# ---- block 1 ----
**Block 1: M1 wires**

Bar = 20 microns. Supply wires on this layer in gray.
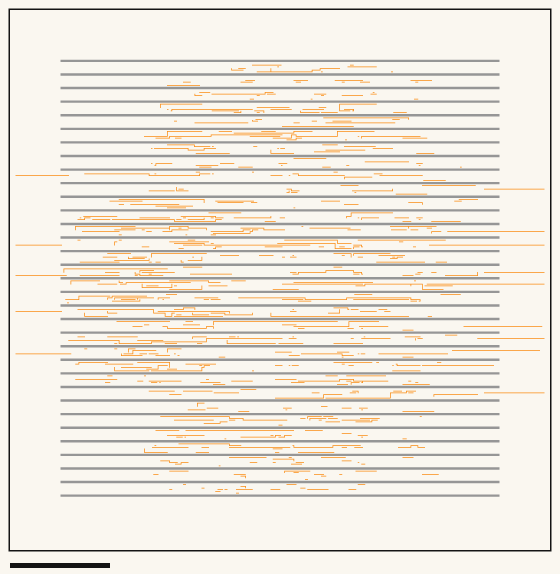
**Block 1: signal wires on met2**

Bar = 20 microns.
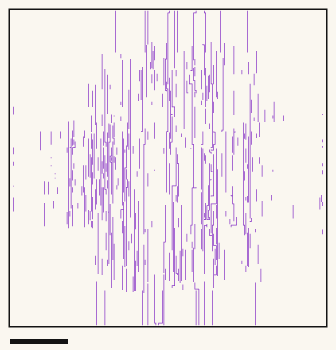
<file path="config.mk">
export PLATFORM = sky130hd
export DESIGN_NAME = uart_rx_fifo
export DESIGN_NICKNAME = d
export VERILOG_FILES = /design/src/rtl/uart_rx_fifo.sv
export SDC_FILE = /design/constraint.sdc
export NUM_CORES = 1
export LEC_CHECK = 0
export CAP_MARGIN = 10
export CELL_PAD_IN_SITES_DETAIL_PLACEMENT = 0
export CELL_PAD_IN_SITES_GLOBAL_PLACEMENT = 1
export CORE_MARGIN = 10
export CORE_UTILIZATION = 41
export DETAILED_ROUTE_END_ITERATION = 6
export PLACE_DENSITY = 0.84
export SLEW_MARGIN = 20
export SYNTH_ARGS = -nofsm -noshare
export SYNTH_HDL_FRONTEND = slang
export SYNTH_SLANG_ARGS = --single-unit
</file>
<file path="constraint.sdc">
create_clock -name clock -period 2.1 [get_ports clock]
set_input_delay 0.21 -clock clock [delete_from_list [all_inputs] [get_ports clock]]
set_output_delay 0.21 -clock clock [all_outputs]
set_load 0.01 [all_outputs]
</file>
<file path="src/rtl/uart_rx_fifo.sv">
// Synchronizes the receiver frame strobe and buffers frames in a first-word-fall-through circular FIFO.
// Optional macro UART_RX_FIFO_DROP_ERR_EN: discard frames flagged with parity/stop errors, store payload only.
module uart_rx_fifo #(
    parameter int WIDTH      = 16,
    parameter int DEPTH_LOG2 = 2
) (
    input  logic                  clock,
    input  logic                  reset,
    input  logic                  req_store,
    input  logic [WIDTH-1:0]      bits,
    input  logic                  error_parity,
    input  logic                  error_stop_bit,
    output logic                  out_valid,
    input  logic                  out_ready,
    output logic [WIDTH-1:0]      out_bits,
    output logic [1:0]            out_error,
    output logic [DEPTH_LOG2:0]   count,
    output logic                  full,
    output logic                  empty,
    output logic                  overrun,
    input  logic                  clear_overrun
);
    localparam int DEPTH = 1 << DEPTH_LOG2;
`ifdef UART_RX_FIFO_DROP_ERR_EN
    localparam int EW = WIDTH;
`else
    localparam int EW = WIDTH + 2;
`endif
    localparam logic [DEPTH_LOG2:0] PONE = 1;

    logic                  r_s1, r_s2, r_s3;
    logic [DEPTH_LOG2:0]   r_wptr, r_rptr;
    logic                  r_overrun;
    logic [EW-1:0]         r_mem [DEPTH];

    logic                  w_push, w_pop, w_err, w_full, w_empty, w_wr, w_ovr;
    logic [EW-1:0]         w_wdata, w_head;

    // s1/s2 resynchronize the asynchronous strobe; s3 remembers the previous level for edge detect
    always_ff @(posedge clock or posedge reset) begin
        if (reset) begin
            r_s1 <= 1'b0;
            r_s2 <= 1'b0;
            r_s3 <= 1'b0;
        end else begin
            r_s1 <= req_store;
            r_s2 <= r_s1;
            r_s3 <= r_s2;
        end
    end

    assign w_push  = r_s2 & ~r_s3;
    assign w_empty = (r_wptr == r_rptr);
    assign w_full  = (r_wptr[DEPTH_LOG2-1:0] == r_rptr[DEPTH_LOG2-1:0]) &&
                     (r_wptr[DEPTH_LOG2] != r_rptr[DEPTH_LOG2]);
    assign w_pop   = ~w_empty & out_ready;

`ifdef UART_RX_FIFO_DROP_ERR_EN
    assign w_err   = error_parity | error_stop_bit;
    assign w_wdata = bits;
`else
    assign w_err   = 1'b0;
    assign w_wdata = {error_parity, error_stop_bit, bits};
`endif

    // a same-cycle pop frees the slot, so a full FIFO still accepts the push
    assign w_wr  = w_push & ~w_err & (~w_full | w_pop);
    assign w_ovr = w_push & ~w_err & w_full & ~w_pop;

    always_ff @(posedge clock or posedge reset) begin
        if (reset) begin
            r_wptr    <= '0;
            r_rptr    <= '0;
            r_overrun <= 1'b0;
        end else begin
            if (w_wr)
                r_wptr <= r_wptr + PONE;
            if (w_pop)
                r_rptr <= r_rptr + PONE;
            if (w_ovr)
                r_overrun <= 1'b1;
            else if (clear_overrun)
                r_overrun <= 1'b0;
        end
    end

    always_ff @(posedge clock) begin
        if (w_wr)
            r_mem[r_wptr[DEPTH_LOG2-1:0]] <= w_wdata;
    end

    assign w_head    = r_mem[r_rptr[DEPTH_LOG2-1:0]];
    assign out_bits  = w_head[WIDTH-1:0];
`ifdef UART_RX_FIFO_DROP_ERR_EN
    assign out_error = 2'b00;
`else
    assign out_error = w_head[WIDTH+1:WIDTH];
`endif
    assign out_valid = ~w_empty;
    assign count     = r_wptr - r_rptr;
    assign full      = w_full;
    assign empty     = w_empty;
    assign overrun   = r_overrun;
endmodule

</file>
==> reports/metrics.csv <==
metric,value,unit
status,finished clean,
remaining global-route overflow,0,
clk sinks,82,
Worst-Margin Slew,0.507,ns
largest net degree at the start of global routing,19,
share of cells above drive strength 1,29.7,%
Clk power,1160,uW
CP max stage delay,0.48,ns
utilization after layout,54.5,%
Tap Cells,102,
comb pwr,2350,uW
tool warnings,32,
multi-input combinational area share,17.6,%
Post-DP HPWL,3650,microns
boundary pin count,48,
CP Class,flip-flop to output port,
# resized after CTS,6,
Final Cycle Share,97.0,%
Top delay family on crit path,buffers and inverters,
Post-Syn Area,0.00318,sq mm
Top cell area share,67.9,%
flip-flops with a built-in enable,72,
Non-Clock Buffer Area Fraction,15.4,%
cells in synth_stat.txt,147,
Comb area,736,sq um
Flop pwr share,37.7,%
CP required,1.89,ns
Seq group,2130,uW
Int Power,3910,uW
placed cells,298,
Leak Pwr,0.00164,uW
vias in the first global route,1748,
nets,248,
GRT Total Usage,10.3,%
Max power group,combinational logic,
PnR worst setup slack,0.0621,ns
"Max stage delay cell, worst path",mux4_2,
Top cells by area,"edfxtp_1 68%, mux4_2 13%, dfrtp_1 7.9%",
Non-CTS inverters,10,
R2R cell count,5,
clock-cell share of area,4.98,%
"Seq share, synth",75.8,%
yosys warning tally,0,
Max Freq,0.491,GHz
first-pass GRT wire length,9160,microns
About 'M1 wires' of block 1:
The longest straight run is 27.6 microns. The wires run mostly horizontal. The layer carries 2450 microns of wire.

About 'signal wires on met2' of block 1:
The longest straight run is 54.1 microns. The wires run mostly vertical. 218 nets have wire on it. The layer holds 51% of the routed length.

per-layer routing:
| layer | global-route usage [%] | routed length [microns] | vias up |
|---|---|---|---|
| met1 | 12.1 | 2450 | 774 |
| li1 | - | - | 718 |
| met5 | 0 | 0 | - |
| met2 | 16.3 | 2940 | 32 |
| met3 | 4.46 | 309 | 2 |
| met4 | 4.01 | 19 | 0 |
worst paths after layout:
check,start,endpoint,slack (ns)
setup / recovery,r_rptr[0],out_bits[8],0.06
hold / removal,reset,r_s1,0.14
setup reg to reg,r_wptr[0],r_mem[2][13],0.18
hold reg to reg,r_s1,r_s2,0.37
max in group asynchronous,reset,r_wptr[1],1.65
min in group clock,req_store,r_s1,0.30
kinds of logic after synthesis:
kind of cell | count (synthesis) | share of synthesized area [%]
multiplexers | 21 | 13.9
flip-flops | 82 | 75.8
AND-OR/OR-AND | 5 | 1.30
XOR/XNOR | 6 | 1.89
buffers and inverters | 14 | 1.89
adder cells (fa/ha/maj) | 8 | 3.38
AND/OR/NAND/NOR | 11 | 1.89
flip-flops by register name, indices dropped and copies added, names as in the netlist:
signal   count
overrun      1
r_mem       72
r_rptr       3
r_s1         1
r_s2         1
r_s3         1
r_wptr       3

# ---- block 2 ----
**Block 2: M1 wires**

Bar = 20 microns. Supply wires on this layer in gray.
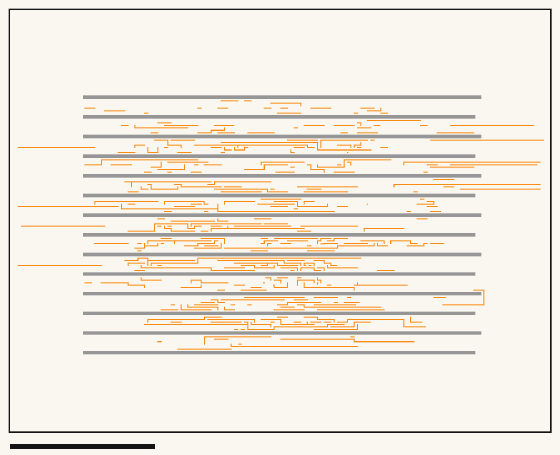
**Block 2: signal wires on met2**

Bar = 20 microns.
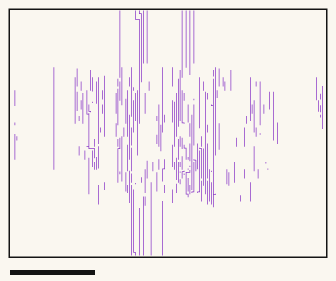
$ cat config.mk
export PLATFORM = sky130hd
export DESIGN_NAME = usr_shift_sequencer
export DESIGN_NICKNAME = d
export VERILOG_FILES = /design/src/rtl/usr_shift_sequencer.sv
export SDC_FILE = /design/constraint.sdc
export NUM_CORES = 1
export LEC_CHECK = 0
export CORE_ASPECT_RATIO = 0.7
export CORE_MARGIN = 10
export CORE_UTILIZATION = 40
export DETAILED_ROUTE_END_ITERATION = 8
export GPL_ROUTABILITY_DRIVEN = 0
export MAX_ROUTING_LAYER = met4
export PLACE_DENSITY = 0.72
export SYNTH_ARGS = -nofsm -noshare
export SYNTH_HDL_FRONTEND = slang
export SYNTH_SLANG_ARGS = --single-unit
$ cat constraint.sdc
create_clock -name clock -period 2.3 [get_ports clock]
set_clock_uncertainty 0.2 [all_clocks]
set_input_delay 0.46 -clock clock [delete_from_list [all_inputs] [get_ports clock]]
set_output_delay 0.46 -clock clock [all_outputs]
set_load 0.02 [all_outputs]
$ cat src/rtl/usr_shift_sequencer.sv
// ----------------------------------------------------------------------------
// usr_shift_sequencer
//
// Command-driven sequencer for a 4-bit universal shift register.
// MODE: 00 hold, 01 shift right, 10 shift left, 11 parallel load.
// It takes one command per valid/ready transaction. For each command it
// parallel-loads the operand, applies N shift cycles with a chosen fill bit,
// and then returns the final register value on a valid/ready response port.
//
// Optional feature macro: USR_SEQ_ROTATE_EN
//   defined   : op 11 rotates right; the fill is taken from sr_dataout[0].
//   undefined : op 11 is rejected with rsp_err=1. The register is not touched.
//
// Ports
//   clock, reset            clock; synchronous active-high reset
//   cmd_valid/cmd_ready     command handshake (ready only while idle)
//   cmd_op/data/count/fill  op code, operand, shift count, serial fill bit
//   rsp_valid/rsp_ready     response handshake
//   rsp_data/rsp_err        final register value / unsupported-op flag
//   busy                    high whenever the sequencer is not idle
//   sr_mode/sr_datain       drive the shift register MODE/DATAIN
//   sr_dataout              shift register DATAOUT
// ----------------------------------------------------------------------------
module usr_shift_sequencer #(
   parameter int unsigned WIDTH = 4,
   parameter int unsigned CNT_W = 3
) (
   input  logic             clock,
   input  logic             reset,
   input  logic             cmd_valid,
   output logic             cmd_ready,
   input  logic [1:0]       cmd_op,
   input  logic [WIDTH-1:0] cmd_data,
   input  logic [CNT_W-1:0] cmd_count,
   input  logic             cmd_fill,
   output logic             rsp_valid,
   input  logic             rsp_ready,
   output logic [WIDTH-1:0] rsp_data,
   output logic             rsp_err,
   output logic             busy,
   output logic [1:0]       sr_mode,
   output logic [WIDTH-1:0] sr_datain,
   input  logic [WIDTH-1:0] sr_dataout
);

   typedef enum logic [1:0] {StIdle, StLoad, StShift, StDone} state_e;

   state_e             state_q, state_d;
   logic [1:0]         op_q, op_d;
   logic [WIDTH-1:0]   data_q, data_d;
   logic [CNT_W-1:0]   cnt_q, cnt_d;
   logic               fill_q, fill_d;
   logic               err_q, err_d;
   logic               accept;
   logic               op_ok;

`ifdef USR_SEQ_ROTATE_EN
   localparam bit RotateEn = 1'b1;
   assign op_ok = 1'b1;
`else
   localparam bit RotateEn = 1'b0;
   assign op_ok = (cmd_op != 2'b11);
`endif

   assign accept = cmd_valid & cmd_ready;

   always_ff @(posedge clock) begin
      if (reset) begin
         state_q <= StIdle;
         op_q    <= 2'b00;
         data_q  <= '0;
         cnt_q   <= '0;
         fill_q  <= 1'b0;
         err_q   <= 1'b0;
      end else begin
         state_q <= state_d;
         op_q    <= op_d;
         data_q  <= data_d;
         cnt_q   <= cnt_d;
         fill_q  <= fill_d;
         err_q   <= err_d;
      end
   end

   // sr_* are decoded only from the registered state and the latched command.
   // The rotate fill comes from sr_dataout; no cmd_* input reaches sr_*.
   always_comb begin
      state_d   = state_q;
      op_d      = op_q;
      data_d    = data_q;
      cnt_d     = cnt_q;
      fill_d    = fill_q;
      err_d     = err_q;
      sr_mode   = 2'b00;
      sr_datain = '0;
      cmd_ready = (state_q == StIdle) && !reset;

      unique case (state_q)
         StIdle: begin
            if (accept) begin
               op_d    = cmd_op;
               data_d  = cmd_data;
               fill_d  = cmd_fill;
               // A load-only command never shifts, whatever count was sent.
               cnt_d   = (cmd_op == 2'b00) ? '0 : cmd_count;
               err_d   = !op_ok;
               state_d = op_ok ? StLoad : StDone;
            end
         end
         StLoad: begin
            sr_mode   = 2'b11;
            sr_datain = data_q;
            state_d   = (cnt_q == '0) ? StDone : StShift;
         end
         StShift: begin
            sr_mode = (op_q == 2'b10) ? 2'b10 : 2'b01;
            // A replicated fill bit serves either serial-in tap.
            if (RotateEn && (op_q == 2'b11)) begin
               sr_datain = {WIDTH{sr_dataout[0]}};
            end else begin
               sr_datain = {WIDTH{fill_q}};
            end
            cnt_d = cnt_q - 1'b1;
            if (cnt_q == CNT_W'(1)) begin
               state_d = StDone;
            end
         end
         StDone: begin
            if (rsp_ready) begin
               state_d = StIdle;
            end
         end
         default: state_d = StIdle;
      endcase
   end

   assign busy      = (state_q != StIdle);
   assign rsp_valid = (state_q == StDone);
   assign rsp_err   = rsp_valid & err_q;
   assign rsp_data  = (rsp_valid && !err_q) ? sr_dataout : '0;

endmodule

==> reports/metrics.csv <==
metric,value,unit
status,finished clean,
pwr dens,1060,mW/mm^2
via count,864,
Setup crit start,state_q[1],
CTS tree,yes,
Psw,589,uW
Routed wire per std cell,14.7,microns
Post-Syn Area,838,sq um
RSZ-0062 raised after global routing,no,
Final Setup Violations,0,
Top cells by area,"dfxtp_1 31%, ha_1 12%, nand2_1 9.9%",
PnR worst setup slack,0.0785,ns
Yosys reg bits,13,
fraction of area in registers,20.6,%
"Primary FF master, synth",dfxtp_1,
"Area growth, synth to finish",52.4,%
GR Layer Usage met3,4.36,%
CTS Buf Count,3,
max-slew violation count,0,
Yosys Chip Area,838,sq um
hold-fix buffers at CTS,0,
Via-to-Cell Ratio,5.08,
clk sinks,13,
nonclk buf count,40,
CTS root buf,clkbuf_4,
hold_ws,0.255,ns
Period minus WS final,2.22,ns
Notes on 'M1 wires' of block 2 above:
The layer holds 47% of the routed length. 152 nets have wire on it.

Notes on 'signal wires on met2' of block 2 above:
The layer carries 1090 microns of wire. 137 nets have wire on it.

## sequential cells by signal (all words and copies together) (netlist names)
signal   cells
state_q      2
data_q       4
op_q         2
err_q        1
fill_q       1
cnt_q        3
## power groups by stage
| stage | clock network [uW] | logic, uW | registers [uW] |
|---|---|---|---|
| detailed placement | 0 | 828 | 323 |
| finish | 148 | 874 | 332 |
| floorplan | 0 | 525 | 318 |
| CTS | 152 | 805 | 318 |
| global placement | 0 | 824 | 320 |
| global route | 165 | 958 | 340 |
## how the worst min path moves through the flow
stage,startpoint,endpoint,cells past startpoint
6_report,op_q[0],op_q[0],2
5_1_grt,op_q[0],op_q[0],2
4_1_cts,op_q[0],op_q[0],2
3_5_place_dp,op_q[0],op_q[0],2
3_3_place_gp,op_q[0],op_q[0],2
2_1_floorplan,op_q[0],op_q[0],2
## kinds of logic after synthesis
family	count (synthesis)	synth area share (%)
and+or+nand+nor	43	25.1
AOI/OAI and AO/OA	31	25.4
buffers and inverters	10	5.37
adders and majority gates	8	11.9
muxes	1	1.19
DFF	13	31.0

# ---- block 3 ----
<file path="config.mk">
export PLATFORM = sky130hd
export DESIGN_NAME = rf_issue_stage
export DESIGN_NICKNAME = d
export VERILOG_FILES = /design/src/rtl/rf_issue_stage_pkg.sv /design/src/rtl/rf_issue_stage_scoreboard.sv /design/src/rtl/rf_issue_stage.sv
export SDC_FILE = /design/constraint.sdc
export NUM_CORES = 2
export LEC_CHECK = 0
export CORE_MARGIN = 2
export CORE_UTILIZATION = 50
export DETAILED_ROUTE_END_ITERATION = 8
export PLACE_DENSITY = 0.69
export SLEW_MARGIN = 5
export SYNTH_ARGS = -nofsm -noshare
export SYNTH_HDL_FRONTEND = slang
export SYNTH_SLANG_ARGS = --single-unit
</file>
<file path="constraint.sdc">
create_clock -name clk -period 6.6 [get_ports clk]
set_clock_uncertainty 0.1 [all_clocks]
set_input_delay 0.66 -clock clk [delete_from_list [all_inputs] [get_ports clk]]
set_output_delay 0.66 -clock clk [all_outputs]
set_load 0.05 [all_outputs]
</file>
<file path="src/rtl/rf_issue_stage_pkg.sv">
// Shared sizing defaults for the CLAP register-read/issue stage.
package rf_issue_stage_pkg;

  localparam int unsigned DefNlane = 2;
  localparam int unsigned DefNwb   = 2;
  localparam int unsigned DefXlen  = 32;
  localparam int unsigned DefNreg  = 32;
  localparam int unsigned PayloadW = 64;

endpackage

</file>
<file path="src/rtl/rf_issue_stage_scoreboard.sv">
// Busy-bit scoreboard for long-latency results; exposes busy with same-cycle release applied.
module rf_scoreboard
  import rf_issue_stage_pkg::*;
#(
  parameter int unsigned NLANE = DefNlane,
  parameter int unsigned NWB   = DefNwb,
  parameter int unsigned NREG  = DefNreg,
  localparam int unsigned AW   = $clog2(NREG)
) (
  input  logic                clk,
  input  logic                rst,
  input  logic                flush,
  input  logic [NLANE-1:0]    set_en,
  input  logic [NLANE*AW-1:0] set_addr,
  input  logic [NWB-1:0]      clr_en,
  input  logic [NWB*AW-1:0]   clr_addr,
  output logic [NREG-1:0]     busy_eff
);

  logic [NREG-1:0] busy_q, busy_d, clr_hit;

  always_comb begin
    clr_hit = '0;
    for (int unsigned p = 0; p < NWB; p++) begin
      if (clr_en[p]) clr_hit[clr_addr[p*AW +: AW]] = 1'b1;
    end
  end

  assign busy_eff = busy_q & ~clr_hit;

  // Sets are applied after clears so a same-cycle set wins.
  always_comb begin
    busy_d = busy_q & ~clr_hit;
    for (int unsigned i = 0; i < NLANE; i++) begin
      if (set_en[i]) busy_d[set_addr[i*AW +: AW]] = 1'b1;
    end
    busy_d[0] = 1'b0;
    if (flush) busy_d = '0;
  end

  always_ff @(posedge clk) begin
    if (rst) busy_q <= '0;
    else     busy_q <= busy_d;
  end

endmodule

</file>
<file path="src/rtl/rf_issue_stage.sv">
// Register-read/issue stage: RF with write-back bypass, scoreboard hold, in-order issue
// into a one-deep output register.
module rf_issue_stage
  import rf_issue_stage_pkg::*;
#(
  parameter int unsigned NLANE = DefNlane,
  parameter int unsigned NWB   = DefNwb,
  parameter int unsigned XLEN  = DefXlen,
  parameter int unsigned NREG  = DefNreg,
  localparam int unsigned AW   = $clog2(NREG)
) (
  input  logic                      clk,
  input  logic                      rst,
  input  logic                      flush,
  input  logic [NLANE-1:0]          in_valid,
  output logic [NLANE-1:0]          in_ready,
  input  logic [NLANE*AW-1:0]       in_rj,
  input  logic [NLANE*AW-1:0]       in_rk,
  input  logic [NLANE*AW-1:0]       in_rd,
  input  logic [NLANE-1:0]          in_rd_we,
  input  logic [NLANE-1:0]          in_long,
  input  logic [NLANE*PayloadW-1:0] in_payload,
  input  logic [NWB-1:0]            wb_en,
  input  logic [NWB*AW-1:0]         wb_addr,
  input  logic [NWB*XLEN-1:0]       wb_data,
  input  logic [NWB-1:0]            wb_long,
  output logic [NLANE-1:0]          out_valid,
  input  logic                      out_ready,
  output logic [NLANE*XLEN-1:0]     out_rj_data,
  output logic [NLANE*XLEN-1:0]     out_rk_data,
  output logic [NLANE*AW-1:0]       out_rd,
  output logic [NLANE-1:0]          out_rd_we,
  output logic [NLANE*PayloadW-1:0] out_payload
);

  logic [XLEN-1:0]           rf_q [NREG];
  logic [NREG-1:0]           busy_eff;
  logic [NLANE-1:0]          elig, set_en;
  logic                      prefix_ok, adv;
  logic [NLANE*XLEN-1:0]     rj_data, rk_data;

  logic [NLANE-1:0]          out_valid_q, out_rd_we_q;
  logic [NLANE*XLEN-1:0]     out_rj_q, out_rk_q;
  logic [NLANE*AW-1:0]       out_rd_q;
  logic [NLANE*PayloadW-1:0] out_payload_q;

  rf_scoreboard #(
    .NLANE(NLANE),
    .NWB  (NWB),
    .NREG (NREG)
  ) u_scoreboard (
    .clk     (clk),
    .rst     (rst),
    .flush   (flush),
    .set_en  (set_en),
    .set_addr(in_rd),
    .clr_en  (wb_en & wb_long),
    .clr_addr(wb_addr),
    .busy_eff(busy_eff)
  );

  // Operand read: x0, then highest matching write-back port, then the array.
  always_comb begin
    rj_data = '0;
    rk_data = '0;
    for (int unsigned l = 0; l < NLANE; l++) begin
      rj_data[l*XLEN +: XLEN] = rf_q[in_rj[l*AW +: AW]];
      rk_data[l*XLEN +: XLEN] = rf_q[in_rk[l*AW +: AW]];
      for (int unsigned p = 0; p < NWB; p++) begin
        if (wb_en[p] && wb_addr[p*AW +: AW] == in_rj[l*AW +: AW]) begin
          rj_data[l*XLEN +: XLEN] = wb_data[p*XLEN +: XLEN];
        end
        if (wb_en[p] && wb_addr[p*AW +: AW] == in_rk[l*AW +: AW]) begin
          rk_data[l*XLEN +: XLEN] = wb_data[p*XLEN +: XLEN];
        end
      end
      if (in_rj[l*AW +: AW] == '0) rj_data[l*XLEN +: XLEN] = '0;
      if (in_rk[l*AW +: AW] == '0) rk_data[l*XLEN +: XLEN] = '0;
    end
  end

  // In-order eligibility; only an older long-latency writer blocks a younger reader.
  always_comb begin
    elig      = '0;
    prefix_ok = 1'b1;
    for (int unsigned i = 0; i < NLANE; i++) begin
      elig[i] = prefix_ok && in_valid[i] &&
                !busy_eff[in_rj[i*AW +: AW]] && !busy_eff[in_rk[i*AW +: AW]];
      for (int unsigned j = 0; j < i; j++) begin
        if (in_rd_we[j] && in_long[j] && in_rd[j*AW +: AW] != '0 &&
            (in_rd[j*AW +: AW] == in_rj[i*AW +: AW] ||
             in_rd[j*AW +: AW] == in_rk[i*AW +: AW])) begin
          elig[i] = 1'b0;
        end
      end
      prefix_ok = elig[i];
    end
  end

  assign adv      = !(|out_valid_q) || out_ready;
  assign in_ready = (adv && !flush && !rst) ? elig : '0;
  assign set_en   = in_ready & in_rd_we & in_long;

  always_ff @(posedge clk) begin
    for (int unsigned p = 0; p < NWB; p++) begin
      if (wb_en[p] && wb_addr[p*AW +: AW] != '0) begin
        rf_q[wb_addr[p*AW +: AW]] <= wb_data[p*XLEN +: XLEN];
      end
    end
  end

  always_ff @(posedge clk) begin
    if (rst) begin
      out_valid_q   <= '0;
      out_rj_q      <= '0;
      out_rk_q      <= '0;
      out_rd_q      <= '0;
      out_rd_we_q   <= '0;
      out_payload_q <= '0;
    end else if (flush) begin
      out_valid_q <= '0;
    end else if (adv) begin
      out_valid_q   <= in_ready;
      out_rj_q      <= rj_data;
      out_rk_q      <= rk_data;
      out_rd_q      <= in_rd;
      out_rd_we_q   <= in_rd_we;
      out_payload_q <= in_payload;
    end
  end

  assign out_valid   = out_valid_q;
  assign out_rj_data = out_rj_q;
  assign out_rk_data = out_rk_q;
  assign out_rd      = out_rd_q;
  assign out_rd_we   = out_rd_we_q;
  assign out_payload = out_payload_q;

endmodule
</file>
**Block 3: M1 wires**

Bar = 100 microns. Supply wires on this layer in gray.
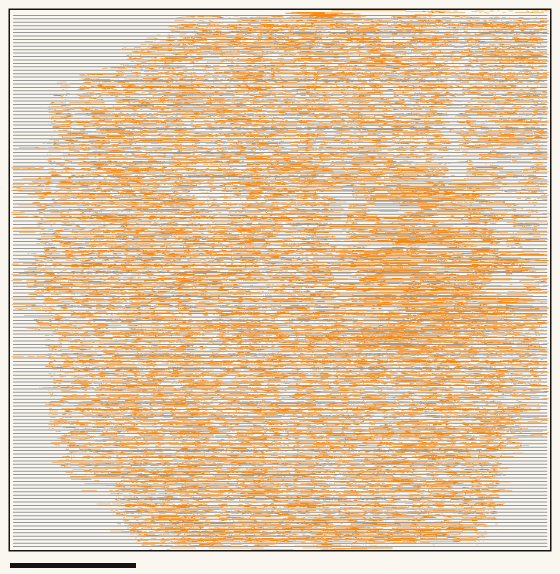
The layer carries 125 mm of wire. 6232 nets have wire on it. The layer holds 34% of the routed length. The longest straight run is 104 microns. The wires run mostly horizontal.

==> reports/metrics.csv <==
metric,value,unit
Psw,6470,uW
Final Setup Violations,0,
Period minus WS final,6.13,ns
# resized after CTS,0,
cells in synth_stat.txt,6216,
status,finished clean,
critical path capture point,in_ready[1],
Comb area,0.0508,sq mm
Yosys Chip Area,0.0902,sq mm
Top delay family on crit path,buffers and inverters,
clk sinks,1325,
Post-CTS Setup Inserts,0,
CP Class,input port to output port,
"Area growth, synth to finish",14.2,%
critical-path cell list,"clkdlybuf4s50_1, nand3b_1, o221ai_1, o21ai_0, nor3_1, nor4b_1, a311oi_2, and4_1, clkdlybuf4s50_1",
post-route cell area,0.103,sq mm
PortBufs,517,
Post-DP HPWL,216000,microns
Rows,155,
Hold WC Path Type,input port to flip-flop,
routability cong.,0.940,
DRC,0,
**Block 3: track usage over the die**

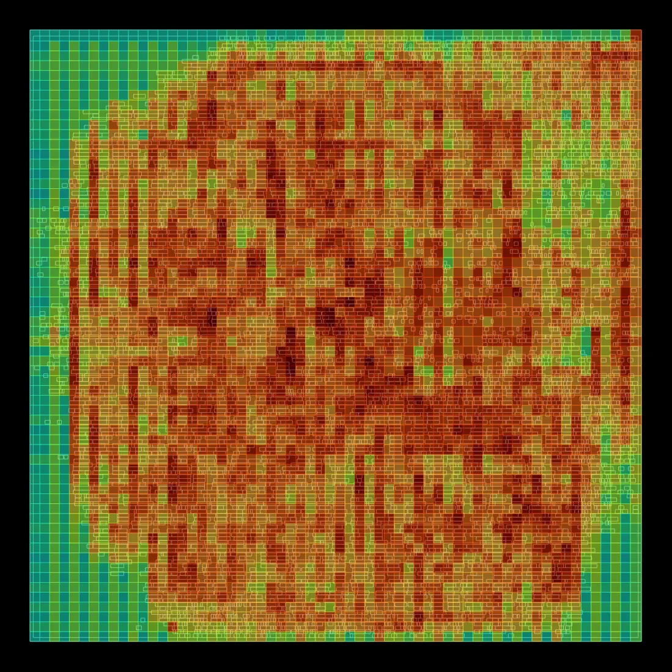
GR peak layer: met2
GRT Total Usage: 39.2%

-- cell families after synthesis --
logic type,count (synthesis),synth area share (%)
multiplexers,2418,46.0
flip-flops,1325,40.8
buffers and inverters,898,3.82
AND/OR/NAND/NOR,817,3.98
AND-OR/OR-AND,707,4.88
XOR/XNOR,50,0.486
other,1,0.00416
-- layout make-up --
| cell class | instances | area share [%] |
|---|---|---|
| Inverter | 13 | 0.0474 |
| Timing Repair Buffer | 748 | 6.98 |
| Clock buffer | 206 | 4.20 |
| Tap cell | 2355 | 2.86 |
| Antenna cell | 6 | 0.0146 |
| Sequential cell | 1325 | 35.7 |
| Multi-Input combinational cell | 4024 | 49.3 |
| Clock inverter | 76 | 0.853 |
-- power groups by stage --
stage,registers (uW),logic (uW),clock network (uW)
after detailed placement,9680,4370,0
after floorplan,10100,2480,0
after global placement,9650,4350,0
final,9510,4480,8990
after CTS,9500,4390,9010
after global routing,9540,4610,9300
-- per-stage QoR --
stage / utilization [%] / total power (uW)
2_1_floorplan: - / 12500
3_5_place_dp: 54.7 / 14100
6_report: 57.6 / 23000
3_3_place_gp: 54.7 / 14000
4_1_cts: 57.6 / 22900
5_1_grt: 57.6 / 23400

# ---- block 4 ----
<file path="config.mk">
export PLATFORM = sky130hd
export DESIGN_NAME = sorted_16_serializer
export DESIGN_NICKNAME = d
export VERILOG_FILES = /design/src/rtl/sorted_16_serializer_pkg.sv /design/src/rtl/sorted_16_slot.sv /design/src/rtl/sorted_16_serializer.sv
export SDC_FILE = /design/constraint.sdc
export NUM_CORES = 1
export LEC_CHECK = 0
export CAP_MARGIN = 15
export CORE_MARGIN = 2
export CORE_UTILIZATION = 60
export CTS_CLUSTER_SIZE = 40
export DETAILED_ROUTE_END_ITERATION = 16
export HOLD_SLACK_MARGIN = 0.06
export PLACE_DENSITY_LB_ADDON = 0.3
export SLEW_MARGIN = 20
export SYNTH_ARGS = -nofsm -noshare
export SYNTH_HDL_FRONTEND = slang
export SYNTH_HIERARCHICAL = 1
export SYNTH_SLANG_ARGS = --single-unit
</file>
<file path="constraint.sdc">
create_clock -name clk -period 4.9 [get_ports clk]
set_input_delay 0.735 -clock clk [delete_from_list [all_inputs] [get_ports clk]]
set_output_delay 0.735 -clock clk [all_outputs]
set_load 0.05 [all_outputs]
</file>
<file path="src/rtl/sorted_16_serializer_pkg.sv">
// Shared sizing constants and helpers for the sorted-vector serializer.
package sorted_16_serializer_pkg;

  localparam int unsigned N_ELEM = 16;
  localparam int unsigned IDX_W  = 4;
  localparam int unsigned DROP_W = 8;
  localparam int unsigned CNT_W  = 2;

  localparam logic [IDX_W-1:0] LAST_IDX = IDX_W'(N_ELEM - 1);
  localparam logic [CNT_W-1:0] N_SLOTS  = CNT_W'(2);

  // Saturating increment for the drop counter.
  function automatic logic [DROP_W-1:0] sat_inc(input logic [DROP_W-1:0] v);
    return (v == {DROP_W{1'b1}}) ? v : v + DROP_W'(1);
  endfunction

endpackage

</file>
<file path="src/rtl/sorted_16_slot.sv">
// One buffered vector (data + labels) with a write enable and an indexed read port.
module sorted_16_slot
  import sorted_16_serializer_pkg::*;
#(
  parameter int unsigned DATA_WIDTH  = 8,
  parameter int unsigned LABEL_WIDTH = 4
) (
  input  logic                          clk,
  input  logic                          rst,
  input  logic                          we,
  input  logic [DATA_WIDTH*N_ELEM-1:0]  x,
  input  logic [LABEL_WIDTH*N_ELEM-1:0] x_label,
  input  logic [IDX_W-1:0]              idx,
  output logic [DATA_WIDTH-1:0]         data,
  output logic [LABEL_WIDTH-1:0]        label
);

  logic [DATA_WIDTH-1:0]  data_q  [N_ELEM];
  logic [LABEL_WIDTH-1:0] label_q [N_ELEM];

  // Capture the whole vector on a write, unpacking elements into the register array.
  always_ff @(posedge clk or negedge rst) begin
    if (!rst) begin
      for (int i = 0; i < int'(N_ELEM); i++) begin
        data_q[i]  <= '0;
        label_q[i] <= '0;
      end
    end else if (we) begin
      for (int i = 0; i < int'(N_ELEM); i++) begin
        data_q[i]  <= x[DATA_WIDTH*i +: DATA_WIDTH];
        label_q[i] <= x_label[LABEL_WIDTH*i +: LABEL_WIDTH];
      end
    end
  end

  assign data  = data_q[idx];
  assign label = label_q[idx];

endmodule

</file>
<file path="src/rtl/sorted_16_serializer.sv">
// Ping-pong buffers sorted 16-element vectors and streams them one element per handshake.
module sorted_16_serializer
  import sorted_16_serializer_pkg::*;
#(
  parameter int unsigned DATA_WIDTH  = 8,
  parameter int unsigned LABEL_WIDTH = 4
) (
  input  logic                          clk,
  input  logic                          rst,
  input  logic                          x_valid,
  input  logic [DATA_WIDTH*N_ELEM-1:0]  x,
  input  logic [LABEL_WIDTH*N_ELEM-1:0] x_label,
  output logic                          m_valid,
  input  logic                          m_ready,
  output logic [DATA_WIDTH-1:0]         m_data,
  output logic [LABEL_WIDTH-1:0]        m_label,
  output logic [IDX_W-1:0]              m_index,
  output logic                          m_first,
  output logic                          m_last,
  input  logic                          ovf_clr,
  output logic                          overflow,
  output logic [DROP_W-1:0]             drop_cnt
);

  logic [CNT_W-1:0] count;
  logic             wr_sel;
  logic             rd_sel;
  logic [IDX_W-1:0] idx;

  logic pop_c, free_c, cap_c, drop_c;
  logic [1:0] we_c;

  logic [DATA_WIDTH-1:0]  slot_data  [2];
  logic [LABEL_WIDTH-1:0] slot_label [2];

  // Handshake decode; a slot freed by the final pop can be refilled in the same cycle.
  assign pop_c  = m_valid & m_ready;
  assign free_c = pop_c & (idx == LAST_IDX);
  assign cap_c  = x_valid & ((count < N_SLOTS) | free_c);
  assign drop_c = x_valid & ~cap_c;
  assign we_c   = {cap_c & wr_sel, cap_c & ~wr_sel};

  // Two vector slots, written alternately and read through the current element index.
  for (genvar s = 0; s < 2; s++) begin : g_slot
    sorted_16_slot #(
      .DATA_WIDTH  (DATA_WIDTH),
      .LABEL_WIDTH (LABEL_WIDTH)
    ) u_slot (
      .clk     (clk),
      .rst     (rst),
      .we      (we_c[s]),
      .x       (x),
      .x_label (x_label),
      .idx     (idx),
      .data    (slot_data[s]),
      .label   (slot_label[s])
    );
  end

  // Occupancy, slot pointers, element index and drop bookkeeping.
  always_ff @(posedge clk or negedge rst) begin
    if (!rst) begin
      count    <= '0;
      wr_sel   <= 1'b0;
      rd_sel   <= 1'b0;
      idx      <= '0;
      overflow <= 1'b0;
      drop_cnt <= '0;
    end else begin
      count <= count + CNT_W'(cap_c) - CNT_W'(free_c);
      if (cap_c) begin
        wr_sel <= ~wr_sel;
      end
      if (pop_c) begin
        if (free_c) begin
          idx    <= '0;
          rd_sel <= ~rd_sel;
        end else begin
          idx <= idx + IDX_W'(1);
        end
      end
      if (ovf_clr) begin
        overflow <= 1'b0;
        drop_cnt <= '0;
      end else if (drop_c) begin
        overflow <= 1'b1;
        drop_cnt <= sat_inc(drop_cnt);
      end
    end
  end

  assign m_valid = (count != '0);
  assign m_data  = rd_sel ? slot_data[1]  : slot_data[0];
  assign m_label = rd_sel ? slot_label[1] : slot_label[0];
  assign m_index = idx;
  assign m_first = (idx == '0);
  assign m_last  = (idx == LAST_IDX);

endmodule

</file>
**Block 4: the metal 3 layer**

Cells faint in the background.
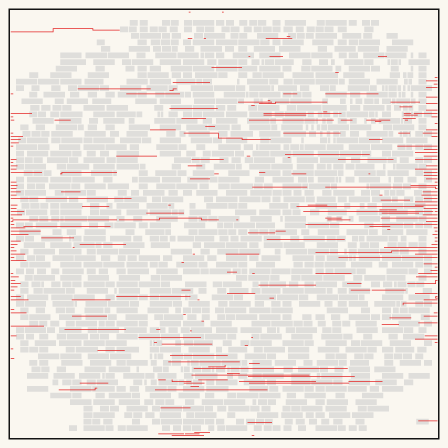
The layer carries 2570 microns of wire. The layer holds 5.9% of the routed length. The longest straight run is 63.7 microns. The wires run mostly horizontal. 187 nets have wire on it.

==> reports/metrics.csv <==
metric,value,unit
status,finished clean,
CTS Buf Count,42,
Met1 Routed Length,18600,microns
grt met1 use,39.5,%
Top non-seq family,multiplexers,
Int Power,10200,uW
Max Freq,0.212,GHz
CP Data Arrival Time,3.99,ns
Adders+Majority by Area,0.344,%
antenna-violating nets left,0,
Slew headroom,33.6,%
Post-DP HPWL,30100,microns
Basic Gates by Area,1.90,%
boundary pin count,225,
Die Y,178,microns
Top reg by flops,g_slot.u_slot/data_q,
Period minus WS final,4.72,ns
Mapped Cells,1117,
Filler Cell Count,1806,
"Seq share, synth",55.2,%
max layer used,met4,
Top delay family on crit path,buffers and inverters,
"Primary FF master, synth",dfrtp_1,
met2 routed WL,21300,microns
CORE AREA,0.0297,sq mm
Post-CTS Setup Inserts,0,
critical path capture point,m_data[6],
1st-iter DRT viols,697,
crit path buf inv count,2,
Yosys Chip Area,0.0182,sq mm
CP Class,flip-flop to output port,
largest net degree at the start of global routing,102,
Hold WC Path Type,input port to async pin,
WP depth,6,
critical-path cell list,"buf_12, mux4_2, a22oi_1, nand2_1, mux2_2, clkdlybuf4s50_1",
startpoint type of the worst setup path,flip-flop,
Post-Route WL,43700,microns
DIE WIDTH,178,microns
GRT Total Usage,28.3,%
Fin. Hold Viols,0,
CTS Buffer Depth,3,
crit-path max FO,49,
Final Setup Violations,0,
PortBufs,224,
R2R Path Start,m_index[0],
biggest regs,"g_slot.u_slot/data_q (256), g_slot.u_slot/label_q (128), drop_cnt (8)",
xor+xnor area frac,0.289,%
hold_ws,0.231,ns
synth unique cells,39,
Mux cell area share,37.5,%
[power groups by stage]
stage               Combinational (uW)  Sequential (uW)  Clock (uW)
detailed placement                6110             6160           0
global route                      6530             6330        3380
finish                            6150             6130        3180
floorplan                         4650             5600           0
global placement                  5920             6090           0
CTS                               6170             6120        3230
[final cells by class]
class,instances,area [sq um],area share [%]
antenna,10,25.0,0.112
timing repair buffer,252,2570,11.5
inverter,4,15.0,0.0674
tap,390,488,2.19
sequential,401,10000,45.1
multi-input combinational,640,7730,34.7
clock buffer,65,1280,5.75
clock inverter,12,115,0.517
[cells in the mapped netlist (2+ instances only)]
master	n
xnor2_1	5
ha_1	5
nor2_1	13
a22oi_1	48
nand3_1	2
mux4_2	60
mux2_1	364
nor4_1	2
nand4_1	3
mux2_2	33
buf_6	2
clkbuf_1	16
and2_1	3
mux2i_1	4
buf_2	47
a211oi_1	2
dfrtp_1	401
buf_1	3
nand2_1	33
buf_12	4
inv_1	4
o21ai_0	4
a21oi_1	3
nor2b_1	6
mux4_1	36

# ---- block 5 ----
**Block 5: the metal 3 layer**

Cells faint in the background.
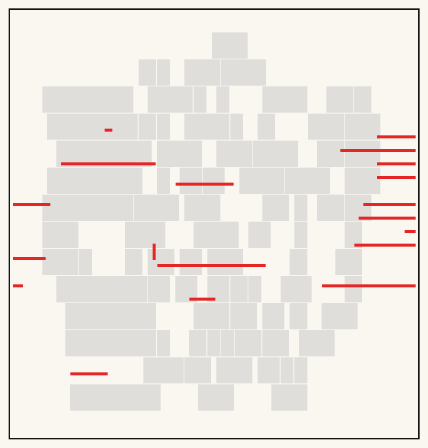
**Block 5: signal wires on met2**

Bar = 10 microns.
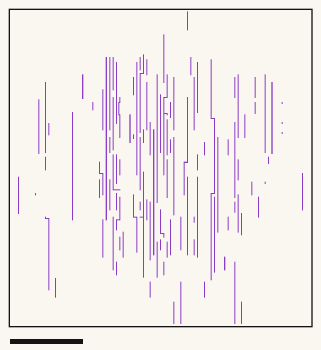
<file path="src/rtl/systolic_feed_ctrl.sv">
// rtl/systolic_feed_ctrl.sv - start/done handshaked, stallable operand-skew and read-out sequencer for an NxN systolic tile
module systolic_feed_ctrl #(
    parameter int N      = 2,
    parameter int PE_LAT = 1,
    parameter int SELW   = (N > 1) ? $clog2(N) : 1
) (
    input  logic                clk,
    input  logic                rst,
    input  logic                start,
    input  logic                stall,
    output logic                busy,
    output logic                done,
    output logic                acc_clr,
    output logic [N-1:0]        row_en,
    output logic [N*SELW-1:0]   row_sel,
    output logic [N-1:0]        col_en,
    output logic [N*SELW-1:0]   col_sel,
    output logic                out_valid,
    output logic [SELW-1:0]     out_row
);

    // One shared step counter; it must reach the longest phase without wrapping.
    localparam int CMAX = (2 * N - 2 > PE_LAT - 1) ? 2 * N - 2 : PE_LAT - 1;
    localparam int CW   = (CMAX > 0) ? $clog2(CMAX + 1) : 1;

    typedef enum logic [2:0] {
        IDLE,
        CLEAR,
        FEED,
        DRAIN,
        OUT,
        DONE
    } state_t;

    state_t          state;
    state_t          state_nx;
    logic [CW-1:0]   cnt;
    logic [CW-1:0]   cnt_nx;
    logic            stall_q;
    logic [N-1:0]    feed_en;

    // Stall is registered so no input reaches an output combinationally; the
    // frozen step is replayed once stall_q drops.
    always_ff @(posedge clk or posedge rst) begin
        if (rst) begin
            state   <= IDLE;
            cnt     <= '0;
            stall_q <= 1'b0;
        end else begin
            state   <= state_nx;
            cnt     <= cnt_nx;
            stall_q <= stall;
        end
    end

    always_comb begin
        state_nx = state;
        cnt_nx   = cnt;
        case (state)
            IDLE: begin
                if (start) begin
                    state_nx = CLEAR;
                    cnt_nx   = '0;
                end
            end
            CLEAR: begin
                if (!stall_q) begin
                    state_nx = FEED;
                    cnt_nx   = '0;
                end
            end
            FEED: begin
                if (!stall_q) begin
                    if (cnt == CW'(2 * N - 2)) begin
                        state_nx = DRAIN;
                        cnt_nx   = '0;
                    end else begin
                        cnt_nx = cnt + CW'(1);
                    end
                end
            end
            DRAIN: begin
                if (!stall_q) begin
                    if (cnt == CW'(PE_LAT - 1)) begin
                        state_nx = OUT;
                        cnt_nx   = '0;
                    end else begin
                        cnt_nx = cnt + CW'(1);
                    end
                end
            end
            OUT: begin
                if (!stall_q) begin
                    if (cnt == CW'(N - 1)) begin
                        state_nx = DONE;
                        cnt_nx   = '0;
                    end else begin
                        cnt_nx = cnt + CW'(1);
                    end
                end
            end
            DONE: begin
                state_nx = IDLE;
                cnt_nx   = '0;
            end
            default: begin
                state_nx = IDLE;
                cnt_nx   = '0;
            end
        endcase
    end

    always_comb begin
        busy      = (state != IDLE);
        done      = (state == DONE);
        acc_clr   = (state == CLEAR) && !stall_q;
        out_valid = (state == OUT) && !stall_q;
        out_row   = (state == OUT) ? SELW'(cnt) : '0;
        feed_en   = '0;
        row_sel   = '0;
        // Row/column k sees element t-k during the N-step window starting at t=k.
        for (int i = 0; i < N; i++) begin
            if (state == FEED && int'(cnt) >= i && int'(cnt) < i + N) begin
                feed_en[i]                = 1'b1;
                row_sel[i*SELW +: SELW]   = SELW'(int'(cnt) - i);
            end
        end
        row_en  = stall_q ? '0 : feed_en;
        col_en  = row_en;
        col_sel = row_sel;
    end

endmodule
</file>
<file path="config.mk">
export PLATFORM = sky130hd
export DESIGN_NAME = systolic_feed_ctrl
export DESIGN_NICKNAME = d
export VERILOG_FILES = /design/src/rtl/systolic_feed_ctrl.sv
export SDC_FILE = /design/constraint.sdc
export NUM_CORES = 1
export LEC_CHECK = 0
export CAP_MARGIN = 40
export CORE_AREA = 2 2 39 41
export CTS_BUF_LIST = sky130_fd_sc_hd__clkbuf_16
export CTS_CLUSTER_DIAMETER = 40
export DETAILED_ROUTE_END_ITERATION = 10
export DIE_AREA = 0 0 41 43
export GPL_TIMING_DRIVEN = 0
export PLACE_DENSITY = 0.74
export SLEW_MARGIN = 20
export SYNTH_ARGS = -nofsm -noshare
export SYNTH_HDL_FRONTEND = slang
export SYNTH_SLANG_ARGS = --single-unit
</file>
<file path="constraint.sdc">
create_clock -name clk -period 2.5 [get_ports clk]
set_input_delay 0.25 -clock clk [delete_from_list [all_inputs] [get_ports clk]]
set_output_delay 0.25 -clock clk [all_outputs]
set_load 0.05 [all_outputs]
</file>
==> reports/metrics.csv <==
metric,value,unit
RSZ-0062 raised after global routing,no,
nets,98,
pwr dens,1340,mW/mm^2
CORE AREA,0.00138,sq mm
flip-flops with a built-in enable,0,
first-pass GRT wire length,1930,microns
max layer used,met4,
grt met1 use,21.1,%
Max-cap violations,0,
tool warnings,33,
Slew headroom,67.0,%
# resized after CTS,15,
status,finished clean,
Fin. Hold Viols,0,
Register Area,153,sq um
hold_ws,0.227,ns
GR peak layer,met2,
Top delay family on crit path,buffers and inverters,
Filler Cell Count,140,
Fin Clk Skew,0.000127,ns
Hold WC Path Type,input port to async pin,
met2 routed WL,595,microns
Late-Pin Clk Latency,0.22,ns
Area after DPL,764,sq um
max-slew violation count,0,
cells in synth_stat.txt,66,
CTS tree,yes,
CP max stage delay,0.78,ns
Post-DP HPWL,889,microns
routability cong.,0.797,
critical path capture point,row_sel[0],
Leak Pwr,0.000363,uW
crit path buf inv count,3,
met2 global-route usage,23.8,%
remaining global-route overflow,0,
Period minus WS final,2.36,ns
Post-Route WL,1180,microns
Pwr Total,1100,uW
Rows,14,
Final TNS setup,0,ns
antenna violations before repair,0,
Met1 Routed Length,471,microns
critical-path cell list,"buf_4, nand2b_1, nor4_2, buf_4, clkdlybuf4s50_1",
"Primary FF master, synth",dfrtp_1,
Final Setup Violations,0,
largest net degree at the start of global routing,11,
R2R Path Start,cnt[0],
top-count cell post-synth,nor2_1,
Max Freq,0.423,GHz
leading area contributor after synthesis,dfrtp_1,
hold-fix buffers at CTS,0,
post-route cell area,825,sq um
Top cell area share,26.3,%
CP Data Arrival Time,2.11,ns
GRT Total Usage,16.3,%
Notes on 'the metal 3 layer' of block 5 above:
The longest straight run is 10.6 microns. The layer carries 83.9 microns of wire. The wires run mostly horizontal. 18 nets have wire on it. The layer holds 7.1% of the routed length.

Notes on 'signal wires on met2' of block 5 above:
The layer carries 595 microns of wire. The layer holds 51% of the routed length. 79 nets have wire on it. The wires run mostly vertical. The longest straight run is 22.1 microns.

-- stage by stage --
step | setup slack (ns) | cells
floorplan | -0.0970 | 66
finish | 0.135 | 101
detailed placement | -0.245 | 98
global placement | -0.221 | 98
global route | 0.00943 | 101
CTS | 0.0260 | 101
-- worst reg2reg max path, delay by kind of cell, from the launching register on --
kind            cells  cell delay (ns)
buf+inv             1             0.19
compound gates      2             0.28
simple gates        1             0.05
mux                 1             0.13
flops               1             0.44
fa+ha+maj           1             0.26
-- sequential cells by signal (all words and copies together), names as in the netlist --
register	flops
state	3
cnt	2
stall_q	1
-- power breakdown --
part	internal, uW	switching [uW]
sequential	135	50.1
clock	205	48.1
combinational	253	412
total	592	510
-- logic make-up (layout without fill, tap and decap cells) --
group,Yosys count,count (layout),synth area share [%]
simple gates,28,28,27.4
buf+inv,11,30,12.3
compound gates,10,10,11.8
fa+ha+maj,7,7,15.3
flops,6,6,26.3
mux,4,4,7.00
-- layout make-up --
class                           count  area share [%]
Buffer                              8            7.13
Clock buffer                        3            9.10
Inverter                            3            1.37
Multi-Input combinational cell     49            44.2
Sequential cell                     6            18.5
Tap cell                           16            2.43
Timing Repair Buffer               16            17.3

# ---- block 6 ----
**Block 6: M1 wires**

Bar = 20 microns. Supply wires on this layer in gray.
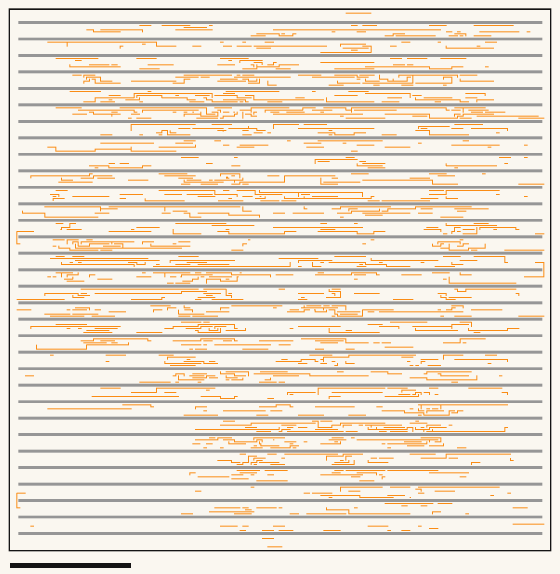
**Block 6: signal wires on met2**

Bar = 20 microns.
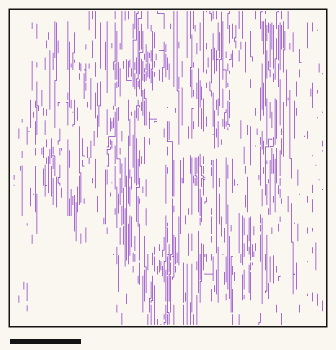
==> src/rtl/pkt_proc_sched.sv <==
// Per-packet scheduler between the SRAM packet FIFO and the processor datapath.
// Optional watchdog on the RUN phase is built when SCHED_TIMEOUT_EN is defined.
//
// state    | meaning
// ---------+----------------------------------------------------
// IDLE     | no packet resident, waiting for sched_en & pkt_valid
// PRST     | FIFO frozen, processor held in reset
// RUN      | processor executing over the resident packet
// REL      | one-cycle release command to the FIFO
// WAIT_REL | waiting for the FIFO to finish forward/discard
module pkt_proc_sched #(
    parameter int PROC_RST_CYCLES = 4,
    parameter int TIMEOUT_CYCLES  = 4096,
    parameter int TWIDTH          = 16
) (
    input  logic        clk,
    input  logic        reset,
    input  logic        sched_en,
    input  logic        pkt_valid,
    input  logic        proc_done,
    input  logic        proc_drop,
    input  logic        rel_done,
    output logic        pc_en,
    output logic        proc_rst,
    output logic        stall,
    output logic        rel_start,
    output logic        rel_drop,
    output logic        busy,
    output logic [31:0] pkt_count,
    output logic [31:0] drop_count,
    output logic [15:0] tmo_count
);

    typedef enum logic [2:0] {
        IDLE     = 3'd0,
        PRST     = 3'd1,
        RUN      = 3'd2,
        REL      = 3'd3,
        WAIT_REL = 3'd4
    } state_t;

    localparam logic [7:0] PRST_LOAD = 8'(PROC_RST_CYCLES - 1);

    state_t     state, state_nxt;
    logic [7:0] prst_cnt;
    logic       tmo_hit;

    // Elaboration-time guard on the parameter ranges the datapath relies on.
    if (PROC_RST_CYCLES < 1 || PROC_RST_CYCLES > 255 || TIMEOUT_CYCLES < 2 ||
        longint'(TIMEOUT_CYCLES) >= (longint'(1) << TWIDTH)) begin : g_param_chk
        $error("pkt_proc_sched: illegal parameter combination");
    end

`ifdef SCHED_TIMEOUT_EN
    localparam logic [TWIDTH-1:0] WD_LAST = TWIDTH'(TIMEOUT_CYCLES - 1);

    logic [TWIDTH-1:0] wd_cnt;

    assign tmo_hit = (state == RUN) && (wd_cnt == WD_LAST);

    // Held at zero outside RUN so the first RUN cycle always sees a fresh count.
    always_ff @(posedge clk or posedge reset) begin
        if (reset) begin
            wd_cnt <= '0;
        end else if (state != RUN) begin
            wd_cnt <= '0;
        end else begin
            wd_cnt <= wd_cnt + 1'b1;
        end
    end

    always_ff @(posedge clk or posedge reset) begin
        if (reset) begin
            tmo_count <= '0;
        end else if (tmo_hit && !proc_done) begin
            tmo_count <= tmo_count + 16'd1;
        end
    end
`else
    assign tmo_hit   = 1'b0;
    assign tmo_count = '0;
`endif

    always_comb begin
        state_nxt = state;
        case (state)
            IDLE:     if (sched_en && pkt_valid) state_nxt = PRST;
            PRST:     if (prst_cnt == 8'd0) state_nxt = RUN;
            RUN:      if (proc_done || tmo_hit) state_nxt = REL;
            REL:      state_nxt = WAIT_REL;
            WAIT_REL: if (rel_done) state_nxt = IDLE;
            default:  state_nxt = IDLE;
        endcase
    end

    always_ff @(posedge clk or posedge reset) begin
        if (reset) begin
            prst_cnt <= '0;
        end else if (state != PRST) begin
            prst_cnt <= PRST_LOAD;
        end else if (prst_cnt != 8'd0) begin
            prst_cnt <= prst_cnt - 8'd1;
        end
    end

    // Outputs are decoded from the next state so every output comes straight off a flop.
    always_ff @(posedge clk or posedge reset) begin
        if (reset) begin
            state      <= IDLE;
            pc_en      <= 1'b0;
            proc_rst   <= 1'b0;
            stall      <= 1'b0;
            busy       <= 1'b0;
            rel_start  <= 1'b0;
            rel_drop   <= 1'b0;
            pkt_count  <= '0;
            drop_count <= '0;
        end else begin
            state     <= state_nxt;
            pc_en     <= (state_nxt == RUN);
            proc_rst  <= (state_nxt == PRST);
            stall     <= (state_nxt != IDLE);
            busy      <= (state_nxt != IDLE);
            rel_start <= (state_nxt == REL);

            // A processor verdict beats a simultaneous watchdog expiry.
            if (state == RUN && proc_done) begin
                rel_drop <= proc_drop;
            end else if (tmo_hit) begin
                rel_drop <= 1'b1;
            end else if (state_nxt == IDLE) begin
                rel_drop <= 1'b0;
            end

            if (state == WAIT_REL && rel_done) begin
                if (rel_drop) begin
                    drop_count <= drop_count + 32'd1;
                end else begin
                    pkt_count <= pkt_count + 32'd1;
                end
            end
        end
    end

endmodule

==> config.mk <==
export PLATFORM = sky130hd
export DESIGN_NAME = pkt_proc_sched
export DESIGN_NICKNAME = d
export VERILOG_FILES = /design/src/rtl/pkt_proc_sched.sv
export SDC_FILE = /design/constraint.sdc
export NUM_CORES = 1
export LEC_CHECK = 0
export CAP_MARGIN = 20
export CORE_MARGIN = 1
export CORE_UTILIZATION = 49
export CTS_BUF_LIST = sky130_fd_sc_hd__clkbuf_4 sky130_fd_sc_hd__clkbuf_8 sky130_fd_sc_hd__clkbuf_16
export DETAILED_ROUTE_END_ITERATION = 7
export GPL_TIMING_DRIVEN = 0
export PLACE_DENSITY = 0.85
export SLEW_MARGIN = 20
export SYNTH_ARGS = -nofsm -noshare
export SYNTH_HDL_FRONTEND = slang
export SYNTH_SLANG_ARGS = --single-unit
==> constraint.sdc <==
create_clock -name clk -period 3.5 [get_ports clk]
set_input_delay 0.7 -clock clk [delete_from_list [all_inputs] [get_ports clk]]
set_output_delay 0.7 -clock clk [all_outputs]
set_load 0.03 [all_outputs]
==> reports/metrics.csv <==
metric,value,unit
CTS tree,yes,
clk sinks,80,
nets,456,
1st-iter DRT viols,70,
antenna violations before repair,0,
yosys warning tally,0,
RSZ-0062 raised after global routing,no,
status,finished clean,
most used logic cell in the final layout,dfrtp_1,
via count,2775,
CP Class,input port to flip-flop,
Final Cycle Share,70.8,%
CTS H-tree depth,3,
tool warnings,26,
pwr dens,480,mW/mm^2
vias in the first global route,2460,
DIE WIDTH,89.1,microns
WP depth,6,
remaining global-route overflow,0,
CP Capture Type,flip-flop,
Routed wire per std cell,13.4,microns
fraction of area in registers,40.6,%
"Area growth, synth to finish",32.7,%
Setup crit start,rel_done,
Post-DP HPWL,5290,microns
Max Freq,0.403,GHz
Slew headroom,59.8,%
Pwr Total,2370,uW
Yosys reg bits,80,
Filler Cell Count,552,
About 'M1 wires' of block 6:
The layer carries 3330 microns of wire. 393 nets have wire on it. The wires run mostly horizontal. The longest straight run is 27.6 microns.

About 'signal wires on met2' of block 6:
The layer carries 3550 microns of wire. The longest straight run is 26.5 microns. The wires run mostly vertical. 400 nets have wire on it.

## synthesized netlist by cell type, drive strengths merged
master | number | area, sq um
nand2b | 3 | 18.8
o21ai | 4 | 20.0
o21a | 1 | 7.51
or3b | 1 | 8.76
nand3 | 29 | 145
a2111oi | 1 | 8.76
inv | 10 | 37.5
nor4bb | 1 | 10.0
and3 | 13 | 81.3
nor4 | 2 | 25.0
nor3b | 1 | 7.51
or4 | 4 | 36.3
xor2 | 17 | 149
nand2 | 29 | 109
xnor2 | 49 | 429
mux2 | 2 | 22.5
nand3b | 2 | 15.0
or2 | 4 | 25.0
and4 | 7 | 61.3
conb | 1 | 3.75
a21oi | 7 | 35.0
and2 | 1 | 6.26
nand4 | 11 | 68.8
dfrtp | 80 | 2000
nand4bb | 1 | 11.3
clkbuf | 3 | 11.3
buf | 20 | 143
ha | 3 | 37.5
a21o | 1 | 7.51
and4bb | 2 | 25.0
nor2 | 25 | 93.8
or3 | 3 | 25.0
nor3 | 5 | 30.0
## routing by layer
metal  GRT usage [%]  vias to the layer above  routed length [microns]
met4            8.51                        0                      152
met3            3.79                       14                      338
met1            23.7                     1352                     3330
met2            31.4                       76                     3550
met5               0                        -                        0
li1                -                     1333                        -

# ---- block 7 ----
File: config.mk
export PLATFORM = sky130hd
export DESIGN_NAME = control_multiciclo
export DESIGN_NICKNAME = d
export VERILOG_FILES = /design/src/rtl/control_multiciclo.sv
export SDC_FILE = /design/constraint.sdc
export NUM_CORES = 1
export LEC_CHECK = 0
export CAP_MARGIN = 25
export CORE_MARGIN = 5
export CORE_UTILIZATION = 54
export CTS_BUF_LIST = sky130_fd_sc_hd__clkbuf_4 sky130_fd_sc_hd__clkbuf_8
export DETAILED_ROUTE_END_ITERATION = 8
export GPL_ROUTABILITY_DRIVEN = 0
export PLACE_DENSITY_LB_ADDON = 0.2
export SLEW_MARGIN = 20
export SYNTH_ARGS = -nofsm -noshare
export SYNTH_HDL_FRONTEND = slang
export SYNTH_SLANG_ARGS = --single-unit
export TNS_END_PERCENT = 50
File: constraint.sdc
create_clock -name clk -period 6.1 [get_ports clk]
set_clock_uncertainty 0.05 [all_clocks]
set_input_delay 0.61 -clock clk [delete_from_list [all_inputs] [get_ports clk]]
set_output_delay 0.61 -clock clk [all_outputs]
set_load 0.05 [all_outputs]
File: src/rtl/control_multiciclo.sv
// Multicycle control FSM for an RV32I datapath: fetch, decode, execute,
// memory access and writeback, with a memory-ready handshake and a retired-instruction counter.
module control_multiciclo #(
    parameter int CNT_W = 32
) (
    input  logic             clk,
    input  logic             rst_n,
    input  logic [6:0]       opcode,
    input  logic             zero,
    input  logic             mem_ready,
    output logic             PCWrite,
    output logic             IRWrite,
    output logic             ALUSrc,
    output logic [1:0]       ALUOp,
    output logic             MemRead,
    output logic             MemWrite,
    output logic             MemtoReg,
    output logic             RegWrite,
    output logic             PCSrc,
    output logic             illegal,
    output logic [CNT_W-1:0] retired
);

    localparam logic [6:0] OP_R      = 7'b0110011;
    localparam logic [6:0] OP_I      = 7'b0010011;
    localparam logic [6:0] OP_LOAD   = 7'b0000011;
    localparam logic [6:0] OP_STORE  = 7'b0100011;
    localparam logic [6:0] OP_BRANCH = 7'b1100011;

    typedef enum logic [3:0] {
        FETCH    = 4'd0,
        DECODE   = 4'd1,
        EXEC_R   = 4'd2,
        EXEC_I   = 4'd3,
        ALU_WB   = 4'd4,
        MEM_ADDR = 4'd5,
        MEM_RD   = 4'd6,
        MEM_WB   = 4'd7,
        MEM_WR   = 4'd8,
        BRANCH   = 4'd9,
        ILLEGAL  = 4'd10
    } state_t;

    state_t           state_reg;
    state_t           state_next;
    logic [CNT_W-1:0] retired_reg;
    logic             retire;

    always_ff @(posedge clk) begin
        if (!rst_n) begin
            state_reg   <= FETCH;
            retired_reg <= '0;
        end else begin
            state_reg <= state_next;
            if (retire)
                retired_reg <= retired_reg + CNT_W'(1);
        end
    end

    // Next-state logic; retire marks the transition that completes an instruction.
    always_comb begin
        state_next = FETCH;
        retire     = 1'b0;
        case (state_reg)
            FETCH:    state_next = mem_ready ? DECODE : FETCH;
            DECODE: begin
                case (opcode)
                    OP_R:                state_next = EXEC_R;
                    OP_I:                state_next = EXEC_I;
                    OP_LOAD, OP_STORE:   state_next = MEM_ADDR;
                    OP_BRANCH:           state_next = BRANCH;
                    default:             state_next = ILLEGAL;
                endcase
            end
            EXEC_R:   state_next = ALU_WB;
            EXEC_I:   state_next = ALU_WB;
            ALU_WB: begin
                state_next = FETCH;
                retire     = 1'b1;
            end
            MEM_ADDR: state_next = (opcode == OP_LOAD) ? MEM_RD : MEM_WR;
            MEM_RD:   state_next = mem_ready ? MEM_WB : MEM_RD;
            MEM_WB: begin
                state_next = FETCH;
                retire     = 1'b1;
            end
            MEM_WR: begin
                state_next = mem_ready ? FETCH : MEM_WR;
                retire     = mem_ready;
            end
            BRANCH: begin
                state_next = FETCH;
                retire     = 1'b1;
            end
            ILLEGAL:  state_next = FETCH;
            default:  state_next = FETCH;
        endcase
    end

    // Outputs are forced low while rst_n is asserted so no write enable fires in the reset cycle.
    always_comb begin
        PCWrite  = 1'b0;
        IRWrite  = 1'b0;
        ALUSrc   = 1'b0;
        ALUOp    = 2'b00;
        MemRead  = 1'b0;
        MemWrite = 1'b0;
        MemtoReg = 1'b0;
        RegWrite = 1'b0;
        PCSrc    = 1'b0;
        illegal  = 1'b0;
        if (rst_n) begin
            case (state_reg)
                FETCH: begin
                    MemRead = 1'b1;
                    PCWrite = mem_ready;
                    IRWrite = mem_ready;
                end
                EXEC_R:   ALUOp = 2'b10;
                EXEC_I: begin
                    ALUSrc = 1'b1;
                    ALUOp  = 2'b10;
                end
                ALU_WB:   RegWrite = 1'b1;
                MEM_ADDR: ALUSrc = 1'b1;
                MEM_RD:   MemRead = 1'b1;
                MEM_WB: begin
                    RegWrite = 1'b1;
                    MemtoReg = 1'b1;
                end
                MEM_WR:   MemWrite = 1'b1;
                BRANCH: begin
                    ALUOp   = 2'b01;
                    PCWrite = zero;
                    PCSrc   = zero;
                end
                ILLEGAL:  illegal = 1'b1;
                default: begin
                end
            endcase
        end
    end

    assign retired = retired_reg;

endmodule

**Block 7: M1 wires**

Bar = 20 microns. Supply wires on this layer in gray.
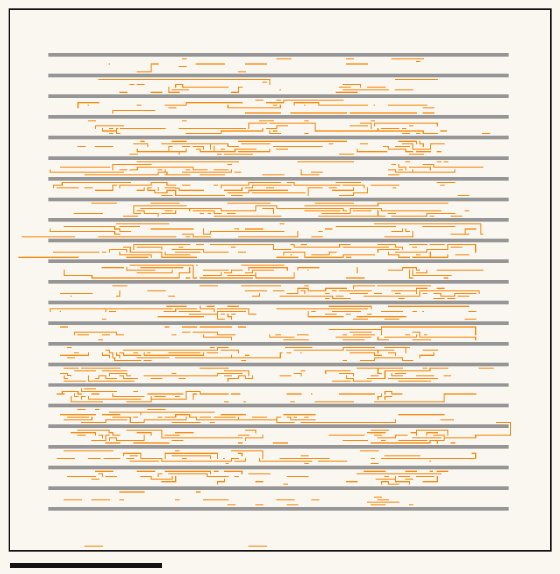
The layer carries 2180 microns of wire. The wires run mostly horizontal. 280 nets have wire on it.

==> reports/metrics.csv <==
metric,value,unit
PnR worst setup slack,2.65,ns
Top delay family on crit path,buffers and inverters,
status,finished clean,
clk sinks,36,
worst IR drop on VDD,194,uV
Hold Path Stages,2,
antenna-violating nets left,0,
Fin. Hold Viols,0,
Hold Startpoint,retired[31],
flip-flops with a built-in enable,0,
Leak Pwr,0.000881,uW
Post-DP HPWL,3510,microns
Top cell area share,35.6,%
Die Y,71.2,microns
Largest register FFs,32,
met2 global-route usage,31.7,%
WP depth,6,
CTS Buffer Depth,2,
largest net degree at the start of global routing,30,
Max Freq,0.290,GHz
CP Data Arrival Time,2.79,ns
Post-Route WL,4830,microns
Yosys Chip Area,0.00202,sq mm
CP required,5.44,ns
Top non-seq family,simple AND/OR/NAND/NOR gates,
"Primary FF master, synth",dfxtp_1,
[layout by cell type (no fill, tap or decap), drive strengths merged, types with 2 or more instances in the layout]
cell	instances
a2111oi	3
a211oi	6
a21o	3
a21oi	18
a31oi	3
and3	7
and4	4
clkbuf	7
clkdlybuf4s50	53
dfxtp	36
inv	10
mux2i	3
nand2	20
nand2b	4
nand3	5
nand3b	3
nand4	5
nor2	28
nor2b	4
nor3	5
nor3b	2
nor4	3
o2111ai	5
o211ai	2
o21a	2
o21ai	10
o31ai	5
or2	3
or3	6
or4	6
xnor2	10
xor2	8
[power by group]
group / internal, uW / switching, uW
registers: 238 / 8.48
clock network: 100 / 78.2
logic: 23.7 / 36.2
[tightest hold or removal path: cells and delay by family, from the launching register on]
| kind | cells | cell delay, ns |
|---|---|---|
| flip-flops | 1 | 0.33 |
| AND/OR/NAND/NOR | 1 | 0.06 |
| multiplexers | 1 | 0.05 |
[layout make-up]
cell class,instances,area [sq um],area share (%)
Multi-Input combinational cell,193,1210,45.4
Sequential cell,36,721,27.1
Timing Repair Buffer,54,538,20.2
Clock buffer,7,96.3,3.62
Tap cell,48,60.1,2.26
Inverter,10,37.5,1.41

# ---- block 8 ----
File: config.mk
export PLATFORM = sky130hd
export DESIGN_NAME = touch_region_sequencer
export DESIGN_NICKNAME = d
export VERILOG_FILES = /design/src/rtl/touch_region_sequencer.sv
export SDC_FILE = /design/constraint.sdc
export NUM_CORES = 1
export LEC_CHECK = 0
export ABC_CLOCK_PERIOD_IN_PS = 3570
export CORE_UTILIZATION = 39
export CTS_CLUSTER_SIZE = 20
export DETAILED_ROUTE_END_ITERATION = 8
export GPL_TIMING_DRIVEN = 0
export PLACE_DENSITY = 0.79
export SLEW_MARGIN = 15
export SYNTH_ARGS = -nofsm -noshare
export SYNTH_HDL_FRONTEND = slang
export SYNTH_SLANG_ARGS = --single-unit
File: constraint.sdc
create_clock -name Clock -period 3.57 [get_ports Clock]
set_clock_uncertainty 0.1 [all_clocks]
set_input_delay 0.357 -clock Clock [delete_from_list [all_inputs] [get_ports Clock]]
set_output_delay 0.357 -clock Clock [all_outputs]
set_load 0.02 [all_outputs]
File: src/rtl/touch_region_sequencer.sv
// rtl/touch_region_sequencer.sv - touch qualify/commit sequencer and eight-region colour lookup
// Optional auto-repeat while held: define TOUCH_REGION_AUTOREPEAT_EN
module touch_region_sequencer #(
    parameter int HOLD_SAMPLES  = 4,
    parameter int REPEAT_FRAMES = 30
) (
    input  logic        Clock,
    input  logic        Resetn,
    input  logic        Touch_en,
    input  logic        Coord_en,
    input  logic [11:0] X_coord,
    input  logic [11:0] Y_coord,
    input  logic        Frame_start,
    input  logic [9:0]  Pixel_X,
    input  logic [9:0]  Pixel_Y,
    output logic [7:0]  Red,
    output logic [7:0]  Green,
    output logic [7:0]  Blue,
    output logic [2:0]  Region,
    output logic        Commit,
    output logic [1:0]  State
);

    typedef enum logic [1:0] {
        S_IDLE   = 2'd0,
        S_SETTLE = 2'd1,
        S_COMMIT = 2'd2,
        S_HELD   = 2'd3
    } state_t;

    localparam int CW = $clog2(HOLD_SAMPLES + 1);
    localparam logic [CW-1:0] HOLD_LAST = CW'(HOLD_SAMPLES - 1);
    localparam logic [CW-1:0] HOLD_MAX  = CW'(HOLD_SAMPLES);
    localparam logic [CW-1:0] CNT_ONE   = CW'(1);

    state_t          state_q, state_d;
    logic [2:0]      cand_q, cand_d;
    logic [CW-1:0]   cnt_q, cnt_d;
    logic            do_commit;
    logic [2:0]      tbl_q [8];
    logic [2:0]      region_q;
    logic            commit_q;
    logic [7:0]      red_q, green_q, blue_q;

    logic [2:0]      touch_region;
    logic            pix_row;
    logic [1:0]      pix_col;
    logic [2:0]      pix_entry;

    assign touch_region = {Y_coord[11], X_coord[11:10]};

`ifdef TOUCH_REGION_AUTOREPEAT_EN
    localparam int FW = $clog2(REPEAT_FRAMES + 1);
    localparam logic [FW-1:0] REPEAT_LAST = FW'(REPEAT_FRAMES - 1);
    localparam logic [FW-1:0] REPEAT_MAX  = FW'(REPEAT_FRAMES);
    logic [FW-1:0]   fcnt_q, fcnt_d;

    // Frame counter for held-press repeats
    always_ff @(posedge Clock or negedge Resetn) begin
        if (!Resetn) fcnt_q <= '0;
        else         fcnt_q <= fcnt_d;
    end

    wire unused_ok = &{1'b0, X_coord[9:0], Y_coord[10:0]};
`else
    wire unused_ok = &{1'b0, X_coord[9:0], Y_coord[10:0], Frame_start, (REPEAT_FRAMES > 0)};
`endif

    // Next-state logic: qualify samples, one commit per press, release wins
    always_comb begin
        state_d   = state_q;
        cand_d    = cand_q;
        cnt_d     = cnt_q;
        do_commit = 1'b0;
`ifdef TOUCH_REGION_AUTOREPEAT_EN
        fcnt_d    = fcnt_q;
`endif
        case (state_q)
            S_IDLE: begin
                cnt_d = '0;
                if (Touch_en && Coord_en) begin
                    cand_d  = touch_region;
                    cnt_d   = CNT_ONE;
                    state_d = (HOLD_SAMPLES == 1) ? S_COMMIT : S_SETTLE;
                end
            end
            S_SETTLE: begin
                if (!Touch_en) begin
                    state_d = S_IDLE;
                    cnt_d   = '0;
                end else if (Coord_en) begin
                    if (touch_region == cand_q) begin
                        if (cnt_q >= HOLD_LAST) begin
                            cnt_d   = HOLD_MAX;
                            state_d = S_COMMIT;
                        end else begin
                            cnt_d = cnt_q + CNT_ONE;
                        end
                    end else begin
                        cand_d = touch_region;
                        cnt_d  = CNT_ONE;
                    end
                end
            end
            S_COMMIT: begin
                do_commit = 1'b1;
                state_d   = S_HELD;
`ifdef TOUCH_REGION_AUTOREPEAT_EN
                fcnt_d    = '0;
`endif
            end
            S_HELD: begin
                if (!Touch_en) begin
                    state_d = S_IDLE;
                    cnt_d   = '0;
                end
`ifdef TOUCH_REGION_AUTOREPEAT_EN
                else if (Coord_en && (touch_region != region_q)) begin
                    cand_d  = touch_region;
                    cnt_d   = CNT_ONE;
                    fcnt_d  = '0;
                    state_d = S_SETTLE;
                end else begin
                    if (Coord_en) cand_d = touch_region;
                    if (Frame_start) begin
                        if (fcnt_q >= REPEAT_LAST) begin
                            if (cand_d == region_q) begin
                                fcnt_d  = '0;
                                state_d = S_COMMIT;
                            end else begin
                                fcnt_d = REPEAT_MAX;
                            end
                        end else begin
                            fcnt_d = fcnt_q + FW'(1);
                        end
                    end
                end
`endif
            end
            default: state_d = S_IDLE;
        endcase
    end

    // FSM, candidate and settle-count registers
    always_ff @(posedge Clock or negedge Resetn) begin
        if (!Resetn) begin
            state_q <= S_IDLE;
            cand_q  <= '0;
            cnt_q   <= '0;
        end else begin
            state_q <= state_d;
            cand_q  <= cand_d;
            cnt_q   <= cnt_d;
        end
    end

    // Colour table step, Region and Commit pulse on leaving COMMIT
    always_ff @(posedge Clock or negedge Resetn) begin
        if (!Resetn) begin
            for (int i = 0; i < 8; i++) tbl_q[i] <= 3'(i);
            region_q <= '0;
            commit_q <= 1'b0;
        end else begin
            commit_q <= do_commit;
            if (do_commit) begin
                tbl_q[cand_q] <= tbl_q[cand_q] + 3'd1;
                region_q      <= cand_q;
            end
        end
    end

    // Pixel position to region; X beyond the panel falls into the last column
    always_comb begin
        pix_row = (Pixel_Y >= 10'd240);
        if (Pixel_X < 10'd200)      pix_col = 2'd0;
        else if (Pixel_X < 10'd400) pix_col = 2'd1;
        else if (Pixel_X < 10'd600) pix_col = 2'd2;
        else                        pix_col = 2'd3;
        pix_entry = tbl_q[{pix_row, pix_col}];
    end

    // Registered pixel colour; reads the table before any same-cycle commit
    always_ff @(posedge Clock or negedge Resetn) begin
        if (!Resetn) begin
            red_q   <= '0;
            green_q <= '0;
            blue_q  <= '0;
        end else begin
            red_q   <= {8{pix_entry[0]}};
            blue_q  <= {8{pix_entry[1]}};
            green_q <= {8{pix_entry[2]}};
        end
    end

    assign Red    = red_q;
    assign Green  = green_q;
    assign Blue   = blue_q;
    assign Region = region_q;
    assign Commit = commit_q;
    assign State  = state_q;

endmodule

**Block 8: M1 wires**

Bar = 20 microns. Supply wires on this layer in gray.
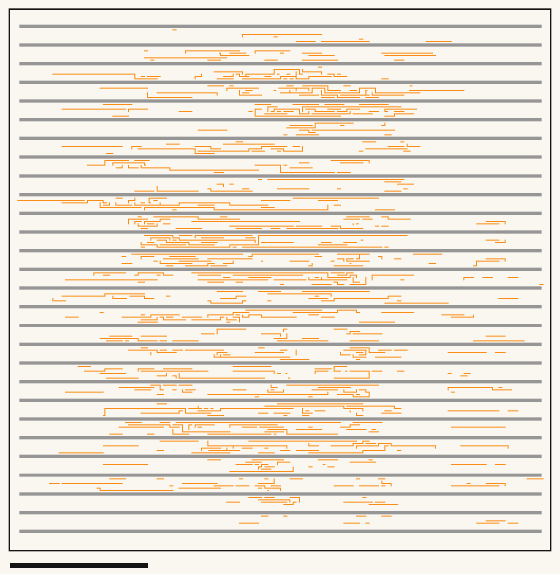
The wires run mostly horizontal. The layer carries 2150 microns of wire. 254 nets have wire on it. The layer holds 43% of the routed length.

**Block 8: signal wires on met2**

Bar = 20 microns.
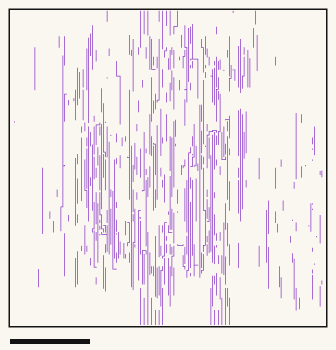
The layer holds 49% of the routed length. The wires run mostly vertical.

==> reports/metrics.csv <==
metric,value,unit
DIE WIDTH,78.5,microns
Seq group,463,uW
CP Capture Type,flip-flop,
combinational power share,19.8,%
"Max stage delay cell, worst path",mux4_2,
clock power share,36.2,%
critical-path cell list,"clkbuf_1, buf_2, mux4_2, mux2_2, ha_1, xnor2_1, mux2_2",
share of cells above drive strength 1,26.8,%
Mapped Cells,213,
CORE AREA,0.00557,sq mm
Yosys Chip Area,0.00228,sq mm
CP Data Arrival Time,2.94,ns
CP required,3.71,ns
CTS Buf Count,5,
CTS root buf,clkbuf_8,
comb pwr,208,uW
status,finished clean,
**Block 8: the metal 3 layer**

Cells faint in the background.
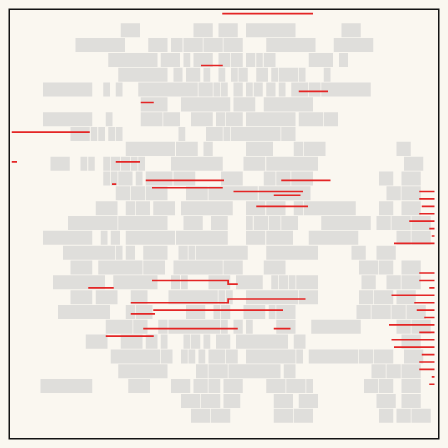
The layer carries 294 microns of wire. The layer holds 5.9% of the routed length.

## Yosys cell counts, types with 3 or more instances
master     n  area share [%]
xor2_1     3             1.2
buf_2      3            0.66
clkbuf_1   3            0.49
and3_1     4             1.1
ha_1       3             1.6
o21ai_0   10             2.2
mux2_2    23              11
mux2i_1    5             2.2
a21oi_1    6             1.3
nand2_1   27             4.4
buf_4     21             6.9
mux4_1     4             4.6
nand3b_1   5             1.6
nor2_1    14             2.3
nor3b_1    3            0.99
dfstp_2   12              14
nand2b_1   3            0.82
dfrtp_1   27              30
inv_1      6            0.99
## through the flow
step | utilization (%) | cells | setup slack (ns)
2_1_floorplan | - | 213 | 1.18
3_3_place_gp | 51.4 | 334 | 0.850
3_5_place_dp | 51.6 | 335 | 0.816
4_1_cts | 53.9 | 344 | 0.788
5_1_grt | 53.9 | 344 | 0.587
6_report | 53.9 | 344 | 0.768
## final cells by class
class / instances / area, sq um
fill: 464 / 2570
sequential: 39 / 991
multi-input combinational: 140 / 1070
clock inverter: 2 / 35.0
buffer: 28 / 195
timing repair buffer: 51 / 515
inverter: 6 / 22.5
tap: 72 / 90.1
clock buffer: 6 / 82.6

# ---- block 9 ----
[src/rtl/traffic_lights_fsm_pkg.sv]
// Shared definitions for the four-way signal controller: state codes, lamp bit map, lamp patterns.
// Lamp patterns are built from the bit map so the two can never drift apart.
package traffic_lights_fsm_pkg;

    typedef logic [3:0] state_t;

    localparam state_t N_ST  = 4'd0;
    localparam state_t N_RT  = 4'd1;
    localparam state_t N_YEL = 4'd2;
    localparam state_t E_ST  = 4'd3;
    localparam state_t E_RT  = 4'd4;
    localparam state_t E_YEL = 4'd5;
    localparam state_t S_ST  = 4'd6;
    localparam state_t S_RT  = 4'd7;
    localparam state_t S_YEL = 4'd8;
    localparam state_t W_ST  = 4'd9;
    localparam state_t W_RT  = 4'd10;
    localparam state_t W_YEL = 4'd11;
    localparam state_t PED   = 4'd12;

    localparam int BIT_ST_RED  = 0;
    localparam int BIT_RT_RED  = 1;
    localparam int BIT_YEL     = 2;
    localparam int BIT_ST_GRN  = 3;
    localparam int BIT_RT_GRN  = 4;
    localparam int BIT_LT_GRN  = 5;
    localparam int BIT_PED_RED = 6;
    localparam int BIT_PED_GRN = 7;

    localparam logic [7:0] LAMP_ACT_ST  = 8'((1 << BIT_ST_GRN) | (1 << BIT_LT_GRN) |
                                             (1 << BIT_RT_RED) | (1 << BIT_PED_RED));
    localparam logic [7:0] LAMP_ACT_RT  = 8'((1 << BIT_ST_RED) | (1 << BIT_RT_GRN) |
                                             (1 << BIT_LT_GRN) | (1 << BIT_PED_RED));
    localparam logic [7:0] LAMP_ACT_YEL = 8'((1 << BIT_YEL) | (1 << BIT_RT_RED) |
                                             (1 << BIT_PED_RED));
    localparam logic [7:0] LAMP_IDLE    = 8'((1 << BIT_ST_RED) | (1 << BIT_RT_RED) |
                                             (1 << BIT_PED_RED));
    localparam logic [7:0] LAMP_PED     = 8'((1 << BIT_ST_RED) | (1 << BIT_RT_RED) |
                                             (1 << BIT_PED_GRN));

    // Successor of each phase once its dwell expires; unknown codes fall back to North straight.
    function automatic state_t next_state(input state_t s);
        case (s)
            N_ST:    return N_RT;
            N_RT:    return N_YEL;
            N_YEL:   return E_ST;
            E_ST:    return E_RT;
            E_RT:    return E_YEL;
            E_YEL:   return S_ST;
            S_ST:    return S_RT;
            S_RT:    return S_YEL;
            S_YEL:   return W_ST;
            W_ST:    return W_RT;
            W_RT:    return W_YEL;
            W_YEL:   return PED;
            default: return N_ST;
        endcase
    endfunction

endpackage

[src/rtl/traffic_lights_fsm_lamp_decode.sv]
// Maps the registered phase to the four approach lamp vectors; purely combinational, zero latency.
// No flow control: outputs follow the state register directly.
module traffic_lights_fsm_lamp_decode
    import traffic_lights_fsm_pkg::*;
(
    input  state_t     state,
    output logic [7:0] north,
    output logic [7:0] east,
    output logic [7:0] south,
    output logic [7:0] west
);

    always_comb begin
        north = LAMP_IDLE;
        east  = LAMP_IDLE;
        south = LAMP_IDLE;
        west  = LAMP_IDLE;
        case (state)
            N_ST:  north = LAMP_ACT_ST;
            N_RT:  north = LAMP_ACT_RT;
            N_YEL: north = LAMP_ACT_YEL;
            E_ST:  east  = LAMP_ACT_ST;
            E_RT:  east  = LAMP_ACT_RT;
            E_YEL: east  = LAMP_ACT_YEL;
            S_ST:  south = LAMP_ACT_ST;
            S_RT:  south = LAMP_ACT_RT;
            S_YEL: south = LAMP_ACT_YEL;
            W_ST:  west  = LAMP_ACT_ST;
            W_RT:  west  = LAMP_ACT_RT;
            W_YEL: west  = LAMP_ACT_YEL;
            PED: begin
                north = LAMP_PED;
                east  = LAMP_PED;
                south = LAMP_PED;
                west  = LAMP_PED;
            end
            // Unknown codes show all-red; the state register recovers on the next edge.
            default: ;
        endcase
    end

endmodule

[src/rtl/traffic_lights_fsm.sv]
// Four-way intersection controller: N->E->S->W (straight, right, yellow) then pedestrian phase.
// Moore outputs decoded from the state register; no backpressure, one clock = one second.
module traffic_lights_fsm
    import traffic_lights_fsm_pkg::*;
#(
    parameter int ST_TIME  = 20,
    parameter int RT_TIME  = 10,
    parameter int YEL_TIME = 5,
    parameter int PED_TIME = 15,
    parameter int CNT_W    = 8
) (
    input  logic       clk_in,
    input  logic       rst_n_in,
    output logic [7:0] north_sgnl_out,
    output logic [7:0] south_sgnl_out,
    output logic [7:0] east_sgnl_out,
    output logic [7:0] west_sgnl_out
);

    localparam logic [CNT_W-1:0] ST_LAST  = CNT_W'(ST_TIME - 1);
    localparam logic [CNT_W-1:0] RT_LAST  = CNT_W'(RT_TIME - 1);
    localparam logic [CNT_W-1:0] YEL_LAST = CNT_W'(YEL_TIME - 1);
    localparam logic [CNT_W-1:0] PED_LAST = CNT_W'(PED_TIME - 1);

    state_t           state;
    state_t           state_nxt;
    logic [CNT_W-1:0] count_st;
    logic [CNT_W-1:0] count_rt;
    logic [CNT_W-1:0] count_yellow;
    logic [CNT_W-1:0] count_st_nxt;
    logic [CNT_W-1:0] count_rt_nxt;
    logic [CNT_W-1:0] count_yellow_nxt;

    // Counters of phases not currently active are forced to zero every cycle.
    always_comb begin
        state_nxt        = state;
        count_st_nxt     = '0;
        count_rt_nxt     = '0;
        count_yellow_nxt = '0;
        case (state)
            N_ST, E_ST, S_ST, W_ST: begin
                if (count_st == ST_LAST) state_nxt = next_state(state);
                else                     count_st_nxt = count_st + 1'b1;
            end
            N_RT, E_RT, S_RT, W_RT: begin
                if (count_rt == RT_LAST) state_nxt = next_state(state);
                else                     count_rt_nxt = count_rt + 1'b1;
            end
            N_YEL, E_YEL, S_YEL, W_YEL: begin
                if (count_yellow == YEL_LAST) state_nxt = next_state(state);
                else                          count_yellow_nxt = count_yellow + 1'b1;
            end
            PED: begin
                if (count_st == PED_LAST) state_nxt = N_ST;
                else                      count_st_nxt = count_st + 1'b1;
            end
            default: state_nxt = N_ST;
        endcase
    end

    always_ff @(posedge clk_in or negedge rst_n_in) begin
        if (!rst_n_in) begin
            state        <= N_ST;
            count_st     <= '0;
            count_rt     <= '0;
            count_yellow <= '0;
        end else begin
            state        <= state_nxt;
            count_st     <= count_st_nxt;
            count_rt     <= count_rt_nxt;
            count_yellow <= count_yellow_nxt;
        end
    end

    traffic_lights_fsm_lamp_decode u_lamp_decode (
        .state (state),
        .north (north_sgnl_out),
        .east  (east_sgnl_out),
        .south (south_sgnl_out),
        .west  (west_sgnl_out)
    );

endmodule

[config.mk]
export PLATFORM = sky130hd
export DESIGN_NAME = traffic_lights_fsm
export DESIGN_NICKNAME = d
export VERILOG_FILES = /design/src/rtl/traffic_lights_fsm_pkg.sv /design/src/rtl/traffic_lights_fsm_lamp_decode.sv /design/src/rtl/traffic_lights_fsm.sv
export SDC_FILE = /design/constraint.sdc
export NUM_CORES = 1
export LEC_CHECK = 0
export ABC_AREA = 1
export CAP_MARGIN = 5
export CORE_MARGIN = 1
export CORE_UTILIZATION = 50
export CTS_BUF_LIST = sky130_fd_sc_hd__clkbuf_8
export DETAILED_ROUTE_END_ITERATION = 8
export PLACE_DENSITY_LB_ADDON = 0.15
export RECOVER_POWER = 25
export SYNTH_ARGS = -nofsm -noshare
export SYNTH_HDL_FRONTEND = slang
export SYNTH_SLANG_ARGS = --single-unit
[constraint.sdc]
create_clock -name clk_in -period 2.1 [get_ports clk_in]
set_input_delay 0.315 -clock clk_in [delete_from_list [all_inputs] [get_ports clk_in]]
set_output_delay 0.315 -clock clk_in [all_outputs]
set_load 0.01 [all_outputs]
**Block 9: M1 wires**

Bar = 20 microns. Supply wires on this layer in gray.
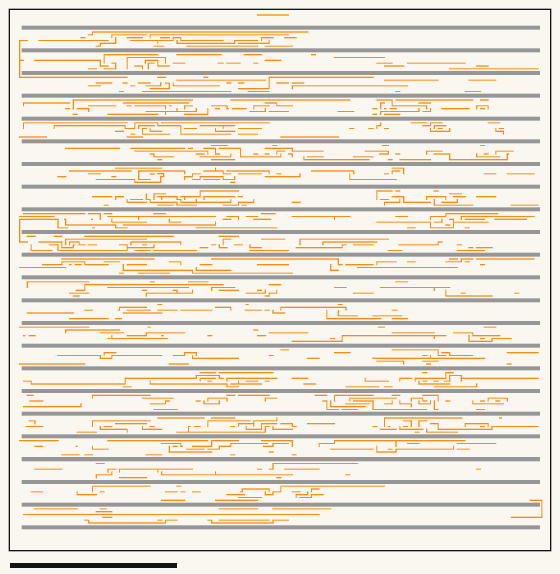
288 nets have wire on it. The layer carries 2060 microns of wire. The longest straight run is 35.4 microns. The layer holds 48% of the routed length. The wires run mostly horizontal.

==> reports/metrics.csv <==
metric,value,unit
Top cells by area,"dfrtp_1 36%, nand2_1 13%, inv_1 7.5%",
Leak Pwr,0.00146,uW
placed cells,348,
Fin Clk Skew,0.00430,ns
RSZ-0062 raised after global routing,yes,
Filler Cell Count,334,
PortBufs,33,
clock-pin slew on the worst setup and hold paths,0.09,ns
Post-Route WL,4320,microns
GRT Total Usage,21.5,%
hold_ws,0.489,ns
vias in the first global route,1619,
status,finished clean,
routability cong.,0.903,
Max-cap violations,0,
xor+xnor area frac,0.892,%
CTS root buf,clkbuf_8,
Adders+Majority by Area,7.01,%
Mapped Cells,267,
pwr dens,351,mW/mm^2
Post-DP HPWL,3220,microns
post-route cell area,0.00251,sq mm
synth unique cells,30,
Max Freq,0.480,GHz
nets,325,
Setup WS pre-CTS,0.0316,ns
Pwr Total,882,uW
**Block 9: signal wires on met2**

Bar = 20 microns.
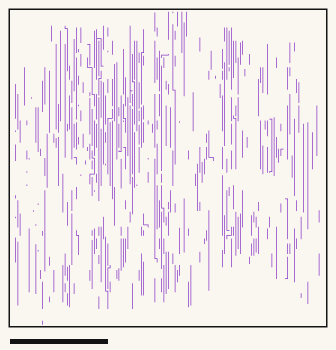
The longest straight run is 23.1 microns. The layer carries 1960 microns of wire. 252 nets have wire on it.

==> area by class of cell <==
type,instances,area [sq um],area share [%]
repair buffers,45,427,17.0
inverters,47,179,7.12
well taps,48,60.1,2.39
multi-input cells,187,1090,43.4
flip-flops and latches,28,703,28.0
clock buffers,4,55.1,2.19
==> critical path, delay by kind of cell, from the launching register on <==
kind / cells / cell delay (ns)
and+or+nand+nor: 1 / 0.14
adders and majority gates: 1 / 0.27
buffers and inverters: 2 / 0.65
DFF: 1 / 0.44
==> path summary, 6_finish.rpt <==
path,depth (start not counted),startpoint,endpoint
max,4,state[0],south_sgnl_out[4]
min reg2reg,1,count_rt[0],count_rt[0]
max in group asynchronous,2,rst_n_in,state[3]
min in group asynchronous,2,rst_n_in,count_rt[3]
min,1,count_rt[0],count_rt[0]
max reg2reg,11,state[1],state[1]
==> where the power goes <==
group	total (uW)	internal [uW]	switching, uW
clock	331	168	163
combinational	12.4	1.83	10.5
sequential	539	539	0
total	882	708	174
==> repair_timing <==
action / in CTS / in global routing
resized: 27 / 16
endpoints found under the setup margin: 31 / 18
buffers inserted: 3 / 4
hold buffers: 0 / 0
==> state kept, by name, summed over array words and instances (netlist names) <==
signal        flops
count_rt          8
count_st          8
count_yellow      8
state             4

# ---- block 10 ----
**Block 10: M1 wires**

Bar = 50 microns. Supply wires on this layer in gray.
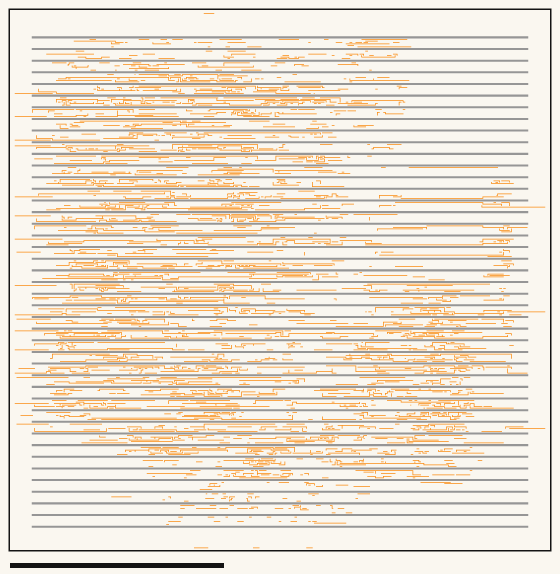
**Block 10: signal wires on met2**

Bar = 50 microns.
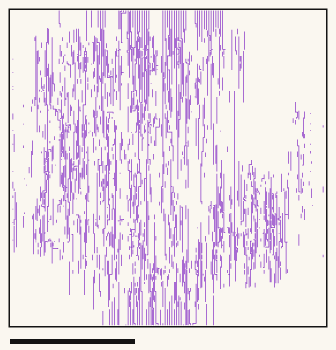
**Block 10: the metal 3 layer**

Cells faint in the background.
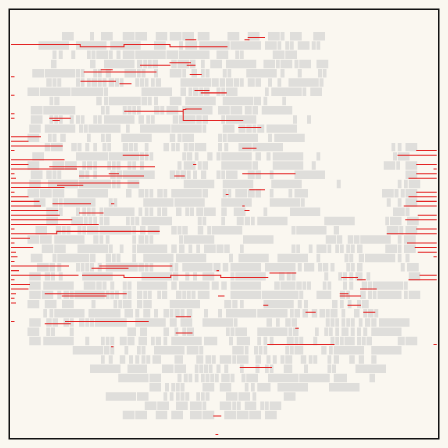
[config.mk]
export PLATFORM = sky130hd
export DESIGN_NAME = mmio_router
export DESIGN_NICKNAME = d
export VERILOG_FILES = /design/src/rtl/mmio_router.sv
export SDC_FILE = /design/constraint.sdc
export NUM_CORES = 1
export LEC_CHECK = 0
export ABC_AREA = 1
export CAP_MARGIN = 10
export CORE_MARGIN = 5
export CORE_UTILIZATION = 40
export DETAILED_ROUTE_END_ITERATION = 10
export HOLD_SLACK_MARGIN = 0.08
export PLACE_DENSITY = 0.74
export SLEW_MARGIN = 25
export SYNTH_ARGS = -nofsm -noshare
export SYNTH_HDL_FRONTEND = slang
export SYNTH_SLANG_ARGS = --single-unit
[constraint.sdc]
create_clock -name clk -period 4.6 [get_ports clk]
set_input_delay 0.69 -clock clk [delete_from_list [all_inputs] [get_ports clk]]
set_output_delay 0.69 -clock clk [all_outputs]
set_load 0.02 [all_outputs]
[src/rtl/mmio_router.sv]
// Routes host memory requests either to a small register window (IO slots)
// or through to the SDRAM driver, with a completion timeout on DRAM accesses.
module mmio_router #(
    parameter int                      ADDR_WIDTH  = 16,
    parameter int                      DATA_WIDTH  = 16,
    parameter int                      IO_AW       = 3,
    parameter logic [ADDR_WIDTH-1:0]   IO_BASE     = 16'h0100,
    parameter int                      IO_COUNT    = 4,
    parameter logic [IO_COUNT-1:0]     RO_MASK     = 4'b0000,
    parameter logic [DATA_WIDTH-1:0]   SLOT0_RESET = 16'hBEEF,
    parameter int                      TIMEOUT     = 255
) (
    input  logic                           clk,
    input  logic                           rst,
    input  logic [ADDR_WIDTH-1:0]          mem_addr,
    input  logic [DATA_WIDTH-1:0]          mem_data_in,
    input  logic                           mem_r_en,
    input  logic                           mem_w_en,
    output logic                           mem_rdy,
    output logic                           mem_cplt,
    output logic [DATA_WIDTH-1:0]          mem_data_out,
    output logic                           dram_r_en,
    output logic                           dram_w_en,
    input  logic                           dram_rdy,
    input  logic                           dram_cplt,
    input  logic [DATA_WIDTH-1:0]          dram_data_out,
    input  logic [IO_COUNT*DATA_WIDTH-1:0] io_in,
    output logic [IO_COUNT*DATA_WIDTH-1:0] io_regs,
    output logic [IO_COUNT-1:0]            io_wr_strobe,
    output logic                           err_timeout,
    output logic                           err_decode
);

    typedef enum logic [1:0] {IDLE, IO_RESP, DRAM_WAIT, DRAIN} state_t;

    state_t                  state, state_nxt;
    logic [15:0]             cnt;
    logic                    rsp_vld_p1;
    logic [DATA_WIDTH-1:0]   rsp_data_p1;

    logic                    req, is_rd, is_wr, io_hit, io_acc, to_hit;
    logic [IO_AW-1:0]        slot;
    logic                    slot_impl, slot_ro, dec_err;
    logic [DATA_WIDTH-1:0]   rd_val;
    logic [IO_COUNT-1:0]     wr_sel;

    assign mem_rdy   = (state == IDLE) & dram_rdy;
    assign req       = mem_rdy & (mem_r_en | mem_w_en);
    assign is_rd     = mem_r_en;
    assign is_wr     = mem_w_en & ~mem_r_en;
    assign io_hit    = mem_addr[ADDR_WIDTH-1:IO_AW] == IO_BASE[ADDR_WIDTH-1:IO_AW];
    assign slot      = mem_addr[IO_AW-1:0];
    assign io_acc    = req & io_hit;
    assign dram_r_en = req & is_rd & ~io_hit;
    assign dram_w_en = req & is_wr & ~io_hit;

    // cnt holds the number of wait cycles already elapsed before this one
    assign to_hit = (state == DRAM_WAIT) & ~dram_cplt & (cnt == 16'(TIMEOUT - 1));

    assign mem_cplt     = (state == DRAM_WAIT) ? dram_cplt     : rsp_vld_p1;
    assign mem_data_out = (state == DRAM_WAIT) ? dram_data_out : rsp_data_p1;

    always_comb begin
        rd_val    = '0;
        slot_impl = 1'b0;
        slot_ro   = 1'b0;
        wr_sel    = '0;
        for (int i = 0; i < IO_COUNT; i++) begin
            if (slot == IO_AW'(i)) begin
                slot_impl = 1'b1;
                slot_ro   = RO_MASK[i];
                rd_val    = RO_MASK[i] ? io_in[i*DATA_WIDTH +: DATA_WIDTH]
                                       : io_regs[i*DATA_WIDTH +: DATA_WIDTH];
                wr_sel[i] = io_acc & is_wr & ~RO_MASK[i];
            end
        end
        dec_err = io_acc & (~slot_impl | (is_wr & slot_ro));
    end

    always_comb begin
        state_nxt = state;
        case (state)
            IDLE:      if (req) state_nxt = io_hit ? IO_RESP : DRAM_WAIT;
            IO_RESP:   state_nxt = IDLE;
            DRAM_WAIT: begin
                if (dram_cplt)   state_nxt = IDLE;
                else if (to_hit) state_nxt = DRAIN;
            end
            DRAIN:     if (dram_cplt) state_nxt = IDLE;
            default:   state_nxt = IDLE;
        endcase
    end

    // p1: registered IO / timeout response, slot writes and sticky flags
    always_ff @(posedge clk or posedge rst) begin
        if (rst) begin
            state                   <= IDLE;
            cnt                     <= '0;
            rsp_vld_p1              <= 1'b0;
            rsp_data_p1             <= '0;
            io_regs                 <= '0;
            io_regs[DATA_WIDTH-1:0] <= SLOT0_RESET;
            io_wr_strobe            <= '0;
            err_timeout             <= 1'b0;
            err_decode              <= 1'b0;
        end else begin
            state        <= state_nxt;
            rsp_vld_p1   <= 1'b0;
            rsp_data_p1  <= '0;
            io_wr_strobe <= wr_sel;
            for (int i = 0; i < IO_COUNT; i++) begin
                if (wr_sel[i]) io_regs[i*DATA_WIDTH +: DATA_WIDTH] <= mem_data_in;
            end
            if (dec_err) err_decode <= 1'b1;
            if (io_acc) begin
                rsp_vld_p1  <= 1'b1;
                rsp_data_p1 <= is_rd ? rd_val : '0;
            end
            if (req & ~io_hit) cnt <= '0;
            if (state == DRAM_WAIT) cnt <= cnt + 16'd1;
            if (to_hit) begin
                rsp_vld_p1  <= 1'b1;
                rsp_data_p1 <= '1;
                err_timeout <= 1'b1;
            end
        end
    end

endmodule

==> reports/metrics.csv <==
metric,value,unit
pwr dens,329,mW/mm^2
DIE WIDTH,126,microns
status,finished clean,
Final Cycle Share,74.0,%
Die Y,126,microns
"Seq share, synth",49.1,%
hold endpoint,err_timeout,
Hold Path Stages,2,
Tap Cells,176,
antenna violations before repair,0,
CP max stage delay,0.64,ns
Comb area,0.00242,sq mm
Init Core Util,40.7,%
Period minus WS final,3.40,ns
Post-Route WL,15400,microns
placed cells,1036,
FF-to-FF setup slack,2.19,ns
DRC,0,
most used logic cell in the final layout,nand2_1,
Mapped Cells,743,
Post-CTS Setup Inserts,0,
critical path capture point,dram_w_en,
chip area,0.0159,sq mm
R2R cell count,8,
Rows,42,
flip-flops with a built-in enable,0,
"Area growth, synth to finish",35.0,%
Fin. Hold Viols,0,
crit path buf inv count,2,
routability cong.,0.848,
tool warnings,91,
syn_area_per_cell,7.25,sq um
vias in the first global route,4840,
## Picture notes: 'M1 wires' of block 10
The longest straight run is 36.3 microns. 833 nets have wire on it. The layer holds 46% of the routed length.

## Picture notes: 'signal wires on met2' of block 10
The layer holds 45% of the routed length. The wires run mostly vertical. The longest straight run is 67.3 microns. The layer carries 6850 microns of wire.

## Picture notes: 'the metal 3 layer' of block 10
The layer holds 6.7% of the routed length. The layer carries 1020 microns of wire. The wires run mostly horizontal.

==> logic make-up after synthesis <==
kind of cell / count (synthesis)
DFF: 105
adders and majority gates: 2
buffers and inverters: 83
xor gates and xnor gates: 4
AOI/OAI and AO/OA: 35
and+or+nand+nor: 514
==> through the flow <==
step	total power [uW]	util, %	area, sq um	hold WS [ns]
floorplan	1350	-	5390	0.467
CTS	2420	55.0	7280	0.474
global route	2520	55.0	7280	0.498
detailed placement	1600	52.6	6960	0.455
finish	2390	55.0	7280	0.468
global placement	1590	52.6	6960	0.451
==> power breakdown <==
group / switching, uW / internal [uW] / total (uW)
Combinational: 372 / 227 / 599
Sequential: 28.9 / 951 / 980
Clock: 364 / 449 / 813
==> synth_stat cells (2+ instances only) <==
cell type	n	share of area [%]
clkbuf_1	21	1.5
nand2_1	324	23
nand4_1	8	0.93
buf_2	4	0.37
inv_1	43	3.0
dfrtp_1	92	43
dfstp_2	13	6.3
inv_2	8	0.56
ha_1	2	0.46
a21oi_1	21	2.0
nand3b_1	2	0.28
nor3_1	2	0.19
o21ai_1	5	0.46
nand3_1	100	9.3
xor2_1	4	0.65
o21ai_0	7	0.65
or2_2	15	1.7
nor2_1	56	3.9
buf_4	7	0.98
nor2_4	3	0.63

# ---- block 11 ----
--- src/rtl/csr_hpm_counters_pkg.sv ---
// CSR address/op definitions shared by the counter bank and its neighbours.
// Optional feature macro used by this slice: HPM_OVERFLOW_IRQ_EN.
package libcsr;

    typedef enum logic [1:0] {
        CSR_OP_READ  = 2'd0,
        CSR_OP_WRITE = 2'd1,
        CSR_OP_SET   = 2'd2,
        CSR_OP_CLEAR = 2'd3
    } csr_op_e;

    typedef enum logic [11:0] {
        CSR_MCOUNTINHIBIT = 12'h320,
        CSR_MHPMEVENT3    = 12'h323,
        CSR_MCYCLE        = 12'hB00,
        CSR_MINSTRET      = 12'hB02,
        CSR_MHPMCOUNTER3  = 12'hB03,
        CSR_MCYCLEH       = 12'hB80,
        CSR_MINSTRETH     = 12'hB82,
        CSR_MHPMCOUNTER3H = 12'hB83
    } csr_add_e;

    // Overflow flag position inside mhpmeventN
    localparam int MHPM_EVT_OF_BIT = 31;

    // Event selector held in mhpmeventN[7:0]
    typedef logic [7:0] hpm_evt_t;

    // Bit n set when counter n exists: mcycle (0), minstret (2), mhpmcounter3..3+num_hpm-1
    function automatic logic [31:0] counter_mask(input int num_hpm);
        logic [31:0] m;
        m = 32'h0000_0005;
        for (int i = 3; i < 32; i++) begin
            if (i < 3 + num_hpm) begin
                m[i] = 1'b1;
            end
        end
        return m;
    endfunction

endpackage

--- src/rtl/csr_hpm_counters_counter.sv ---
// Single CNT_W-bit counter with independent low/high 32-bit write ports.
// A write to either half suppresses that cycle's increment; the untouched
// half keeps its value. wrap flags the edge on which an increment rolls to 0.
module hpm_counter #(
    parameter int CNT_W = 64
) (
    input  logic               clk,
    input  logic               rst,
    input  logic               inc_en,
    input  logic               wr_lo,
    input  logic               wr_hi,
    input  logic [31:0]        lo_wdata,
    input  logic [CNT_W-33:0]  hi_wdata,
    output logic [CNT_W-1:0]   value,
    output logic               wrap
);

    logic [CNT_W-1:0] cnt_reg;
    logic [CNT_W-1:0] cnt_next;

    // Next value: software write beats increment
    always_comb begin
        cnt_next = cnt_reg;
        if (wr_lo) begin
            cnt_next[31:0] = lo_wdata;
        end else if (wr_hi) begin
            cnt_next[CNT_W-1:32] = hi_wdata;
        end else if (inc_en) begin
            cnt_next = cnt_reg + CNT_W'(1);
        end
    end

    // Counter state
    always_ff @(posedge clk) begin
        if (rst) begin
            cnt_reg <= '0;
        end else begin
            cnt_reg <= cnt_next;
        end
    end

    assign value = cnt_reg;
    assign wrap  = inc_en & ~wr_lo & ~wr_hi & (&cnt_reg);

endmodule

--- src/rtl/csr_hpm_counters.sv ---
// Machine counter/timer CSR bank: mcycle, minstret and NUM_HPM mhpmcounters,
// with mcountinhibit and per-counter event selection.
// Define HPM_OVERFLOW_IRQ_EN to add sticky overflow flags (mhpmeventN[31])
// and the overflow interrupt; otherwise irq_o is tied low.
module csr_hpm_counters
    import libcsr::*;
#(
    parameter int NUM_HPM    = 4,
    parameter int CNT_W      = 64,
    parameter int NUM_EVENTS = 8
) (
    input  logic                  clk,
    input  logic                  rst,
    input  logic [11:0]           csr_addr_i,
    input  logic [1:0]            csr_op_i,
    input  logic                  csr_valid_i,
    input  logic [31:0]           csr_wdata_i,
    output logic [31:0]           csr_rdata_o,
    output logic                  csr_hit_o,
    input  logic                  stall_i,
    input  logic                  retire_i,
    input  logic [NUM_EVENTS-1:0] event_i,
    output logic                  irq_o
);

    localparam logic [31:0] CNT_MASK = counter_mask(NUM_HPM);
    localparam logic [11:0] ADDR_LO  = CSR_MCYCLE;
    localparam logic [11:0] ADDR_HI  = CSR_MCYCLEH;
    localparam logic [11:0] ADDR_INH = CSR_MCOUNTINHIBIT;

    logic [4:0]        idx;
    logic              sel_lo;
    logic              sel_hi;
    logic              sel_inh;
    logic              sel_evt;
    logic              we;
    logic [31:0]       wd;
    logic [31:0]       inh_reg;
    logic [31:0][31:0] lo_rd;
    logic [31:0][31:0] hi_rd;
    logic [31:0][31:0] evt_rd;

    // Address decode: index within a 32-entry page selects the counter
    assign idx     = csr_addr_i[4:0];
    assign sel_lo  = (csr_addr_i[11:5] == ADDR_LO[11:5]) && CNT_MASK[idx];
    assign sel_hi  = (csr_addr_i[11:5] == ADDR_HI[11:5]) && CNT_MASK[idx];
    assign sel_inh = (csr_addr_i == ADDR_INH);
    assign sel_evt = (csr_addr_i[11:5] == ADDR_INH[11:5]) && (idx >= 5'd3) && CNT_MASK[idx];
    assign csr_hit_o = sel_lo | sel_hi | sel_inh | sel_evt;

    // Read mux on pre-edge state; also the operand of SET/CLEAR
    always_comb begin
        csr_rdata_o = '0;
        if (sel_lo) begin
            csr_rdata_o = lo_rd[idx];
        end else if (sel_hi) begin
            csr_rdata_o = hi_rd[idx];
        end else if (sel_inh) begin
            csr_rdata_o = inh_reg;
        end else if (sel_evt) begin
            csr_rdata_o = evt_rd[idx];
        end
    end

    // Write data for the read-modify-write ops
    always_comb begin
        case (csr_op_e'(csr_op_i))
            CSR_OP_SET:   wd = csr_rdata_o | csr_wdata_i;
            CSR_OP_CLEAR: wd = csr_rdata_o & ~csr_wdata_i;
            default:      wd = csr_wdata_i;
        endcase
    end

    assign we = csr_valid_i & ~stall_i & (csr_op_i != CSR_OP_READ) & csr_hit_o;

    // mcountinhibit: only bits of existing counters are writable
    always_ff @(posedge clk) begin
        if (rst) begin
            inh_reg <= '0;
        end else if (we && sel_inh) begin
            inh_reg <= wd & CNT_MASK;
        end
    end

`ifdef HPM_OVERFLOW_IRQ_EN
    logic [31:0] of_next;
    logic        irq_reg;

    // Interrupt tracks the OF flags as they are updated on the same edge
    always_ff @(posedge clk) begin
        if (rst) begin
            irq_reg <= 1'b0;
        end else begin
            irq_reg <= |of_next;
        end
    end

    assign irq_o = irq_reg;
`else
    assign irq_o = 1'b0;
`endif

    for (genvar gi = 0; gi < 32; gi++) begin : g_slot
        if (CNT_MASK[gi]) begin : g_cnt
            logic             inc_en;
            logic             wr_lo;
            logic             wr_hi;
            logic [CNT_W-1:0] value;
            logic             wrap;

            assign wr_lo = we & sel_lo & (idx == 5'(gi));
            assign wr_hi = we & sel_hi & (idx == 5'(gi));

            hpm_counter #(
                .CNT_W (CNT_W)
            ) u_counter (
                .clk      (clk),
                .rst      (rst),
                .inc_en   (inc_en),
                .wr_lo    (wr_lo),
                .wr_hi    (wr_hi),
                .lo_wdata (wd),
                .hi_wdata (wd[CNT_W-33:0]),
                .value    (value),
                .wrap     (wrap)
            );

            assign lo_rd[gi] = value[31:0];
            assign hi_rd[gi] = 32'(value[CNT_W-1:32]);

            if (gi == 0) begin : g_mcycle
                logic wrap_unused;
                assign inc_en      = ~inh_reg[0];
                assign evt_rd[gi]  = '0;
                assign wrap_unused = wrap;
`ifdef HPM_OVERFLOW_IRQ_EN
                assign of_next[gi] = 1'b0;
`endif
            end else if (gi == 2) begin : g_minstret
                logic wrap_unused;
                assign inc_en      = retire_i & ~stall_i & ~inh_reg[2];
                assign evt_rd[gi]  = '0;
                assign wrap_unused = wrap;
`ifdef HPM_OVERFLOW_IRQ_EN
                assign of_next[gi] = 1'b0;
`endif
            end else begin : g_hpm
                hpm_evt_t evt_reg;
                logic     fire;

                // Selected event strobe; selector 0 or beyond NUM_EVENTS never fires
                always_comb begin
                    fire = 1'b0;
                    for (int e = 0; e < NUM_EVENTS; e++) begin
                        if (evt_reg == hpm_evt_t'(e + 1)) begin
                            fire = event_i[e];
                        end
                    end
                end

                assign inc_en = fire & ~inh_reg[gi];

                // Event selector register
                always_ff @(posedge clk) begin
                    if (rst) begin
                        evt_reg <= '0;
                    end else if (we && sel_evt && (idx == 5'(gi))) begin
                        evt_reg <= wd[7:0];
                    end
                end

`ifdef HPM_OVERFLOW_IRQ_EN
                logic of_reg;

                // A wrap on the same edge as a software write still latches OF
                always_comb begin
                    of_next[gi] = of_reg;
                    if (we && sel_evt && (idx == 5'(gi))) begin
                        of_next[gi] = wd[MHPM_EVT_OF_BIT];
                    end
                    if (wrap) begin
                        of_next[gi] = 1'b1;
                    end
                end

                // Sticky overflow flag
                always_ff @(posedge clk) begin
                    if (rst) begin
                        of_reg <= 1'b0;
                    end else begin
                        of_reg <= of_next[gi];
                    end
                end

                assign evt_rd[gi] = {of_reg, 23'b0, evt_reg};
`else
                logic wrap_unused;
                assign wrap_unused = wrap;
                assign evt_rd[gi]  = {24'b0, evt_reg};
`endif
            end
        end else begin : g_none
            assign lo_rd[gi]  = '0;
            assign hi_rd[gi]  = '0;
            assign evt_rd[gi] = '0;
`ifdef HPM_OVERFLOW_IRQ_EN
            assign of_next[gi] = 1'b0;
`endif
        end
    end

endmodule
--- config.mk ---
export PLATFORM = sky130hd
export DESIGN_NAME = csr_hpm_counters
export DESIGN_NICKNAME = d
export VERILOG_FILES = /design/src/rtl/csr_hpm_counters_pkg.sv /design/src/rtl/csr_hpm_counters_counter.sv /design/src/rtl/csr_hpm_counters.sv
export SDC_FILE = /design/constraint.sdc
export NUM_CORES = 2
export LEC_CHECK = 0
export ABC_AREA = 0
export ABC_CLOCK_PERIOD_IN_PS = 4190
export CAP_MARGIN = 30
export CORE_UTILIZATION = 50
export DETAILED_ROUTE_END_ITERATION = 16
export DONT_BUFFER_PORTS = 1
export PLACE_DENSITY = 0.66
export SYNTH_ARGS = -nofsm -noshare
export SYNTH_HDL_FRONTEND = slang
export SYNTH_SLANG_ARGS = --single-unit
--- constraint.sdc ---
create_clock -name clk -period 4.19 [get_ports clk]
set_input_delay 0.838 -clock clk [delete_from_list [all_inputs] [get_ports clk]]
set_output_delay 0.838 -clock clk [all_outputs]
set_load 0.01 [all_outputs]
**Block 11: M1 wires**

Bar = 50 microns. Supply wires on this layer in gray.
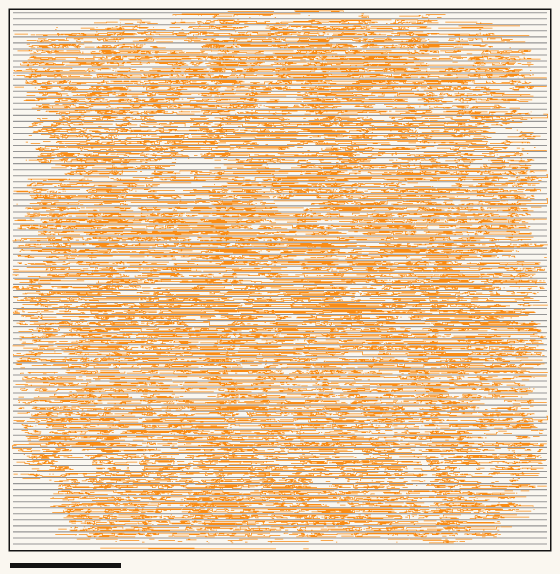
The layer holds 38% of the routed length. The longest straight run is 75.4 microns. The layer carries 54.8 mm of wire. The wires run mostly horizontal. 3640 nets have wire on it.

**Block 11: signal wires on met2**

Bar = 50 microns.
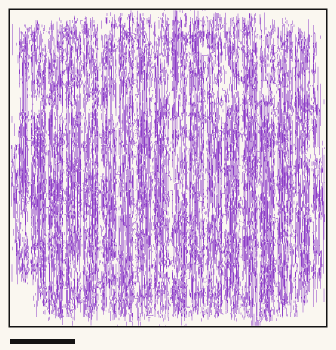
3043 nets have wire on it. The layer carries 56.9 mm of wire.

==> reports/metrics.csv <==
metric,value,unit
# resized after CTS,0,
clock-cell share of area,5.21,%
nonclk buf count,186,
hold-fix buffers at CTS,0,
Clk power,4590,uW
Non-Clock Buffer Area Fraction,4.92,%
Non-CTS inverters,62,
syn_area_per_cell,7.55,sq um
Rows,88,
Fin. Hold Viols,0,
Post-Route WL,143000,microns
Int Power,6820,uW
vias in the first global route,28900,
Max-cap violations,0,
Hold Startpoint,rst,
CP Data Arrival Time,2.97,ns
remaining global-route overflow,0,
Comb area,0.0194,sq mm
post-route cell area,0.0323,sq mm
hold endpoint,g_slot[0].g_cnt.u_counter.value[27],
tool warnings,32,
Largest register FFs,384,
Filler Cell Count,5572,
share of cells above drive strength 1,8.60,%
status,finished clean,
max layer used,met5,
**Block 11: the metal 3 layer**

Cells faint in the background.
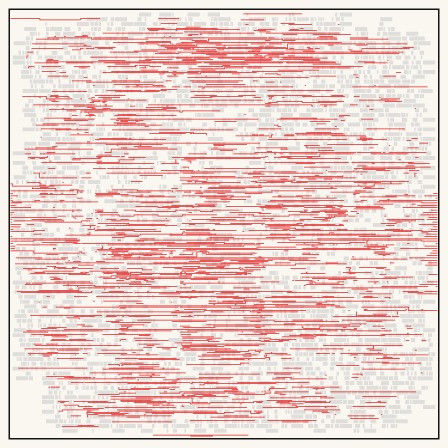
The layer holds 14% of the routed length. The longest straight run is 166 microns. The layer carries 20.2 mm of wire. 673 nets have wire on it. The wires run mostly horizontal.

per-stage QoR:
step / instances / utilization, %
finish: 4602 / 56.1
global route: 4600 / 56.1
CTS: 4599 / 56.1
detailed placement: 4506 / 53.2
global placement: 4503 / 53.2
floorplan: 3854 / -
worst max-delay path: stages:
cell and delay (ns):
or3_2 0.61, buf_12 0.22, o22ai_1 0.59, a221oi_1 0.17
o22a_1 0.36, inv_1 0.15
logic make-up (layout without fill, tap and decap cells):
kind of cell	count (synthesis)	count (layout)	synth area share, %
AND/OR/NAND/NOR	1646	1646	28.9
AND-OR/OR-AND	1032	1032	24.4
XOR/XNOR	235	235	7.07
flip-flops	422	422	29.0
adder cells (fa/ha/maj)	6	6	0.258
other	1	3	0.0129
multiplexers	152	152	5.26
buffers and inverters	360	341	5.00
cells in the final DEF (no fill, tap or decap), drive strengths merged, types with 68 or more instances in the layout:
cell type	instances
a21oi	175
dfxtp	422
a211oi	256
nand2	310
clkbuf	77
nor2	417
and3	68
nand3	185
o21ai	150
xnor2	127
xor2	108
nand4	144
nor4	100
buf	185
nor3	144
a31oi	70
mux2i	143

# ---- block 12 ----
**Block 12: M1 wires**

Bar = 20 microns. Supply wires on this layer in gray.
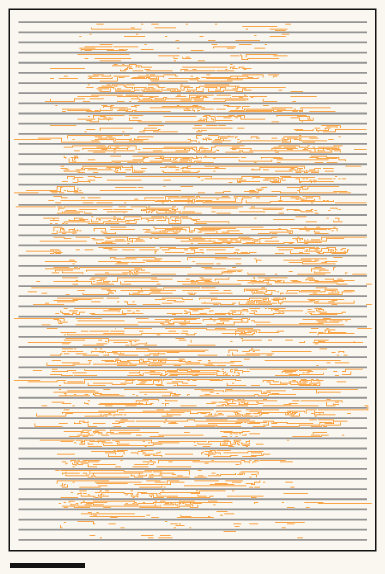
### src/rtl/inst_loader_pkg.sv
// ============================================================================
// inst_loader_pkg : shared types and constants for the instruction loader.
// Revision: 1.0
// ============================================================================
`default_nettype none

package inst_loader_pkg;

  typedef enum logic {
    LOAD = 1'b0,
    EXEC = 1'b1
  } mode_t;

  typedef enum logic [2:0] {
    S_LEN   = 3'd0,
    S_INST  = 3'd1,
    S_WRITE = 3'd2,
    S_START = 3'd3,
    S_RUN   = 3'd4,
    S_ERR   = 3'd5
  } loader_state_t;

  localparam int LEN_BYTES = 4;
  localparam int LEN_WIDTH = 32;

  function automatic int bytes_per_inst(input int inst_width);
    return inst_width / 8;
  endfunction

endpackage

`default_nettype wire

### src/rtl/inst_loader_byte_assembler.sv
// ============================================================================
// inst_loader_byte_assembler : big-endian byte shifter with a modulo counter.
// Revision: 1.0
// ============================================================================
`default_nettype none

module inst_loader_byte_assembler #(
  parameter int WORD_W = 32,
  parameter int CNT_W  = 3
) (
  input  logic              clk,
  input  logic              rst_n,
  input  logic              clear_i,
  input  logic              in_valid_i,
  input  logic [7:0]        in_byte_i,
  input  logic [CNT_W-1:0]  width_i,
  output logic [WORD_W-1:0] out_word_o,
  output logic              out_last_o
);

  // Only the earlier bytes are stored; the current byte completes the word.
  logic [WORD_W-9:0] word_q;
  logic [CNT_W-1:0]  cnt_q;

  assign out_word_o = {word_q, in_byte_i};
  assign out_last_o = in_valid_i && (cnt_q == width_i - CNT_W'(1));

  always_ff @(posedge clk or negedge rst_n) begin
    if (!rst_n) begin
      word_q <= '0;
      cnt_q  <= '0;
    end else if (clear_i) begin
      word_q <= '0;
      cnt_q  <= '0;
    end else if (in_valid_i) begin
      word_q <= out_word_o[WORD_W-9:0];
      cnt_q  <= out_last_o ? '0 : cnt_q + CNT_W'(1);
    end
  end

endmodule

`default_nettype wire

### src/rtl/inst_loader.sv
// ============================================================================
// inst_loader : boot loader writing a length-prefixed UART byte stream to imem.
// Revision: 1.0
// ============================================================================
`default_nettype none

module inst_loader
  import inst_loader_pkg::*;
#(
  parameter int INST_WIDTH     = 32,
  parameter int INST_MEM_WIDTH = 13
) (
  input  logic                    clk,
  input  logic                    rst_n,
  input  logic                    rx_valid,
  input  logic [7:0]              rx_data,
  input  logic                    reload,
  output mode_t                   mode,
  output logic                    we,
  output logic [INST_WIDTH-1:0]   inst_out,
  output logic                    stall_req,
  output logic                    reset_pc,
  output logic                    done,
  output logic                    error,
  output logic [INST_MEM_WIDTH:0] words_loaded
);

  localparam int BYTES_PER_INST = bytes_per_inst(INST_WIDTH);
  localparam int MAX_BYTES      = (BYTES_PER_INST > LEN_BYTES) ? BYTES_PER_INST : LEN_BYTES;
  localparam int WORD_W         = MAX_BYTES * 8;
  localparam int CNT_W          = $clog2(MAX_BYTES) + 1;
  localparam logic [LEN_WIDTH:0] CAPACITY = {{LEN_WIDTH{1'b0}}, 1'b1} << INST_MEM_WIDTH;

  loader_state_t          state_q, state_d;
  logic [LEN_WIDTH-1:0]   len_q;
  logic [INST_MEM_WIDTH:0] wl_q;

  mode_t mode_d;
  logic  we_d, stall_d, reset_pc_d, done_d, error_d;

  logic              w_asm_valid, w_asm_clear, w_asm_last, w_last_word;
  logic [CNT_W-1:0]  w_width;
  logic [WORD_W-1:0] w_word;
  logic [LEN_WIDTH-1:0]  w_len_rx;
  logic [INST_WIDTH-1:0] w_inst_rx;

  // Bytes outside the loading states never reach the assembler.
  assign w_asm_valid = rx_valid && (state_q inside {S_LEN, S_INST, S_WRITE});
  assign w_asm_clear = state_q inside {S_START, S_RUN, S_ERR};
  assign w_width     = (state_q == S_LEN) ? CNT_W'(LEN_BYTES) : CNT_W'(BYTES_PER_INST);
  assign w_len_rx    = w_word[LEN_WIDTH-1:0];
  assign w_inst_rx   = w_word[INST_WIDTH-1:0];
  assign w_last_word = (LEN_WIDTH'(wl_q) + LEN_WIDTH'(1)) == len_q;
  assign words_loaded = wl_q;

  inst_loader_byte_assembler #(
    .WORD_W (WORD_W),
    .CNT_W  (CNT_W)
  ) u_asm (
    .clk        (clk),
    .rst_n      (rst_n),
    .clear_i    (w_asm_clear),
    .in_valid_i (w_asm_valid),
    .in_byte_i  (rx_data),
    .width_i    (w_width),
    .out_word_o (w_word),
    .out_last_o (w_asm_last)
  );

  always_ff @(posedge clk or negedge rst_n) begin
    if (!rst_n) begin
      state_q   <= S_LEN;
      mode      <= LOAD;
      we        <= 1'b0;
      stall_req <= 1'b1;
      reset_pc  <= 1'b1;
      done      <= 1'b0;
      error     <= 1'b0;
    end else begin
      state_q   <= state_d;
      mode      <= mode_d;
      we        <= we_d;
      stall_req <= stall_d;
      reset_pc  <= reset_pc_d;
      done      <= done_d;
      error     <= error_d;
    end
  end

  always_comb begin
    state_d = state_q;
    case (state_q)
      S_LEN: begin
        if (w_asm_last) begin
          if (w_len_rx == '0)                  state_d = S_START;
          else if ({1'b0, w_len_rx} > CAPACITY) state_d = S_ERR;
          else                                 state_d = S_INST;
        end
      end
      S_INST:  if (w_asm_last) state_d = S_WRITE;
      // A byte arriving here may itself complete a word when words are one byte wide.
      S_WRITE: begin
        if (w_last_word)     state_d = S_START;
        else if (w_asm_last) state_d = S_WRITE;
        else                 state_d = S_INST;
      end
      S_START: state_d = S_RUN;
      S_RUN:   if (reload) state_d = S_LEN;
      S_ERR:   state_d = S_ERR;
      default: state_d = S_LEN;
    endcase
  end

  always_comb begin
    mode_d     = (state_d == S_RUN) ? EXEC : LOAD;
    we_d       = (state_d == S_WRITE);
    stall_d    = !(state_d inside {S_WRITE, S_RUN});
    reset_pc_d = (state_d inside {S_LEN, S_START});
    done_d     = (state_d == S_RUN);
    error_d    = (state_d == S_ERR);
  end

  always_ff @(posedge clk or negedge rst_n) begin
    if (!rst_n) begin
      len_q    <= '0;
      wl_q     <= '0;
      inst_out <= '0;
    end else begin
      if (state_q == S_LEN && w_asm_last) len_q <= w_len_rx;
      if (state_q == S_RUN && reload)     wl_q  <= '0;
      else if (state_q == S_WRITE)        wl_q  <= wl_q + 1'b1;
      if (state_d == S_WRITE && w_asm_last) inst_out <= w_inst_rx;
    end
  end

endmodule

`default_nettype wire

### config.mk
export PLATFORM = sky130hd
export DESIGN_NAME = inst_loader
export DESIGN_NICKNAME = d
export VERILOG_FILES = /design/src/rtl/inst_loader_pkg.sv /design/src/rtl/inst_loader_byte_assembler.sv /design/src/rtl/inst_loader.sv
export SDC_FILE = /design/constraint.sdc
export NUM_CORES = 1
export LEC_CHECK = 0
export CELL_PAD_IN_SITES_DETAIL_PLACEMENT = 0
export CELL_PAD_IN_SITES_GLOBAL_PLACEMENT = 1
export CORE_ASPECT_RATIO = 1.5
export CORE_MARGIN = 2
export CORE_UTILIZATION = 49
export CTS_CLUSTER_DIAMETER = 120
export CTS_CLUSTER_SIZE = 30
export DETAILED_ROUTE_END_ITERATION = 12
export PLACE_DENSITY = 0.88
export SLEW_MARGIN = 10
export SYNTH_ARGS = -nofsm -noshare
export SYNTH_HDL_FRONTEND = slang
export SYNTH_HIERARCHICAL = 1
export SYNTH_SLANG_ARGS = --single-unit
### constraint.sdc
create_clock -name clk -period 4.3 [get_ports clk]
set_input_delay 0.86 -clock clk [delete_from_list [all_inputs] [get_ports clk]]
set_output_delay 0.86 -clock clk [all_outputs]
set_load 0.05 [all_outputs]
==> reports/metrics.csv <==
metric,value,unit
critical-path cell list,"nand4_2, nor3_1, xnor2_1, mux2i_1, and2_1, buf_4, nand4_1, nand3_1",
Hold Startpoint,len_q[28],
routability cong.,0.862,
"Seq share, synth",43.8,%
CTS Buf Count,17,
Yosys reg bits,113,
top-count cell post-synth,dfrtp_1,
"Area growth, synth to finish",20.2,%
worst IR drop on VDD,375,uV
DRC,0,
hold_ws,0.508,ns
Hold WC Path Type,flip-flop to flip-flop,
biggest regs,"inst_out (32), len_q (32), u_asm/word_q (24)",
startpoint type of the worst setup path,flip-flop,
CTS root buf,clkbuf_16,
syn_area_per_cell,10.3,sq um
CP Data Arrival Time,3.67,ns
flip-flops with a built-in enable,0,
"Max stage delay cell, worst path",and2_1,
Routed wire per std cell,21.9,microns
Yosys Chip Area,0.00647,sq mm
max-slew violation count,0,
CTS Buffer Depth,2,
crit-path max FO,21,
Post-CTS Setup Inserts,0,
Post-synth top cells,"111 x dfrtp_1, 51 x nor2_1, 41 x nand3_1",
CP required,4.65,ns
Mapped Cells,630,
boundary pin count,64,
Basic Gates by Area,17.7,%
Leak Pwr,0.00329,uW
met3 routed WL,901,microns
share of cells above drive strength 1,19.1,%
GR peak layer,met2,
number of diodes,0,
status,finished clean,
leading area contributor after synthesis,dfrtp_1,
RSZ-0062 raised after global routing,no,
Via-to-Cell Ratio,6.60,
Fin Clk Skew,0.00769,ns
Post-Syn Area,0.00647,sq mm
"Compound Share, Synth",19.3,%
vias in the first global route,5548,
Slew headroom,34.8,%
Setup WS pre-CTS,0.909,ns
tool warnings,26,
Notes on 'M1 wires' of block 12 above:
The layer holds 39% of the routed length. 615 nets have wire on it. The layer carries 7180 microns of wire.

## final cells by class
class / count / area [sq um]
clock buffers: 17 / 425
well taps: 159 / 199
repair buffers: 78 / 741
multi-input cells: 452 / 3340
clock inverters: 15 / 216
inverters: 5 / 18.8
flip-flops and latches: 113 / 2830
fillers: 1054 / 5180
## cell usage in the layout (no fill, tap or decap), drive strengths merged, types with 8 or more instances in the layout
cell type,count
a221oi,33
buf,16
clkbuf,17
clkdlybuf4s50,62
clkinv,9
dfrtp,111
mux2,35
mux2i,28
nand2,30
nand3,42
nand4,36
nor2,51
nor3,8
nor4,13
o211ai,33
o21a,32
o21ai,25
xnor2,11
xor2,9
## report_power, final
group	switching, uW	total, uW	internal (uW)	leakage (uW)
Sequential	664	2190	1530	0.00141
Clock	515	1540	1020	0.000312
Combinational	1930	3080	1150	0.00156
Total	3110	6810	3700	0.00329
## worst max-delay path by stage
stage,from,end,cells past startpoint
after floorplan,words_loaded[2],inst_out[13],10
after global placement,rx_valid,inst_out[21],9
after detailed placement,rx_valid,inst_out[12],9
after CTS,words_loaded[0],inst_out[12],9
after global routing,words_loaded[3],inst_out[31],8
final,words_loaded[3],inst_out[27],8


==> notes/layouts.md <==
Pictures saved along the way, in no particular order.

The metal 3 layer.
Cells faint in the background.
(a)
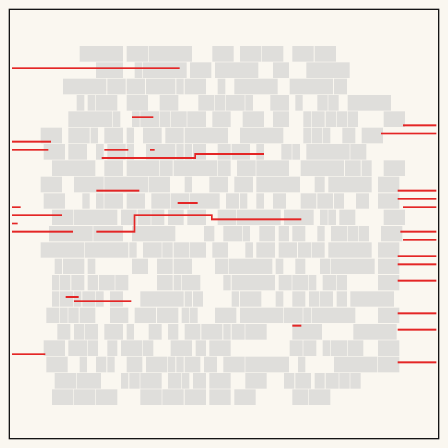
(b)
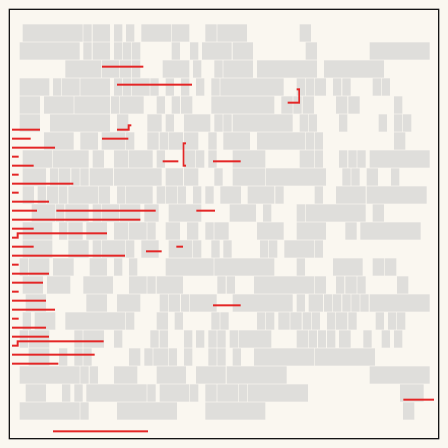
(c)
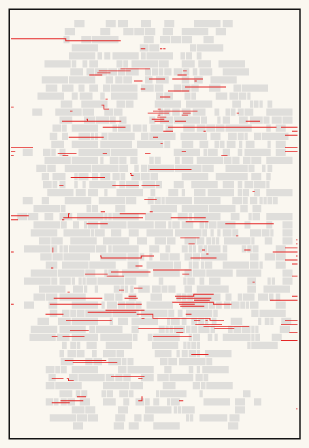
(d)
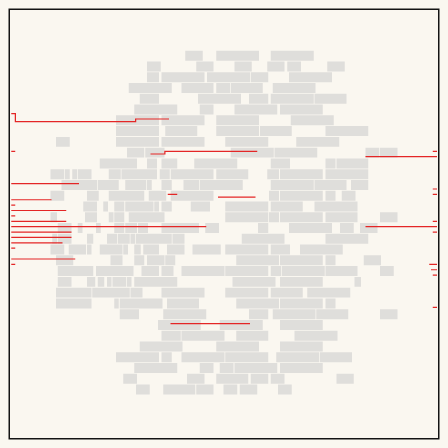
(e)
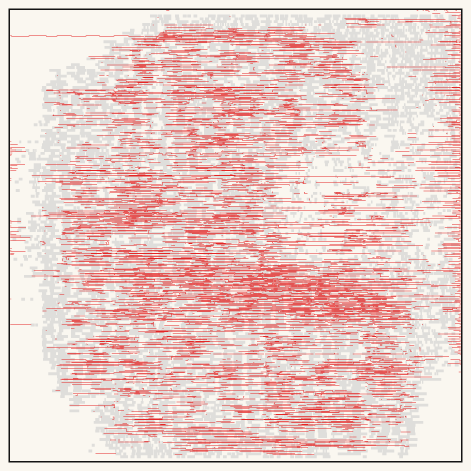
(f)
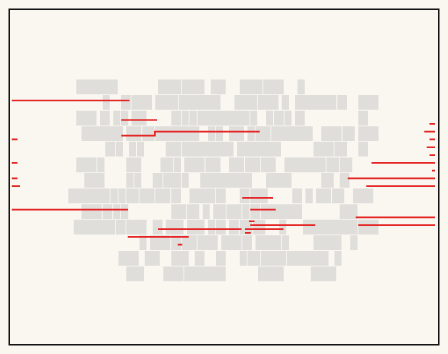
Block 12 is (c).
Block 9 is (b).
Block 1 is (d).
Block 2 is (f).
Block 7 is (a).
Block 3 is (e).


==> gallery <==
Clock distribution.
image #1
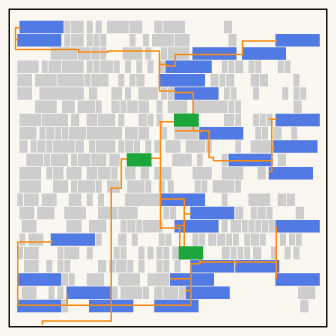
image #2
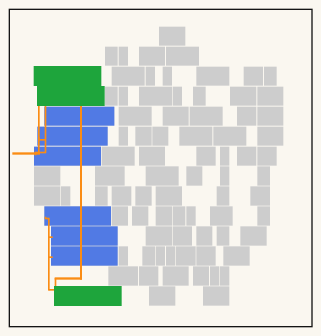
image #3
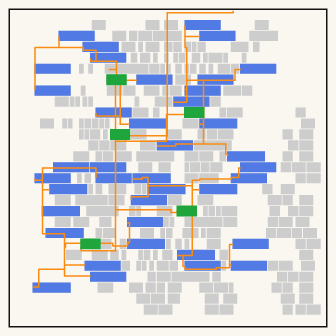
image #4
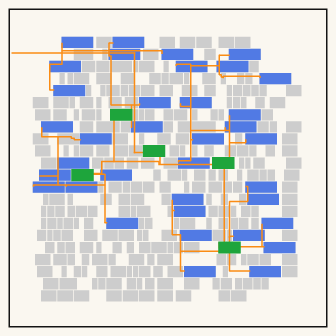
image #5
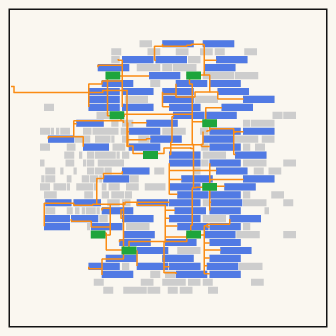
image #6
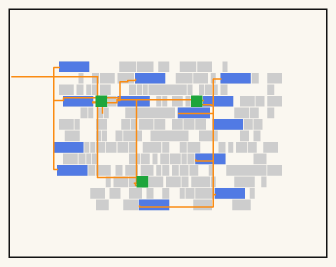
Image #4 comes from block 7.
Image #3 comes from block 8.
Image #6 comes from block 2.
Image #1 comes from block 9.
Image #5 comes from block 1.
Image #2 comes from block 5.
- most sequential cells: image #5
- fewest sequential cells: image #2

Key to image #3:
Key: clock-net drivers = green [count 5]; flip-flops = blue [count 39]; clock wires = orange [length 496 microns]
There are 6 routed clock nets.

Power figures rest on the tool's default switching activity, not on a simulated workload.
